# design 1

### The metal 4 layer, design 1

Supply wires on this layer in gray.
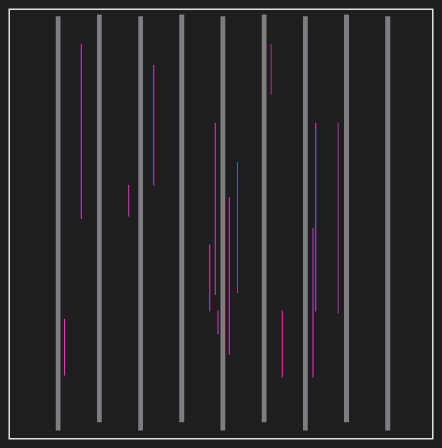

**config.mk**
```make
export PLATFORM = sky130hd
export DESIGN_NAME = window_gen_3x3
export DESIGN_NICKNAME = d
export VERILOG_FILES = /design/src/rtl/window_gen_3x3.sv
export SDC_FILE = /design/constraint.sdc
export NUM_CORES = 1
export LEC_CHECK = 0
export ABC_AREA = 0
export CORE_AREA = 2 2 137 139
export CTS_CLUSTER_DIAMETER = 100
export DETAILED_ROUTE_END_ITERATION = 7
export DIE_AREA = 0 0 139 141
export HOLD_SLACK_MARGIN = 0.03
export PLACE_DENSITY_LB_ADDON = 0.08
export SYNTH_ARGS = -nofsm -noshare
export SYNTH_HDL_FRONTEND = slang
export SYNTH_SLANG_ARGS = --single-unit
```
**constraint.sdc**
```tcl
create_clock -name clk -period 3.9 [get_ports clk]
set_input_delay 0.78 -clock clk [delete_from_list [all_inputs] [get_ports clk]]
set_output_delay 0.78 -clock clk [all_outputs]
set_load 0.005 [all_outputs]
```
**src/rtl/window_gen_3x3.sv**
```systemverilog
// 3x3 sliding-window generator over a raster pixel stream.
// Two line buffers plus a two-column shift register feed a registered window.
module window_gen_3x3 #(
  parameter int IMG_WIDTH  = 8,
  parameter int IMG_HEIGHT = 8
) (
  input  logic        clk,
  input  logic        rst_n,
  input  logic [7:0]  pixel_i,
  input  logic        pixel_valid_i,
  input  logic        sof_i,
  output logic [71:0] window_o,
  output logic        window_valid_o,
  output logic        frame_done_o
);

  localparam int CW = (IMG_WIDTH  > 1) ? $clog2(IMG_WIDTH)  : 1;
  localparam int RW = (IMG_HEIGHT > 1) ? $clog2(IMG_HEIGHT) : 1;
  localparam logic [CW-1:0] C_LAST = CW'(IMG_WIDTH - 1);
  localparam logic [RW-1:0] R_LAST = RW'(IMG_HEIGHT - 1);
  localparam logic [CW-1:0] C_TWO  = CW'(2);
  localparam logic [RW-1:0] R_TWO  = RW'(2);

  logic [CW-1:0] c_q, c_d, eff_c;
  logic [RW-1:0] r_q, r_d, eff_r;
  logic [71:0]   win_q, win_d;
  logic          wv_q, wv_d;
  logic          fd_q, fd_d;

  // lb0 holds row r-1, lb1 holds row r-2, both indexed by column
  logic [7:0]    lb0_q [IMG_WIDTH];
  logic [7:0]    lb1_q [IMG_WIDTH];
  logic [23:0]   col1_q, col2_q;
  logic [23:0]   cur;
  logic          emit;

  always_comb begin
    eff_c = sof_i ? '0 : c_q;
    eff_r = sof_i ? '0 : r_q;
    cur   = {lb1_q[eff_c], lb0_q[eff_c], pixel_i};
    emit  = pixel_valid_i && (eff_r >= R_TWO) && (eff_c >= C_TWO);
  end

  always_comb begin
    c_d  = c_q;
    r_d  = r_q;
    win_d = win_q;
    wv_d = 1'b0;
    fd_d = 1'b0;
    if (pixel_valid_i) begin
      if (eff_c == C_LAST) begin
        c_d = '0;
        r_d = (eff_r == R_LAST) ? '0 : eff_r + RW'(1);
      end else begin
        c_d = eff_c + CW'(1);
        r_d = eff_r;
      end
      if (emit) begin
        wv_d  = 1'b1;
        fd_d  = (eff_r == R_LAST) && (eff_c == C_LAST);
        win_d = {col2_q[23:16], col1_q[23:16], cur[23:16],
                 col2_q[15:8],  col1_q[15:8],  cur[15:8],
                 col2_q[7:0],   col1_q[7:0],   cur[7:0]};
      end
    end
  end

  always_ff @(posedge clk or negedge rst_n) begin
    if (!rst_n) begin
      c_q   <= '0;
      r_q   <= '0;
      win_q <= '0;
      wv_q  <= 1'b0;
      fd_q  <= 1'b0;
    end else begin
      c_q   <= c_d;
      r_q   <= r_d;
      win_q <= win_d;
      wv_q  <= wv_d;
      fd_q  <= fd_d;
    end
  end

  // Storage is never read before being rewritten within the current frame
  always_ff @(posedge clk) begin
    if (pixel_valid_i) begin
      lb1_q[eff_c] <= lb0_q[eff_c];
      lb0_q[eff_c] <= pixel_i;
      col2_q       <= col1_q;
      col1_q       <= cur;
    end
  end

  assign window_o       = win_q;
  assign window_valid_o = wv_q;
  assign frame_done_o   = fd_q;

endmodule

```
# design 2

$ cat src/rtl/alu_registrada.sv
// Registered ALU stage fed by the Mux_A/Mux_B operand selectors.
// Single-cycle ops write rC in one clock. MUL is an iterative LSB-first shift-add
// taking SIZE cycles and uses a start/busy/done handshake.
module alu_registrada #(
   parameter int unsigned SIZE = 8
) (
   input  logic            Clock,
   input  logic            Reset,
   input  logic            wStart,
   input  logic [2:0]      wOp,
   input  logic [SIZE-1:0] wA,
   input  logic [SIZE-1:0] wB,
   output logic [SIZE-1:0] rC,
   output logic            rCarry,
   output logic            rZero,
   output logic            rBusy,
   output logic            rDone
);

   localparam int unsigned CW = (SIZE > 1) ? $clog2(SIZE) : 1;

   localparam logic [2:0] OpAdd  = 3'b000;
   localparam logic [2:0] OpSub  = 3'b001;
   localparam logic [2:0] OpAnd  = 3'b010;
   localparam logic [2:0] OpOr   = 3'b011;
   localparam logic [2:0] OpXor  = 3'b100;
   localparam logic [2:0] OpShl  = 3'b101;
   localparam logic [2:0] OpMul  = 3'b110;
   localparam logic [2:0] OpPass = 3'b111;

   typedef enum logic [0:0] {StIdle, StMul} state_t;

   state_t              state;
   logic [2*SIZE-1:0]   acc;
   logic [2*SIZE-1:0]   mul_a;
   logic [SIZE-1:0]     mul_b;
   logic [CW-1:0]       cnt;

   logic [SIZE:0]       add_w;
   logic [SIZE:0]       sub_w;
   logic [SIZE-1:0]     op_res;
   logic                op_carry;
   logic [2*SIZE-1:0]   mul_sum;

   // Combinational result and carry for the single-cycle opcodes.
   always_comb begin
      add_w    = {1'b0, wA} + {1'b0, wB};
      sub_w    = {1'b0, wA} - {1'b0, wB};
      op_res   = '0;
      op_carry = 1'b0;
      case (wOp)
         OpAdd:  begin op_res = add_w[SIZE-1:0]; op_carry = add_w[SIZE]; end
         // Bit SIZE of the widened difference is the unsigned borrow.
         OpSub:  begin op_res = sub_w[SIZE-1:0]; op_carry = sub_w[SIZE]; end
         OpAnd:  op_res = wA & wB;
         OpOr:   op_res = wA | wB;
         OpXor:  op_res = wA ^ wB;
         OpShl:  begin op_res = {wA[SIZE-2:0], 1'b0}; op_carry = wA[SIZE-1]; end
         OpPass: op_res = wB;
         default: begin op_res = '0; op_carry = 1'b0; end
      endcase
   end

   // One shift-add step: add the shifted multiplicand when the current B bit is set.
   always_comb begin
      mul_sum = acc + (mul_b[0] ? mul_a : '0);
   end

   // State machine with registered result, flags and handshake outputs.
   always_ff @(posedge Clock) begin
      if (!Reset) begin
         state  <= StIdle;
         rC     <= '0;
         rCarry <= 1'b0;
         rZero  <= 1'b1;
         rBusy  <= 1'b0;
         rDone  <= 1'b0;
         acc    <= '0;
         mul_a  <= '0;
         mul_b  <= '0;
         cnt    <= '0;
      end else begin
         rDone <= 1'b0;
         case (state)
            StIdle: begin
               if (wStart) begin
                  if (wOp == OpMul) begin
                     // Operands are latched so later wA/wB changes cannot corrupt the product.
                     mul_a <= {{SIZE{1'b0}}, wA};
                     mul_b <= wB;
                     acc   <= '0;
                     cnt   <= '0;
                     rBusy <= 1'b1;
                     state <= StMul;
                  end else begin
                     rC     <= op_res;
                     rCarry <= op_carry;
                     rZero  <= (op_res == '0);
                     rDone  <= 1'b1;
                  end
               end
            end
            StMul: begin
               if (cnt == CW'(SIZE - 1)) begin
                  rC     <= mul_sum[SIZE-1:0];
                  rCarry <= |mul_sum[2*SIZE-1:SIZE];
                  rZero  <= (mul_sum[SIZE-1:0] == '0);
                  rDone  <= 1'b1;
                  rBusy  <= 1'b0;
                  acc    <= mul_sum;
                  state  <= StIdle;
               end else begin
                  acc   <= mul_sum;
                  mul_a <= {mul_a[2*SIZE-2:0], 1'b0};
                  mul_b <= {1'b0, mul_b[SIZE-1:1]};
                  cnt   <= cnt + 1'b1;
               end
            end
            default: state <= StIdle;
         endcase
      end
   end

endmodule
$ cat config.mk
export PLATFORM = sky130hd
export DESIGN_NAME = alu_registrada
export DESIGN_NICKNAME = d
export VERILOG_FILES = /design/src/rtl/alu_registrada.sv
export SDC_FILE = /design/constraint.sdc
export NUM_CORES = 1
export LEC_CHECK = 0
export ABC_AREA = 0
export CORE_AREA = 2 2 89 91
export CTS_CLUSTER_SIZE = 28
export DETAILED_ROUTE_END_ITERATION = 10
export DIE_AREA = 0 0 91 93
export GPL_ROUTABILITY_DRIVEN = 1
export GPL_TIMING_DRIVEN = 1
export PLACE_DENSITY = 0.8
export SLEW_MARGIN = 0
export SYNTH_ARGS = -nofsm -noshare
export SYNTH_HDL_FRONTEND = slang
export SYNTH_SLANG_ARGS = --single-unit
$ cat constraint.sdc
create_clock -name Clock -period 7.1 [get_ports Clock]
set_input_delay 1.065 -clock Clock [delete_from_list [all_inputs] [get_ports Clock]]
set_output_delay 1.065 -clock Clock [all_outputs]
set_load 0.01 [all_outputs]
### The metal 1 layer, design 2

Supply wires on this layer in gray.
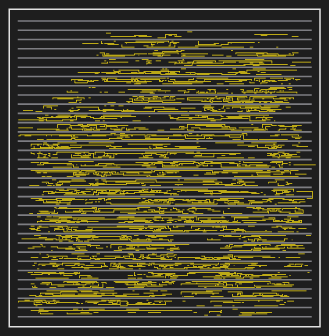
share of all routed wire: 47%
main direction: horizontal
longest straight run: 47.4 um
via total after detailed routing: 4168
met1 Usage GRT: 0.368
sum of routed wire length over all layers: 11200 um

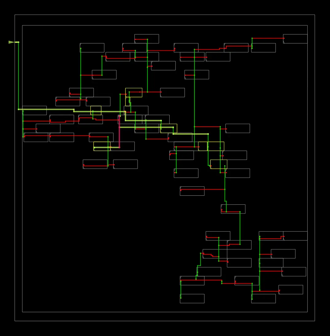
*Clock nets, design 2*
clock group power: 0.177 mW
CTS Sinks: 56
count of sequential standard cells: 56
Post-Route Skew: 0.0203 ns

==> summary.txt, design 2 <==
Entry: Yosys synthesis followed by OpenROAD place and route.

Global routing:
- The run gives the total global routing track utilization as 0.265.
- Global route summary, busiest routing layer listed as met2.
- The run gives the largest net degree at the start of global routing as 54.

Synthesis:
- At floorplan, the net count of the design was reported as 627.
- The number of different library cells used by synthesis comes to 71.
- The run puts the area fraction in full adders, half adders and majority gates at 0.132.
- For reference, the top cells by count after synthesis are nand2_1, dfxtp_1, nor2_1.
- The run gives the post-synthesis mux area share as 0.0310.
- The synthesis stats list as the most numerous cell nand2_1.
- Yosys attributes the largest share of cell area to dfxtp_1, ha_1, nand2_1.
- The run gives the area share of and/or/nand/nor cells after synthesis as 0.207.

Placement:
- The run gives the weighted congestion at the end of routability-driven global placement as 0.986.

Final layout:
- The run gives the logic gate fraction of the total cell area as 0.622.
- The run gives the tally of non-filler cells in the final layout as 677.
- The run puts the number of non-clock inverters at 28.

Clocking:
- The run gives the worst-skew pair later-pin latency as 0.31 ns.

Timing:
- The run puts the final tally of max-slew violations at 0.
- Setup repair after global routing left no endpoint under its margin.

Job:
- The run gives the number of warnings in the stage logs as 42.
- The report counts max-capacitance violations totalling 0.

Min path:
- In the hold report, the worst path ends at rC[0]$_SDFFE_PN0P_.
- According to the hold report, the worst path is of the flop to flop type.

Route:
- Summed over all nets, wire length on met3 after detailed routing comes to 531 um.
- The run gives the number of search-and-repair iterations in the first detailed-routing pass as 5.
- In this run the top signal layer used is met4.

Setup path:
- In this run the critical register-to-register path is launched from state$_SDFF_PN0_.
- The run puts the highest net fanout along the worst path at 29.

Floorplanning:
- The run puts the chip width at 91 um.

Outcome:
- The flow ran to the end, and the final reports show no timing, DRC or antenna violations.
## design 2: cells in the final DEF (no fill, tap or decap), types with 3 or more instances in the layout
cell type         n
nand2_1          61
dfxtp_1          56
nor2_1           53
ha_1             41
a21oi_1          40
o21ai_0          35
clkdlybuf4s50_1  33
inv_1            26
o211ai_1         23
nand3_1          22
and2_1           17
a22oi_1          13
o21a_1           12
xnor2_1          11
nor3_1           10
mux2i_1           9
a211oi_1          7
xor2_1            6
or3_1             6
buf_4             6
nand2b_1          5
clkbuf_8          5
o21bai_1          4
o31ai_1           4
a2111oi_0         4
nor4_1            4
and3_1            3
a21o_1            3
a22o_1            3
a221oi_1          3
fa_1              3
## design 2: report_power, final
group | total, mW | internal, mW | switching (mW) | leakage [nW]
combinational | 0.166 | 0.0707 | 0.0957 | 1.45
clock | 0.177 | 0.0706 | 0.106 | 0.0414
sequential | 0.334 | 0.325 | 0.00834 | 0.455
## design 2: through the flow
stage,instance area (um2),power [mW]
2_1_floorplan,4360,0.448
3_3_place_gp,4720,0.501
3_5_place_dp,4720,0.504
4_1_cts,4810,0.675
5_1_grt,4810,0.706
6_report,4810,0.677
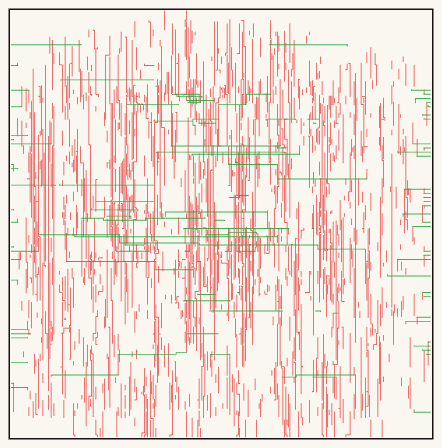
*Routed metal, one color a layer, design 1*
Two of the layers only.
[red] metal 2 | wire length: 9450 um
[green] metal 3 | wire length: 1180 um
via total after detailed routing: 5206
Total GRT Usage: 0.203
routed wire length per instance: 20.9 um

About 'The metal 4 layer' of design 1:
longest straight run: 62.6 um
share of all routed wire: 2.7%

==> summary.txt, design 1 <==
Entry: Yosys synthesis followed by OpenROAD place and route.

Timing:
- The run puts the worst clock skew at 0.0128 ns.
- The run gives the final tally of max-slew violations as 0.
- The run gives the final worst setup slack as 0.767 ns.

Job:
- The run reported a max-capacitance violation count of 0.

Synthesis:
- The number of nets in the synthesized netlist is 584.
- The run puts the count of instantiated cells in the yosys netlist at 566.
- The run gives the chip area line of the yosys report as 9780 um2.
- The synthesized design contains 256 register bits.
- The run puts the and-or/or-and share of the synthesized area at 0.0703.
- In the synthesized netlist, the dominant kind of combinational cell is multiplexers.

Setup path:
- The run puts the endpoint required time on the critical path at 4.05 ns.
- The run gives the highest net fanout along the worst path as 16.
- The run gives the element type at the critical path start as an input port.
- The critical path in this run is classified as input port to flop.

Route:
- The run puts the number of search-and-repair iterations in the first detailed-routing pass at 4.
- The run puts the iteration-0 DRC count of the detailed router at 364.
- The run puts the post-route met1 wirelength at 8210 um.

Placement:
- The run puts the instance count after placement with tap cells included at 879.
- The buffer_ports step reported a buffer count of 85.
- The HPWL after detailed placement is 12100 um.

Final layout:
- The run gives the most frequently placed logic cell in the final layout as edfxtp_1.

Outcome:
- The flow ran to the end, and the final reports show no timing, DRC or antenna violations.

Global routing:
- The run gives the wire length of the first global-routing pass as 30700 um.
- The run gives the most utilized layer in the global route result as met2.
- The run puts the residual overflow from global routing at 0.

Clocking:
- The run gives the number of hold buffers added after CTS as 0.
- The tree built by TritonCTS fans out to 256 sinks.
- Clock tree synthesis selected as its root buffer the cell clkbuf_16.
- The run puts the worst-skew pair later-pin latency at 0.53 ns.
## design 1: area by class of cell
type,instances,area (um2)
Inverter,10,37.5
Fill cell,1335,6430
Sequential cell,256,7290
Tap cell,234,293
Timing Repair Buffer,110,1040
Clock inverter,7,61.3
Multi-Input combinational cell,269,2310
Clock buffer,41,808
## design 1: state kept, by name (all words and copies together), names as in the netlist
register        flops
window_valid_o      1
window_o           72
lb1_q              64
col1_q             24
col2_q             24
frame_done_o        1
c_q                 3
lb0_q              64
r_q                 3
## design 1: path summary, 6_finish.rpt
kind | to | from | slack, ns | depth (start not counted)
hold / removal | window_o[40]$_DFFE_PN0P_ | rst_n | 0.43 | 1
setup / recovery | lb1_q[0][5]$_DFFE_PP_ | sof_i | 0.77 | 6
setup reg to reg | lb1_q[0][5]$_DFFE_PP_ | c_q[0]$_DFFE_PN0P_ | 1.09 | 5
max in group asynchronous | c_q[0]$_DFFE_PN0P_ | rst_n | 2.73 | 1
min in group clk | col2_q[2]$_DFFE_PP_ | col1_q[2]$_DFFE_PP_ | 0.44 | 0
hold reg to reg | col2_q[2]$_DFFE_PP_ | col1_q[2]$_DFFE_PP_ | 0.44 | 0

# design 3

### Zoomed window, design 3

Bar = 10 um. Region (37, 37) to (67, 67) um. Cells in gray, sequential cells in the stronger gray; small squares are vias.
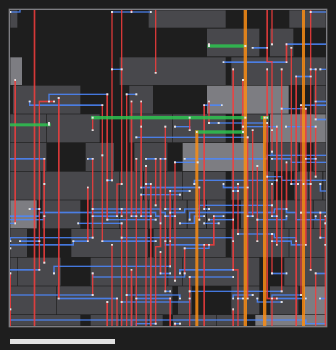

<file path="src/rtl/sisc_pkg.sv">
// Shared widths and arbiter state encoding for the memory-arbiter slice.
package sisc_pkg;

    localparam int AW = 16;
    localparam int DW = 32;

    typedef enum logic [1:0] {
        IDLE     = 2'd0,
        GRANT_IF = 2'd1,
        GRANT_DM = 2'd2
    } state_t;

    // Bit positions in the two-way request/grant vectors.
    localparam int REQ_IF = 0;
    localparam int REQ_DM = 1;

endpackage

</file>
<file path="src/rtl/mem_arbiter_if.sv">
// Requester and memory-side bundle of the memory arbiter.
interface mem_arbiter_if #(
    parameter int AW = sisc_pkg::AW,
    parameter int DW = sisc_pkg::DW
);
    logic          if_req;
    logic [AW-1:0] if_addr;
    logic          if_gnt;
    logic [DW-1:0] if_rdata;
    logic          if_valid;

    logic          dm_req;
    logic          dm_we;
    logic [AW-1:0] dm_addr;
    logic [DW-1:0] dm_wdata;
    logic          dm_gnt;
    logic [DW-1:0] dm_rdata;
    logic          dm_valid;

    logic          mem_en;
    logic          mem_we;
    logic [AW-1:0] mem_addr;
    logic [DW-1:0] mem_wdata;
    logic [DW-1:0] mem_rdata;

    // Arbiter view.
    modport slave (
        input  if_req, if_addr,
        output if_gnt, if_rdata, if_valid,
        input  dm_req, dm_we, dm_addr, dm_wdata,
        output dm_gnt, dm_rdata, dm_valid,
        output mem_en, mem_we, mem_addr, mem_wdata,
        input  mem_rdata
    );

    // Requesters and memory view.
    modport master (
        output if_req, if_addr,
        input  if_gnt, if_rdata, if_valid,
        output dm_req, dm_we, dm_addr, dm_wdata,
        input  dm_gnt, dm_rdata, dm_valid,
        input  mem_en, mem_we, mem_addr, mem_wdata,
        output mem_rdata
    );

endinterface

</file>
<file path="src/rtl/rr_arb2.sv">
// Two-way round-robin pick; on a tie the requester not served last wins.
module rr_arb2 (
    input  logic [1:0] req,
    input  logic       last,
    output logic [1:0] gnt_onehot
);
    // last: 1 = DM (bit 1) was served last, 0 = IF (bit 0) was served last.
    always_comb begin
        gnt_onehot = 2'b00;
        case (req)
            2'b01:   gnt_onehot = 2'b01;
            2'b10:   gnt_onehot = 2'b10;
            2'b11:   gnt_onehot = last ? 2'b01 : 2'b10;
            default: gnt_onehot = 2'b00;
        endcase
    end

endmodule

</file>
<file path="src/rtl/mem_arbiter.sv">
// Arbitrates instruction-fetch and data-memory requests onto one memory port.
//   state    | meaning
//   IDLE     | no strobe; evaluate requests, capture winner
//   GRANT_IF | fetch strobe issued, if_gnt high
//   GRANT_DM | data strobe issued, dm_gnt high
module mem_arbiter #(
    parameter int AW = sisc_pkg::AW,
    parameter int DW = sisc_pkg::DW
) (
    input  logic          clk,
    input  logic          rst,
    mem_arbiter_if.slave  bus
);
    import sisc_pkg::*;

    state_t        r_state;
    logic          r_last_dm;
    logic          r_if_gnt;
    logic          r_dm_gnt;
    logic          r_mem_en;
    logic          r_we;
    logic [AW-1:0] r_addr;
    logic [DW-1:0] r_wdata;
    logic          r_if_valid;
    logic          r_dm_valid;
    logic [1:0]    w_gnt;

    rr_arb2 u_rr_arb2 (
        .req        ({bus.dm_req, bus.if_req}),
        .last       (r_last_dm),
        .gnt_onehot (w_gnt)
    );

    always_ff @(posedge clk) begin
        if (rst) begin
            r_state    <= IDLE;
            r_last_dm  <= 1'b1;
            r_if_gnt   <= 1'b0;
            r_dm_gnt   <= 1'b0;
            r_mem_en   <= 1'b0;
            r_we       <= 1'b0;
            r_addr     <= '0;
            r_wdata    <= '0;
            r_if_valid <= 1'b0;
            r_dm_valid <= 1'b0;
        end else begin
            // Read data returns one cycle after the strobe; writes never pulse valid.
            r_if_valid <= (r_state == GRANT_IF);
            r_dm_valid <= (r_state == GRANT_DM) && !r_we;
            case (r_state)
                IDLE: begin
                    if (w_gnt[REQ_IF]) begin
                        r_state   <= GRANT_IF;
                        r_last_dm <= 1'b0;
                        r_if_gnt  <= 1'b1;
                        r_mem_en  <= 1'b1;
                        r_we      <= 1'b0;
                        r_addr    <= bus.if_addr;
                        r_wdata   <= '0;
                    end else if (w_gnt[REQ_DM]) begin
                        r_state   <= GRANT_DM;
                        r_last_dm <= 1'b1;
                        r_dm_gnt  <= 1'b1;
                        r_mem_en  <= 1'b1;
                        r_we      <= bus.dm_we;
                        r_addr    <= bus.dm_addr;
                        r_wdata   <= bus.dm_wdata;
                    end
                end
                GRANT_IF, GRANT_DM: begin
                    r_state  <= IDLE;
                    r_if_gnt <= 1'b0;
                    r_dm_gnt <= 1'b0;
                    r_mem_en <= 1'b0;
                end
                default: begin
                    r_state  <= IDLE;
                    r_if_gnt <= 1'b0;
                    r_dm_gnt <= 1'b0;
                    r_mem_en <= 1'b0;
                end
            endcase
        end
    end

    assign bus.if_gnt    = r_if_gnt;
    assign bus.dm_gnt    = r_dm_gnt;
    assign bus.if_valid  = r_if_valid;
    assign bus.dm_valid  = r_dm_valid;
    assign bus.if_rdata  = r_if_valid ? bus.mem_rdata : '0;
    assign bus.dm_rdata  = r_dm_valid ? bus.mem_rdata : '0;
    assign bus.mem_en    = r_mem_en;
    // Gating keeps the write enable confined to strobe cycles.
    assign bus.mem_we    = r_mem_en & r_we;
    assign bus.mem_addr  = r_addr;
    assign bus.mem_wdata = r_wdata;

endmodule

</file>
<file path="src/flat_wrapper.sv">
// flat-port wrapper written by rule: the top's interface ports become plain ports
module mem_arbiter_flat import sisc_pkg::*;
#(
    parameter int AW = sisc_pkg::AW,
    parameter int DW = sisc_pkg::DW
)
  (clk, rst, bus_if_req, bus_if_addr, bus_if_gnt, bus_if_rdata, bus_if_valid, bus_dm_req, bus_dm_we, bus_dm_addr, bus_dm_wdata, bus_dm_gnt, bus_dm_rdata, bus_dm_valid, bus_mem_en, bus_mem_we, bus_mem_addr, bus_mem_wdata, bus_mem_rdata);
  mem_arbiter_if #(.AW(AW), .DW(DW)) bus_i ();
  input  logic clk;
  input  logic rst;
  input wire logic [$bits(bus_i.if_req)-1:0] bus_if_req;
  input wire logic [$bits(bus_i.if_addr)-1:0] bus_if_addr;
  output wire logic [$bits(bus_i.if_gnt)-1:0] bus_if_gnt;
  output wire logic [$bits(bus_i.if_rdata)-1:0] bus_if_rdata;
  output wire logic [$bits(bus_i.if_valid)-1:0] bus_if_valid;
  input wire logic [$bits(bus_i.dm_req)-1:0] bus_dm_req;
  input wire logic [$bits(bus_i.dm_we)-1:0] bus_dm_we;
  input wire logic [$bits(bus_i.dm_addr)-1:0] bus_dm_addr;
  input wire logic [$bits(bus_i.dm_wdata)-1:0] bus_dm_wdata;
  output wire logic [$bits(bus_i.dm_gnt)-1:0] bus_dm_gnt;
  output wire logic [$bits(bus_i.dm_rdata)-1:0] bus_dm_rdata;
  output wire logic [$bits(bus_i.dm_valid)-1:0] bus_dm_valid;
  output wire logic [$bits(bus_i.mem_en)-1:0] bus_mem_en;
  output wire logic [$bits(bus_i.mem_we)-1:0] bus_mem_we;
  output wire logic [$bits(bus_i.mem_addr)-1:0] bus_mem_addr;
  output wire logic [$bits(bus_i.mem_wdata)-1:0] bus_mem_wdata;
  input wire logic [$bits(bus_i.mem_rdata)-1:0] bus_mem_rdata;
  assign bus_i.if_req = bus_if_req;
  assign bus_i.if_addr = bus_if_addr;
  assign bus_if_gnt = bus_i.if_gnt;
  assign bus_if_rdata = bus_i.if_rdata;
  assign bus_if_valid = bus_i.if_valid;
  assign bus_i.dm_req = bus_dm_req;
  assign bus_i.dm_we = bus_dm_we;
  assign bus_i.dm_addr = bus_dm_addr;
  assign bus_i.dm_wdata = bus_dm_wdata;
  assign bus_dm_gnt = bus_i.dm_gnt;
  assign bus_dm_rdata = bus_i.dm_rdata;
  assign bus_dm_valid = bus_i.dm_valid;
  assign bus_mem_en = bus_i.mem_en;
  assign bus_mem_we = bus_i.mem_we;
  assign bus_mem_addr = bus_i.mem_addr;
  assign bus_mem_wdata = bus_i.mem_wdata;
  assign bus_i.mem_rdata = bus_mem_rdata;
  mem_arbiter #(.AW(AW), .DW(DW)) u_core (.clk(clk), .rst(rst), .bus(bus_i));
endmodule
</file>
<file path="config.mk">
export PLATFORM = sky130hd
export DESIGN_NAME = mem_arbiter_flat
export DESIGN_NICKNAME = d
export VERILOG_FILES = /design/src/rtl/sisc_pkg.sv /design/src/rtl/mem_arbiter_if.sv /design/src/rtl/rr_arb2.sv /design/src/rtl/mem_arbiter.sv /design/src/flat_wrapper.sv
export SDC_FILE = /design/constraint.sdc
export NUM_CORES = 1
export LEC_CHECK = 0
export ABC_AREA = 1
export ABC_CLOCK_PERIOD_IN_PS = 1200
export CAP_MARGIN = 20
export CORE_MARGIN = 2
export CORE_UTILIZATION = 33
export DETAILED_ROUTE_END_ITERATION = 8
export PLACE_DENSITY = 0.78
export REMOVE_ABC_BUFFERS = 1
export SYNTH_ARGS = -nofsm -noshare
export SYNTH_HDL_FRONTEND = slang
export SYNTH_SLANG_ARGS = --single-unit
</file>
<file path="constraint.sdc">
create_clock -name clk -period 1.2 [get_ports clk]
set_clock_uncertainty 0.2 [all_clocks]
set_input_delay 0.24 -clock clk [delete_from_list [all_inputs] [get_ports clk]]
set_output_delay 0.24 -clock clk [all_outputs]
set_load 0.005 [all_outputs]
</file>
# design 4

## config.mk

```make
export PLATFORM = sky130hd
export DESIGN_NAME = iris_axil_master
export DESIGN_NICKNAME = d
export VERILOG_FILES = /design/src/rtl/iris_axil_master_pkg.sv /design/src/rtl/iris_axil_master.sv
export SDC_FILE = /design/constraint.sdc
export NUM_CORES = 1
export LEC_CHECK = 0
export CAP_MARGIN = 5
export CORE_MARGIN = 1
export CORE_UTILIZATION = 42
export CTS_BUF_LIST = sky130_fd_sc_hd__clkbuf_2 sky130_fd_sc_hd__clkbuf_4 sky130_fd_sc_hd__clkbuf_8
export CTS_CLUSTER_SIZE = 24
export DETAILED_ROUTE_END_ITERATION = 7
export GPL_TIMING_DRIVEN = 1
export PLACE_DENSITY = 0.94
export SLEW_MARGIN = 20
export SYNTH_ARGS = -nofsm -noshare
export SYNTH_HDL_FRONTEND = slang
export SYNTH_SLANG_ARGS = --single-unit
```

## constraint.sdc

```tcl
create_clock -name clk -period 1.7 [get_ports clk]
set_clock_uncertainty 0.05 [all_clocks]
set_input_delay 0.34 -clock clk [delete_from_list [all_inputs] [get_ports clk]]
set_output_delay 0.34 -clock clk [all_outputs]
set_load 0.03 [all_outputs]
```

## src/rtl/iris_axil_master_pkg.sv

```systemverilog
// Shared iris AXI-Lite definitions: response codes, default widths and the
// initiator FSM state encoding.
package iris_axil_master_pkg;

   localparam int DATA_W_DEF = 24;
   localparam int ADDR_W_DEF = 16;
   localparam int STRB_W     = 4;

   localparam logic [1:0] RESP_OKAY   = 2'b00;
   localparam logic [1:0] RESP_EXOKAY = 2'b01;
   localparam logic [1:0] RESP_SLVERR = 2'b10;
   localparam logic [1:0] RESP_DECERR = 2'b11;

   typedef enum logic [2:0] {
      ST_IDLE    = 3'd0,
      ST_WR_REQ  = 3'd1,
      ST_WR_RESP = 3'd2,
      ST_RD_REQ  = 3'd3,
      ST_RD_DATA = 3'd4,
      ST_RSP     = 3'd5
   } state_t;

endpackage

```

## src/rtl/iris_axil_master.sv

```systemverilog
// Single-outstanding AXI-Lite initiator: one command in, one AW/W/B or AR/R exchange, one response out.
// Latency: rsp_valid 4 cycles after command accept with a zero-wait responder.
// Backpressure: cmd_ready only in IDLE; waits indefinitely on AXI readies/valids and rsp_ready.
module iris_axil_master
   import iris_axil_master_pkg::*;
#(
   parameter int DATA_WIDTH = DATA_W_DEF,
   parameter int ADDR_WIDTH = ADDR_W_DEF
) (
   input  logic                  clk,
   input  logic                  rst_n,
   input  logic                  cmd_valid,
   output logic                  cmd_ready,
   input  logic                  cmd_write,
   input  logic [ADDR_WIDTH-1:0] cmd_addr,
   input  logic [DATA_WIDTH-1:0] cmd_wdata,
   input  logic [STRB_W-1:0]     cmd_wstrb,
   output logic                  rsp_valid,
   input  logic                  rsp_ready,
   output logic                  rsp_write,
   output logic [DATA_WIDTH-1:0] rsp_rdata,
   output logic [1:0]            rsp_resp,
   output logic                  axi_awvalid,
   output logic [ADDR_WIDTH-1:0] axi_awaddr,
   input  logic                  axi_awready,
   output logic                  axi_wvalid,
   output logic [DATA_WIDTH-1:0] axi_wdata,
   output logic [STRB_W-1:0]     axi_wstrb,
   output logic                  axi_wlast,
   input  logic                  axi_wready,
   input  logic                  axi_bvalid,
   input  logic [1:0]            axi_bresp,
   output logic                  axi_bready,
   output logic                  axi_arvalid,
   output logic [ADDR_WIDTH-1:0] axi_araddr,
   input  logic                  axi_arready,
   input  logic                  axi_rvalid,
   input  logic [DATA_WIDTH-1:0] axi_rdata,
   input  logic [1:0]            axi_rresp,
   input  logic                  axi_rlast,
   output logic                  axi_rready
);

   state_t                  r_state;
   state_t                  w_state_nxt;

   logic                    r_cmd_ready;
   logic                    r_awvalid;
   logic [ADDR_WIDTH-1:0]   r_awaddr;
   logic                    r_wvalid;
   logic [DATA_WIDTH-1:0]   r_wdata;
   logic [STRB_W-1:0]       r_wstrb;
   logic                    r_wlast;
   logic                    r_aw_done;
   logic                    r_w_done;
   logic                    r_bready;
   logic                    r_arvalid;
   logic [ADDR_WIDTH-1:0]   r_araddr;
   logic                    r_rready;
   logic                    r_rsp_valid;
   logic                    r_rsp_write;
   logic [DATA_WIDTH-1:0]   r_rsp_rdata;
   logic [1:0]              r_rsp_resp;

   logic                    w_cmd_fire;
   logic                    w_aw_fire;
   logic                    w_w_fire;
   logic                    w_wr_done;
   logic                    w_b_fire;
   logic                    w_ar_fire;
   logic                    w_r_fire;
   logic                    w_rsp_fire;
   logic                    w_unused_rlast;

   // Each ready/valid register is only ever set in its own state, so the
   // handshakes below are implicitly qualified by state.
   assign w_cmd_fire     = cmd_valid & r_cmd_ready;
   assign w_aw_fire      = r_awvalid & axi_awready;
   assign w_w_fire       = r_wvalid & axi_wready;
   assign w_wr_done      = (r_aw_done | w_aw_fire) & (r_w_done | w_w_fire);
   assign w_b_fire       = r_bready & axi_bvalid;
   assign w_ar_fire      = r_arvalid & axi_arready;
   assign w_r_fire       = r_rready & axi_rvalid;
   assign w_rsp_fire     = r_rsp_valid & rsp_ready;
   assign w_unused_rlast = axi_rlast;

   always_ff @(posedge clk or negedge rst_n) begin
      if (!rst_n) begin
         r_state <= ST_IDLE;
      end else begin
         r_state <= w_state_nxt;
      end
   end

   always_comb begin
      w_state_nxt = r_state;
      case (r_state)
         ST_IDLE:    if (w_cmd_fire) w_state_nxt = cmd_write ? ST_WR_REQ : ST_RD_REQ;
         ST_WR_REQ:  if (w_wr_done)  w_state_nxt = ST_WR_RESP;
         ST_WR_RESP: if (w_b_fire)   w_state_nxt = ST_RSP;
         ST_RD_REQ:  if (w_ar_fire)  w_state_nxt = ST_RD_DATA;
         ST_RD_DATA: if (w_r_fire)   w_state_nxt = ST_RSP;
         ST_RSP:     if (w_rsp_fire) w_state_nxt = ST_IDLE;
         default:    w_state_nxt = ST_IDLE;
      endcase
   end

   always_ff @(posedge clk or negedge rst_n) begin
      if (!rst_n) begin
         r_cmd_ready <= 1'b0;
         r_awvalid   <= 1'b0;
         r_awaddr    <= '0;
         r_wvalid    <= 1'b0;
         r_wdata     <= '0;
         r_wstrb     <= '0;
         r_wlast     <= 1'b0;
         r_aw_done   <= 1'b0;
         r_w_done    <= 1'b0;
         r_bready    <= 1'b0;
         r_arvalid   <= 1'b0;
         r_araddr    <= '0;
         r_rready    <= 1'b0;
         r_rsp_valid <= 1'b0;
         r_rsp_write <= 1'b0;
         r_rsp_rdata <= '0;
         r_rsp_resp  <= RESP_OKAY;
      end else begin
         // cmd_ready rises one cycle after the FSM lands in IDLE
         if (w_cmd_fire) begin
            r_cmd_ready <= 1'b0;
         end else if (r_state == ST_IDLE) begin
            r_cmd_ready <= 1'b1;
         end

         if (w_cmd_fire) begin
            if (cmd_write) begin
               r_awvalid <= 1'b1;
               r_awaddr  <= cmd_addr;
               r_wvalid  <= 1'b1;
               r_wdata   <= cmd_wdata;
               r_wstrb   <= cmd_wstrb;
               r_wlast   <= 1'b1;
               r_aw_done <= 1'b0;
               r_w_done  <= 1'b0;
            end else begin
               r_arvalid <= 1'b1;
               r_araddr  <= cmd_addr;
            end
         end

         if (w_aw_fire) begin
            r_awvalid <= 1'b0;
            r_aw_done <= 1'b1;
         end
         if (w_w_fire) begin
            r_wvalid  <= 1'b0;
            r_wlast   <= 1'b0;
            r_w_done  <= 1'b1;
         end
         if ((r_state == ST_WR_REQ) && w_wr_done) begin
            r_bready <= 1'b1;
         end
         if (w_b_fire) begin
            r_bready    <= 1'b0;
            r_rsp_write <= 1'b1;
            r_rsp_rdata <= '0;
            r_rsp_resp  <= axi_bresp;
         end

         if (w_ar_fire) begin
            r_arvalid <= 1'b0;
            r_rready  <= 1'b1;
         end
         if (w_r_fire) begin
            r_rready    <= 1'b0;
            r_rsp_write <= 1'b0;
            r_rsp_rdata <= axi_rdata;
            r_rsp_resp  <= axi_rresp;
         end

         if (w_rsp_fire) begin
            r_rsp_valid <= 1'b0;
         end else if (r_state == ST_RSP) begin
            r_rsp_valid <= 1'b1;
         end
      end
   end

   assign cmd_ready   = r_cmd_ready;
   assign rsp_valid   = r_rsp_valid;
   assign rsp_write   = r_rsp_write;
   assign rsp_rdata   = r_rsp_rdata;
   assign rsp_resp    = r_rsp_resp;
   assign axi_awvalid = r_awvalid;
   assign axi_awaddr  = r_awaddr;
   assign axi_wvalid  = r_wvalid;
   assign axi_wdata   = r_wdata;
   assign axi_wstrb   = r_wstrb;
   assign axi_wlast   = r_wlast;
   assign axi_bready  = r_bready;
   assign axi_arvalid = r_arvalid;
   assign axi_araddr  = r_araddr;
   assign axi_rready  = r_rready;

endmodule

```

# design 5

File: config.mk
export PLATFORM = sky130hd
export DESIGN_NAME = uart_rx
export DESIGN_NICKNAME = d
export VERILOG_FILES = /design/src/rtl/uart_pkg.sv /design/src/rtl/sync_2ff.sv /design/src/rtl/uart_rx.sv
export SDC_FILE = /design/constraint.sdc
export NUM_CORES = 1
export LEC_CHECK = 0
export CAP_MARGIN = 30
export CORE_UTILIZATION = 54
export CTS_BUF_LIST = sky130_fd_sc_hd__clkbuf_16
export DETAILED_ROUTE_END_ITERATION = 6
export PLACE_DENSITY_LB_ADDON = 0.15
export SLEW_MARGIN = 20
export SYNTH_ARGS = -nofsm -noshare
export SYNTH_HDL_FRONTEND = slang
export SYNTH_SLANG_ARGS = --single-unit
export TNS_END_PERCENT = 100
File: constraint.sdc
create_clock -name clk -period 2.4 [get_ports clk]
set_input_delay 0.24 -clock clk [delete_from_list [all_inputs] [get_ports clk]]
set_output_delay 0.24 -clock clk [all_outputs]
set_load 0.1 [all_outputs]
File: src/rtl/uart_pkg.sv
// Shared UART definitions: receiver state encoding and default framing constants
// used by the receiver, transmitter and baud generator.
package uart_pkg;

   localparam int unsigned UART_DATA_WIDTH = 8;
   localparam int unsigned UART_OVERSAMPLE = 16;

   typedef enum logic [2:0] {
      StIdle,
      StStart,
      StData,
      StParity,
      StStop
   } rx_state_e;

endpackage

File: src/rtl/sync_2ff.sv
// One-bit two-flop synchroniser for asynchronous inputs; both flops reset to RESET_VAL.
module sync_2ff #(
   parameter logic RESET_VAL = 1'b1
) (
   input  logic clk,
   input  logic rst,
   input  logic d,
   output logic q
);

   logic meta_q;

   always_ff @(posedge clk) begin
      if (rst) begin
         meta_q <= RESET_VAL;
         q      <= RESET_VAL;
      end else begin
         meta_q <= d;
         q      <= meta_q;
      end
   end

endmodule

File: src/rtl/uart_rx.sv
// Oversampling UART receiver feeding the receive FIFO write side.
// Define UART_RX_PARITY_EN to add an even-parity bit and the parity_err output.
module uart_rx
   import uart_pkg::*;
#(
   parameter int unsigned DATA_WIDTH = UART_DATA_WIDTH,
   parameter int unsigned OVERSAMPLE = UART_OVERSAMPLE
) (
   input  logic                  clk,
   input  logic                  rst,
   input  logic                  rx,
   input  logic                  baud_tick,
   input  logic                  fifo_full,
   output logic [DATA_WIDTH-1:0] data_out,
   output logic                  data_valid,
   output logic                  frame_err,
   output logic                  overrun_err,
   output logic                  busy
`ifdef UART_RX_PARITY_EN
   ,
   output logic                  parity_err
`endif
);

   localparam int unsigned TW = $clog2(OVERSAMPLE);
   localparam int unsigned BW = (DATA_WIDTH > 1) ? $clog2(DATA_WIDTH) : 1;
   localparam logic [TW-1:0] TICK_HALF = TW'(OVERSAMPLE / 2 - 1);
   localparam logic [TW-1:0] TICK_LAST = TW'(OVERSAMPLE - 1);
   localparam logic [BW-1:0] BIT_LAST  = BW'(DATA_WIDTH - 1);

   logic rx_s;

   sync_2ff #(
      .RESET_VAL (1'b1)
   ) u_sync (
      .clk (clk),
      .rst (rst),
      .d   (rx),
      .q   (rx_s)
   );

   rx_state_e             state_q, state_d;
   logic [TW-1:0]         tick_q, tick_d;
   logic [BW-1:0]         bit_q, bit_d;
   logic [DATA_WIDTH-1:0] shift_q, shift_d;
   logic [DATA_WIDTH-1:0] data_d;
   logic                  valid_d, frame_d, overrun_d;
`ifdef UART_RX_PARITY_EN
   logic                  par_q, par_d, parity_d;
`endif

   always_comb begin
      state_d   = state_q;
      tick_d    = tick_q;
      bit_d     = bit_q;
      shift_d   = shift_q;
      data_d    = data_out;
      valid_d   = 1'b0;
      frame_d   = 1'b0;
      overrun_d = 1'b0;
`ifdef UART_RX_PARITY_EN
      par_d     = par_q;
      parity_d  = 1'b0;
`endif
      if (baud_tick) begin
         unique case (state_q)
            StIdle: begin
               if (!rx_s) begin
                  state_d = StStart;
                  tick_d  = '0;
               end
            end
            StStart: begin
               if (tick_q == TICK_HALF) begin
                  if (!rx_s) begin
                     state_d = StData;
                     tick_d  = '0;
                     bit_d   = '0;
                  end else begin
                     state_d = StIdle;
                  end
               end else begin
                  tick_d = tick_q + TW'(1);
               end
            end
            StData: begin
               if (tick_q == TICK_LAST) begin
                  tick_d  = '0;
                  shift_d = {rx_s, shift_q[DATA_WIDTH-1:1]};
                  if (bit_q == BIT_LAST) begin
`ifdef UART_RX_PARITY_EN
                     state_d = StParity;
`else
                     state_d = StStop;
`endif
                  end else begin
                     bit_d = bit_q + BW'(1);
                  end
               end else begin
                  tick_d = tick_q + TW'(1);
               end
            end
`ifdef UART_RX_PARITY_EN
            StParity: begin
               if (tick_q == TICK_LAST) begin
                  tick_d  = '0;
                  par_d   = rx_s;
                  state_d = StStop;
               end else begin
                  tick_d = tick_q + TW'(1);
               end
            end
`endif
            StStop: begin
               if (tick_q == TICK_LAST) begin
                  tick_d  = '0;
                  state_d = StIdle;
                  // Exactly one outcome per frame: framing, then parity, then overrun.
                  if (!rx_s) begin
                     frame_d = 1'b1;
`ifdef UART_RX_PARITY_EN
                  end else if (^{shift_q, par_q}) begin
                     parity_d = 1'b1;
`endif
                  end else if (fifo_full) begin
                     overrun_d = 1'b1;
                  end else begin
                     valid_d = 1'b1;
                     data_d  = shift_q;
                  end
               end else begin
                  tick_d = tick_q + TW'(1);
               end
            end
            default: state_d = StIdle;
         endcase
      end
   end

   always_ff @(posedge clk) begin
      if (rst) begin
         state_q     <= StIdle;
         tick_q      <= '0;
         bit_q       <= '0;
         shift_q     <= '0;
         data_out    <= '0;
         data_valid  <= 1'b0;
         frame_err   <= 1'b0;
         overrun_err <= 1'b0;
         busy        <= 1'b0;
`ifdef UART_RX_PARITY_EN
         par_q       <= 1'b0;
         parity_err  <= 1'b0;
`endif
      end else begin
         state_q     <= state_d;
         tick_q      <= tick_d;
         bit_q       <= bit_d;
         shift_q     <= shift_d;
         data_out    <= data_d;
         data_valid  <= valid_d;
         frame_err   <= frame_d;
         overrun_err <= overrun_d;
         busy        <= (state_d != StIdle);
`ifdef UART_RX_PARITY_EN
         par_q       <= par_d;
         parity_err  <= parity_d;
`endif
      end
   end

endmodule

# design 6

==> src/rtl/line_feeder_y_pkg.sv <==
// Shared constants, FSM state type and small helpers for the vertical line feeder.
package line_feeder_y_pkg;

  localparam int NTAP    = 5;
  localparam int MAX_DEC = 5;
  localparam int PIX_W   = 8;

  typedef enum logic {
    FILL = 1'b0,
    READ = 1'b1
  } state_t;

  // Decimation factor: 0 behaves as 1, anything above MAX_DEC saturates.
  function automatic logic [2:0] clamp_dec(input logic [2:0] d);
    if (d == 3'd0) return 3'd1;
    if (d > 3'(MAX_DEC)) return 3'(MAX_DEC);
    return d;
  endfunction

  // Line width: 0 or anything wider than the buffers means full width.
  function automatic logic [6:0] clamp_width(input logic [6:0] w, input logic [6:0] max_w);
    if (w == 7'd0 || w > max_w) return max_w;
    return w;
  endfunction

  // Row buffer index k rows behind row (modulo NTAP), k in 1..NTAP.
  function automatic logic [2:0] row_back(input logic [2:0] row, input logic [2:0] k);
    logic [3:0] t;
    t = {1'b0, row} + 4'(NTAP) - {1'b0, k};
    if (t >= 4'(NTAP)) t = t - 4'(NTAP);
    return t[2:0];
  endfunction

endpackage

==> src/rtl/line_ram.sv <==
// One line buffer: single write port, single synchronous read port.
// Contents are never cleared; only the addressed word is read on re.
module line_ram #(
  parameter int DEPTH = 64,
  parameter int AW    = 6,
  parameter int W     = 8
) (
  input  logic          clk,
  input  logic          we,
  input  logic [AW-1:0] waddr,
  input  logic [W-1:0]  wdata,
  input  logic          re,
  input  logic [AW-1:0] raddr,
  output logic [W-1:0]  rdata
);

  logic [W-1:0] mem [DEPTH];

  // Write and registered read; rdata holds between reads.
  always_ff @(posedge clk) begin
    if (we) mem[waddr] <= wdata;
    if (re) rdata <= mem[raddr];
  end

endmodule

==> src/rtl/line_feeder_y.sv <==
// Vertical line feeder: buffers filtered lines in five circular row buffers
// and, every D lines, streams out a column of the D newest lines.
// Optional feature macro: LINE_FEEDER_Y_ROW_CNT_EN adds the out_row counter.
//
// Input handshake: a pixel transfers on a rising edge where in_valid and
// in_ready are both high; in_ready is high only in FILL, and a pixel
// offered in a sof cycle is dropped.
module line_feeder_y
  import line_feeder_y_pkg::*;
#(
  parameter int MAX_W = 64
) (
  input  logic       clk,
  input  logic       rst,
  input  logic       sof,
  input  logic       in_valid,
  output logic       in_ready,
  input  logic [7:0] in_pix,
  input  logic [6:0] cfg_width,
  input  logic [2:0] cfg_dec,
  output logic       en_load,
  output logic [7:0] br1P,
  output logic [7:0] br2P,
  output logic [7:0] br3P,
  output logic [7:0] br4P,
  output logic [7:0] br5P,
`ifdef LINE_FEEDER_Y_ROW_CNT_EN
  output logic [7:0] out_row,
`endif
  output logic       dbg_state
);

  localparam int AW = (MAX_W > 1) ? $clog2(MAX_W) : 1;
  localparam logic [6:0] MAX_W7 = 7'(MAX_W);

  state_t state_q, state_d;

  logic [6:0] wr_col_q, rd_col_q, width_q;
  logic [2:0] wr_row_q, phase_q, dec_q;

  logic accept, line_end, frame_last, re, rd_last;
  logic [6:0] width_m1;
  logic [2:0] dec_m1;

  logic [NTAP-1:0]  ram_we;
  logic [PIX_W-1:0] ram_q [NTAP];
  logic [NTAP-1:0]  tap_en_q;
  logic [2:0]       sel_q [NTAP];
  logic [PIX_W-1:0] taps [NTAP];
  logic             last_q;

  assign width_m1   = width_q - 7'd1;
  assign dec_m1     = dec_q - 3'd1;
  assign in_ready   = (state_q == FILL);
  assign accept     = in_valid && in_ready && !sof && !rst;
  assign line_end   = accept && (wr_col_q == width_m1);
  assign frame_last = line_end && (phase_q == dec_m1);
  assign rd_last    = (rd_col_q == width_m1);
  assign re         = (state_q == READ) && !sof && !rst;
  assign dbg_state  = state_q;

  // State register; sof and rst both force FILL.
  always_ff @(posedge clk) begin
    if (rst) state_q <= FILL;
    else     state_q <= state_d;
  end

  // Next state: enter READ on the last pixel of the D-th line, leave after the scan.
  always_comb begin
    state_d = state_q;
    case (state_q)
      FILL: if (frame_last) state_d = READ;
      READ: if (rd_last)    state_d = FILL;
      default: state_d = FILL;
    endcase
    if (sof) state_d = FILL;
  end

  // Configuration latch and write/read position counters.
  always_ff @(posedge clk) begin
    if (rst) begin
      width_q  <= MAX_W7;
      dec_q    <= 3'd1;
      wr_col_q <= '0;
      wr_row_q <= '0;
      phase_q  <= '0;
      rd_col_q <= '0;
    end else if (sof) begin
      width_q  <= clamp_width(cfg_width, MAX_W7);
      dec_q    <= clamp_dec(cfg_dec);
      wr_col_q <= '0;
      wr_row_q <= '0;
      phase_q  <= '0;
      rd_col_q <= '0;
    end else begin
      if (accept) begin
        if (line_end) begin
          wr_col_q <= '0;
          wr_row_q <= (wr_row_q == 3'(NTAP - 1)) ? 3'd0 : wr_row_q + 3'd1;
          phase_q  <= (phase_q == dec_m1) ? 3'd0 : phase_q + 3'd1;
        end else begin
          wr_col_q <= wr_col_q + 7'd1;
        end
      end
      if (state_q == READ) rd_col_q <= rd_last ? 7'd0 : rd_col_q + 7'd1;
    end
  end

  genvar gi;
  generate
    for (gi = 0; gi < NTAP; gi++) begin : g_row
      assign ram_we[gi] = accept && (wr_row_q == 3'(gi));
      line_ram #(.DEPTH(MAX_W), .AW(AW), .W(PIX_W)) u_ram (
        .clk   (clk),
        .we    (ram_we[gi]),
        .waddr (wr_col_q[AW-1:0]),
        .wdata (in_pix),
        .re    (re),
        .raddr (rd_col_q[AW-1:0]),
        .rdata (ram_q[gi])
      );
    end
  endgenerate

  // Strobe and tap routing, registered alongside the RAM read so they stay aligned
  // and hold once the scan ends.
  always_ff @(posedge clk) begin
    if (rst) begin
      en_load  <= 1'b0;
      last_q   <= 1'b0;
      tap_en_q <= '0;
      for (int k = 0; k < NTAP; k++) sel_q[k] <= '0;
    end else begin
      en_load <= re;
      last_q  <= re && rd_last;
      if (re) begin
        for (int k = 0; k < NTAP; k++) begin
          tap_en_q[k] <= (3'(k + 1) <= dec_q);
          sel_q[k]    <= row_back(wr_row_q, 3'(k + 1));
        end
      end
    end
  end

  // Tap k shows the line k-1 rows older than the newest one, or 0 beyond D.
  always_comb begin
    for (int k = 0; k < NTAP; k++) begin
      taps[k] = '0;
      if (tap_en_q[k]) taps[k] = ram_q[sel_q[k]];
    end
  end

  assign br1P = taps[0];
  assign br2P = taps[1];
  assign br3P = taps[2];
  assign br4P = taps[3];
  assign br5P = taps[4];

`ifdef LINE_FEEDER_Y_ROW_CNT_EN
  // Count emitted rows, bumping after the final strobe of each scan.
  always_ff @(posedge clk) begin
    if (rst || sof)                                out_row <= '0;
    else if (en_load && last_q && out_row != 8'hff) out_row <= out_row + 8'd1;
  end
`endif

endmodule

==> config.mk <==
export PLATFORM = sky130hd
export DESIGN_NAME = line_feeder_y
export DESIGN_NICKNAME = d
export VERILOG_FILES = /design/src/rtl/line_feeder_y_pkg.sv /design/src/rtl/line_ram.sv /design/src/rtl/line_feeder_y.sv
export SDC_FILE = /design/constraint.sdc
export NUM_CORES = 2
export LEC_CHECK = 0
export CAP_MARGIN = 5
export CELL_PAD_IN_SITES_DETAIL_PLACEMENT = 1
export CELL_PAD_IN_SITES_GLOBAL_PLACEMENT = 1
export CORE_MARGIN = 5
export CORE_UTILIZATION = 40
export CTS_CLUSTER_DIAMETER = 200
export DETAILED_ROUTE_END_ITERATION = 8
export GPL_TIMING_DRIVEN = 0
export PLACE_DENSITY_LB_ADDON = 0.08
export SETUP_SLACK_MARGIN = 0.2
export SYNTH_ARGS = -nofsm -noshare
export SYNTH_HDL_FRONTEND = slang
export SYNTH_HIERARCHICAL = 1
export SYNTH_SLANG_ARGS = --single-unit
==> constraint.sdc <==
create_clock -name clk -period 5.7 [get_ports clk]
set_input_delay 0.57 -clock clk [delete_from_list [all_inputs] [get_ports clk]]
set_output_delay 0.57 -clock clk [all_outputs]
set_load 0.03 [all_outputs]
### Clock nets, design 3

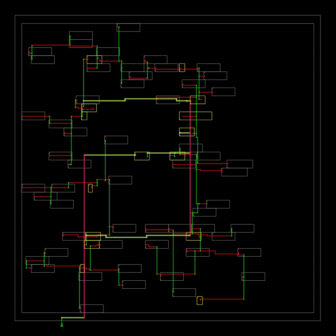
CTS buffer count: 9
CTS Sinks: 57
clock group power: 1.74 mW
clock insertion delay at the later pin of the skew report: 0.34 ns

About 'Zoomed window' of design 3:
[red] metal 2
[green] metal 3
[blue] metal 1
[orange] metal 4
cells with their middle in the window: 53
sequential cells in the window: 3
most frequent: buf_12 (7), buf_4 (7)
netlist names of flops here include: u_core.r_state (2), u_core.r_we (1)

==> summary.txt, design 3 <==
Entry: Yosys synthesis followed by OpenROAD place and route.

Setup path:
- The run gives the worst endpoint data arrival time as 1.30 ns.
- The run puts the worst-case reg-to-reg path depth at 7.
- The worst setup path is of the flop to output port kind.
- The run gives the slowest cell on the critical path as dfxtp_4.

Timing:
- The run gives the final worst setup slack as -0.536 ns.
- The run puts the highest attainable clock frequency at 576 MHz.
- Setup violations remaining at the end of the flow were counted as 167.

Global routing:
- The run puts the residual overflow from global routing at 0.

Power and ir drop:
- The run puts the power drawn by the combinational cells at 3.11 mW.
- The run puts the overall power after layout at 7.12 mW.

Floorplanning:
- The run puts the height of the die at 103 um.

Outcome:
- The checks that failed: setup timing.
- The run finished, with violations left.

Clocking:
- After clock tree synthesis, the clock-pin slew on the worst setup and hold paths is 0.07 ns.

Route:
- The run gives the residual antenna-violating net count after detailed routing as 0.

Final layout:
- The run gives the fraction of layout cells with a size suffix above 1 as 0.634.
- The fraction of final cell area spent on non-clock buffers in this run is 0.438.

Synthesis:
- The synthesis run shows the most used standard cells to be nand2_1, inv_1, dfxtp_1.
- The run gives the count of distinct cell types in the synthesized netlist as 23.

Min path:
- The run gives the count of cells along the worst hold path as 4.
-- design 3: sequential cells by signal, summed over array words and instances (netlist names) --
signal                flops
u_core.bus.dm_valid       1
u_core.bus.if_gnt         1
u_core.r_last_dm          1
u_core.bus.mem_addr      16
u_core.bus.if_valid       1
u_core.r_state            2
u_core.bus.mem_wdata     32
u_core.bus.dm_gnt         1
u_core.bus.mem_en         1
u_core.r_we               1
-- design 3: path summary, 6_finish.rpt --
check                                  from                                    end  slack, ns
max          u_core.bus.if_valid$_SDFF_PP0_                       bus_if_rdata[25]      -0.54
min                              bus_dm_req         u_core.r_state[1]$_SDFFE_PP0P_       0.09
max reg2reg  u_core.r_state[0]$_SDFFE_PP0P_  u_core.bus.mem_wdata[25]$_SDFFE_PP0P_      -0.20
min reg2reg        u_core.r_we$_SDFFE_PP0P_         u_core.bus.dm_valid$_SDFF_PP0_       0.23
-- design 3: timing repair --
| action | 4_1_cts | 5_1_grt |
|---|---|---|
| setup endpoints to repair | 172 | 171 |
| cloned | 20 | 3 |
| setup buffers | 29 | 23 |
| hold endpoints to repair | 0 | 0 |
| resized | 742 | 286 |
| pin swaps | 49 | 37 |
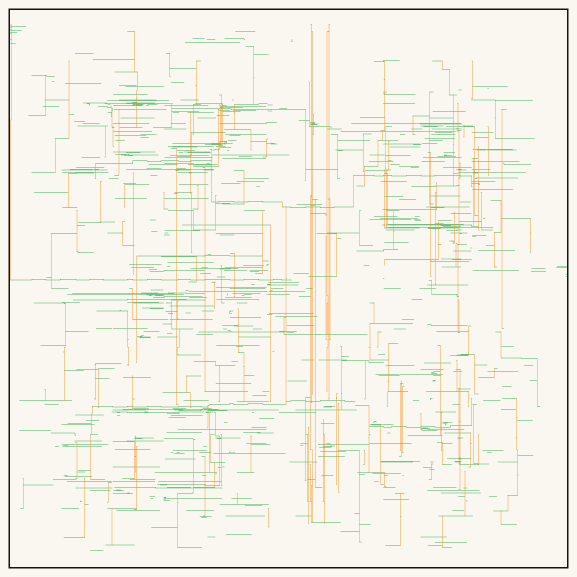
*Routed metal, one color a layer, design 6*
Two of the layers only.
[green] metal 3 | wire length: 15500 um
[orange] metal 4 | wire length: 10700 um

==> summary.txt, design 6 <==
Entry: Yosys synthesis followed by OpenROAD place and route.

Final layout:
- Leaving out fill and tap cells, the most frequent cells in the layout are edfxtp_1, mux4_2, nor2_1.

Floorplanning:
- The run gives the die area as 275000 um2.
- The run puts the chip width at 524 um.

Job:
- The number of maximum-capacitance violations recorded for the run is 0.

Clocking:
- The run puts the CTS H-tree depth at 5.
- On the worst setup and hold paths after CTS, the clock-pin slew comes to 0.06 ns.

Timing:
- The run puts the worst clock skew at 0.0545 ns.
- The run gives the highest attainable clock frequency as 184 MHz.

Synthesis:
- The run gives the area of the mapped netlist as 106000 um2.
- The run puts the post-synthesis mux area share at 0.161.
- Of the post-synthesis cell area, the dominant cell type holds 0.742.
- The run gives the area fraction in full adders, half adders and majority gates as 0.00213.

Outcome:
- The run finished with clean final reports.

Global routing:
- The run gives the via count of the first global-routing pass as 56600.
- The run puts the number of antenna violations at the first check in global routing at 17.
- The run gives the largest net degree at the start of global routing as 138.
- In the global route stage, met3 resource usage came out at 0.0307.

Setup path:
- According to the timing report, the critical path is launched from sel_q[0][9]$_SDFFCE_PN0P_.
- The run gives the number of cells on the critical path as 5.

Route:
- The run gives the vias per cell as 5.81.

Power and ir drop:
- Summed over all cells, the static leakage comes to 35.8 nW.
- The power report puts the net switching power at 7.95 mW.
-- design 6: cell type report --
cell class / count / area [um2] / area share
antenna: 14 / 35.0 / 0.000290
timing repair buffer: 99 / 1370 / 0.0113
buffer: 278 / 1680 / 0.0139
multi-input combinational: 2236 / 24900 / 0.206
sequential: 2652 / 79300 / 0.656
tap: 3515 / 4400 / 0.0364
clock buffer: 397 / 8070 / 0.0668
clock inverter: 115 / 1060 / 0.00876
inverter: 20 / 75.1 / 0.000621
-- design 6: metal layers --
metal	up-vias	part of all wire
li1	22400	-
met4	4	0.035
met1	29700	0.43
met5	-	0.000090
met2	1620	0.48
met3	499	0.050
-- design 6: registers in the layout, indices dropped and copies added (netlist names) --
register,flops
dec_q,3
phase_q,3
wr_row_q,3
width_q,7
wr_col_q,7
sel_q,15
g_row.u_ram/rdata,40
en_load,1
tap_en_q,5
dbg_state,1
rd_col_q,7
g_row.u_ram/mem,2560
-- design 6: worst paths after layout --
check | to | slack [ns]
max | br4P[4] | 0.25
max reg2reg | g_row[3].u_ram/rdata[3]$_DFFE_PP_ | 0.58
min reg2reg | phase_q[1]$_SDFFE_PP0P_ | 0.50
min | g_row[2].u_ram/mem[43][1]$_DFFE_PP_ | 0.07
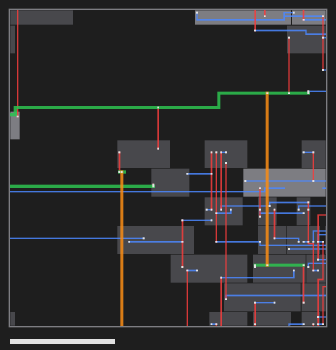
*Zoomed window, design 4*
Bar = 10 um. Region (34, 34) to (64, 64) um. Cells in gray, sequential cells in the stronger gray; small squares are vias.
[blue] metal 1
[green] metal 3
[red] metal 2
[orange] metal 4
netlist names of flops here include: cmd_ready (1), rsp_resp (1)
most frequent: buf_12 (4), clkbuf_8 (3)
cells with their middle in the window: 20
sequential cells in the window: 2

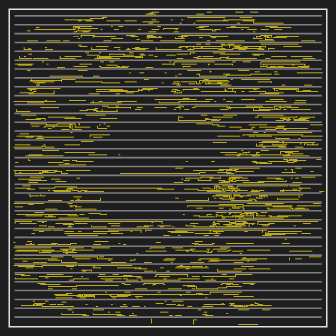
*The metal 1 layer, design 4*
Supply wires on this layer in gray.
main direction: horizontal
wire length on this layer: 3710 um
longest straight run: 35.0 um
share of all routed wire: 40%
nets with wire on the layer: 448
via total after detailed routing: 2811
met1 Usage GRT: 0.253
sum of routed wire length over all layers: 9350 um

==> summary.txt, design 4 <==
Entry: Yosys synthesis followed by OpenROAD place and route.

Floorplanning:
- During tapcell insertion the tool placed 108 well taps.
- The run puts the number of cell rows at 34.
- During I/O placement, the number of pins put on the boundary was 178.

Clocking:
- The run gives the maximum count of clock buffers along a single path as 2.
- The run gives the clock root buffer as clkbuf_8.

Synthesis:
- The run gives the top cell type by instance count after synthesis as dfrtp_1.
- The run gives the area fraction in full adders, half adders and majority gates as 0.
- Of the total synthesized cell area, the portion taken by XOR and XNOR cells is 0.
- Synthesis instantiated 32 different standard cells from the library.
- Synthesis produced a netlist with a net count of 328.
- The run puts the number of synthesized flops with an enable pin at 0.
- Sorting the synthesized cells by how often they occur yields dfrtp_1, mux2_2, a22o_1.
- Among the non-sequential cells, multiplexers take the most area.

Timing:
- The run gives the time the worst path needs with I/O delays and setup as 1.59 ns.

Setup path:
- The run puts the largest incremental delay on the critical path at 0.44 ns.

Final layout:
- The library cells used most frequently in the layout, excluding fill and tap cells, are dfrtp_1, dlygate4sd2_1, clkdlybuf4s50_1.
- There are 99 flip-flops and latches.
- The run gives the count of filler cells inserted in the layout as 678.
- The layout has 188 buffers outside the clock class.

Outcome:
- The run finished with clean final reports.

Min path:
- The run gives the worst min-delay path category as input port to async pin.

Placement:
- The run gives the weighted congestion at the end of routability-driven global placement as 0.787.

Power and ir drop:
- The run puts the total power divided by cell area at 1940 nW/um2.

Global routing:
- Entering global routing, the biggest net connects 32 pins.

Route:
- In this run the top signal layer used is met4.
[design 4: routing by layer]
layer / global-route usage / vias up
li1: - / 1264
met1: 0.253 / 1420
met2: 0.353 / 113
met3: 0.0578 / 14
met4: 0.0586 / 0
met5: 0 / -
[design 4: state kept, by name (all words and copies together) (netlist names)]
name	count
axi_araddr	16
axi_arvalid	1
axi_awaddr	16
axi_awvalid	1
axi_bready	1
axi_rready	1
axi_wdata	24
axi_wlast	1
axi_wstrb	4
cmd_ready	1
r_aw_done	1
r_state	3
r_w_done	1
rsp_rdata	24
rsp_resp	2
rsp_valid	1
rsp_write	1
[design 4: power by group through the flow]
| stage | registers, mW | clock network, mW | logic, mW |
|---|---|---|---|
| after floorplan | 6.28 | 0 | 1.37 |
| after global placement | 4.12 | 0 | 6.22 |
| after detailed placement | 4.21 | 0 | 6.37 |
| after CTS | 4.13 | 1.69 | 5.62 |
| after global routing | 4.28 | 1.78 | 5.83 |
| final | 4.12 | 1.65 | 5.56 |
[design 4: what timing repair did]
action / in CTS / in global routing
endpoints found under the setup margin: 107 / 0
endpoints found under the hold margin: 27 / 0
hold buffers: 1 / 0
resized: 96 / 0
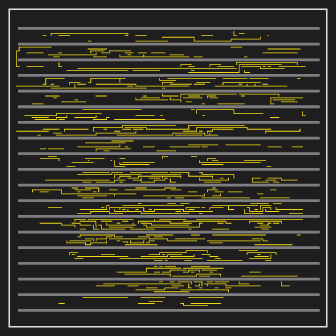
*The metal 1 layer, design 5*
Supply wires on this layer in gray.
main direction: horizontal
share of all routed wire: 48%
longest straight run: 27.6 um
wire length on this layer: 1490 um

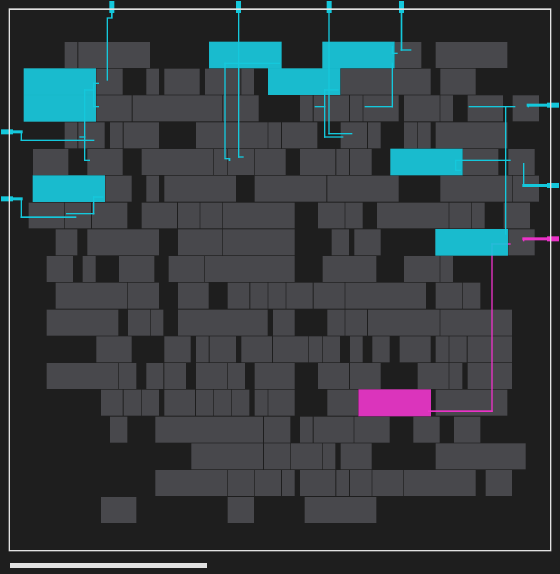
*Nets reached from selected ports, design 5*
Bar = 20 um.
[magenta] frame_err | direction: output | end cells: 1 | buffers: 1 | wire: 27.7 um
[cyan] data_out | direction: output | end cells: 8 | buffers: 8 | wire: 141 um
count of buffers inserted at the top-level ports: 16
IO Count: 17

==> summary.txt, design 5 <==
Entry: Yosys synthesis followed by OpenROAD place and route.

Setup path:
- The run gives the element type at the critical path start as a flop.
- The run gives the number of cells on the critical path as 4.
- The run gives the endpoint required time on the critical path as 2.61 ns.
- The run gives the largest incremental delay on the critical path as 0.55 ns.
- OpenSTA lists the critical path startpoint as state_q[1]$_SDFF_PP0_.

Floorplanning:
- At the floorplan stage, the core utilization is reported as 0.588.

Synthesis:
- The run gives the and-or/or-and share of the synthesized area as 0.161.
- The run puts the count of distinct cell types in the synthesized netlist at 49.
- By area the synthesized netlist is led by dfxtp_1, mux2i_1, nor2_1.
- Counting instances in the post-synthesis netlist gives the leading cell types as dfxtp_1, nor2_1, mux2i_1.

Final layout:
- The flow measured a signed area growth from synthesis to layout of 19.6%.
- The run puts the count of filler cells inserted in the layout at 194.

Global routing:
- Global routing put the most usage on met2.

Clocking:
- At the later pin of the worst-skew pair, clock insertion delay measures 0.28 ns.
- The run puts the CTS H-tree depth at 2.

Power and ir drop:
- The power report attributes to the sequential group a share of 0.416.
- Summed over all sequential cells, the power is 0.540 mW.

Outcome:
- The flow ran to the end, and the final reports show no timing, DRC or antenna violations.

Placement:
- Once detailed placement completed, the half-perimeter wirelength came to 2070 um.

Min path:
- The run gives the worst hold endpoint as u_sync.q$_SDFF_PP1_.

Timing:
- Based on the critical path, the design can be clocked at up to 468 MHz.
==> design 5: layout make-up <==
type	count	area, um2	share of cell area
clock buffer	5	125	0.0693
clock inverter	3	38.8	0.0215
inverter	3	11.3	0.00623
multi-input combinational	109	786	0.435
sequential	32	641	0.355
tap	30	37.5	0.0208
timing repair buffer	21	168	0.0928
==> design 5: through the flow <==
step / util / area [um2] / setup slack, ns
floorplan: - / 1510 / 0.603
global placement: 0.640 / 1640 / 0.382
detailed placement: 0.640 / 1640 / 0.310
CTS: 0.704 / 1810 / 0.285
global route: 0.704 / 1810 / 0.215
finish: 0.704 / 1810 / 0.265
==> design 5: cells in the final DEF, fill, tap and decap left out, types with 2 or more instances in the layout <==
master,Yosys,layout
ha_1,3,3
a31o_2,2,2
or3b_1,4,4
buf_4,2,17
clkbuf_16,0,5
nand3_1,3,3
clkdlybuf4s50_1,0,4
inv_1,3,4
dfxtp_1,32,32
o211ai_1,5,5
nor2_1,18,18
xor2_1,2,2
mux2i_1,17,17
nor3_1,5,5
a21oi_1,3,3
or2_2,2,2
a32o_1,2,2
nand2_1,7,7
and2_1,3,3
o21ai_0,6,6
o41ai_1,2,2


## Gallery

Zoomed window.
shot_01.png
Bar = 10 um. Region (30, 32) to (60, 62) um. Cells in gray, sequential cells in the stronger gray; small squares are vias.
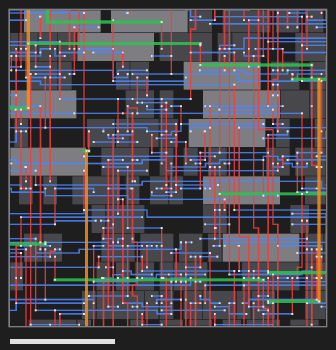
shot_02.png
Bar = 10 um. Region (54, 56) to (84, 86) um. Cells in gray, sequential cells in the stronger gray; small squares are vias.
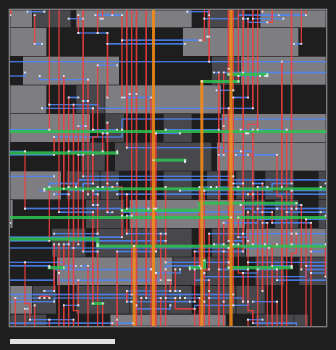
shot_03.png
Bar = 10 um. Region (12, 12) to (42, 42) um. Cells in gray, sequential cells in the stronger gray; small squares are vias.
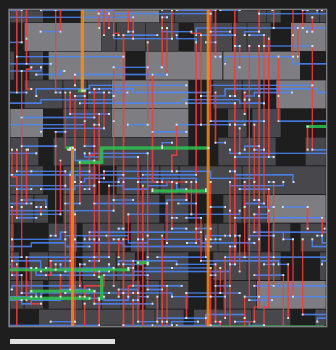
shot_04.png
Bar = 10 um. Region (247, 247) to (277, 277) um. Cells in gray, sequential cells in the stronger gray; small squares are vias.
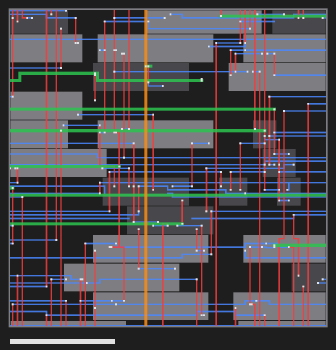
design 5 -> shot_03.png
design 2 -> shot_01.png
design 6 -> shot_04.png
design 1 -> shot_02.png
The one with the largest die is shot_04.png.
The one with the smallest die is shot_03.png.

Key to shot_04.png:
[red] metal 2
[green] metal 3
[blue] metal 1
[orange] metal 4
netlist names of flops here include: g_row.u_ram/mem (14)
sequential cells in the window: 14
cells with their middle in the window: 23
most frequent: edfxtp_1 (14), mux4_2 (4)


==> screenshots <==
Clock nets.
panel A
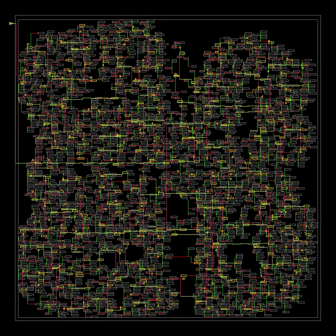
panel B
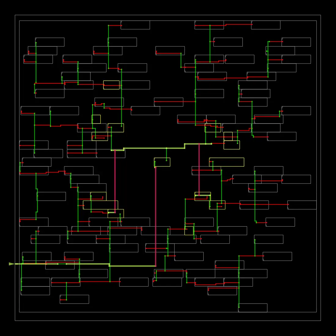
panel C
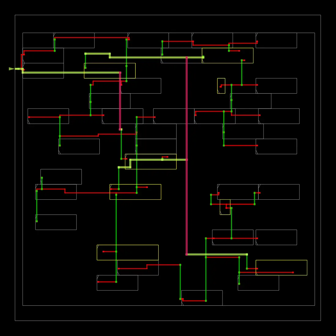
panel D
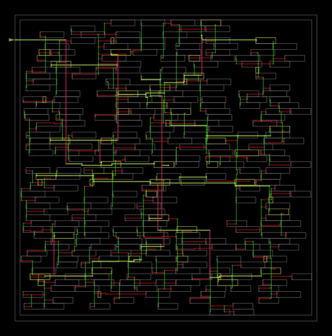
panel A: design 6
panel B: design 4
panel D: design 1
panel C: design 5

Power figures rest on the tool's default switching activity, not on a simulated workload.
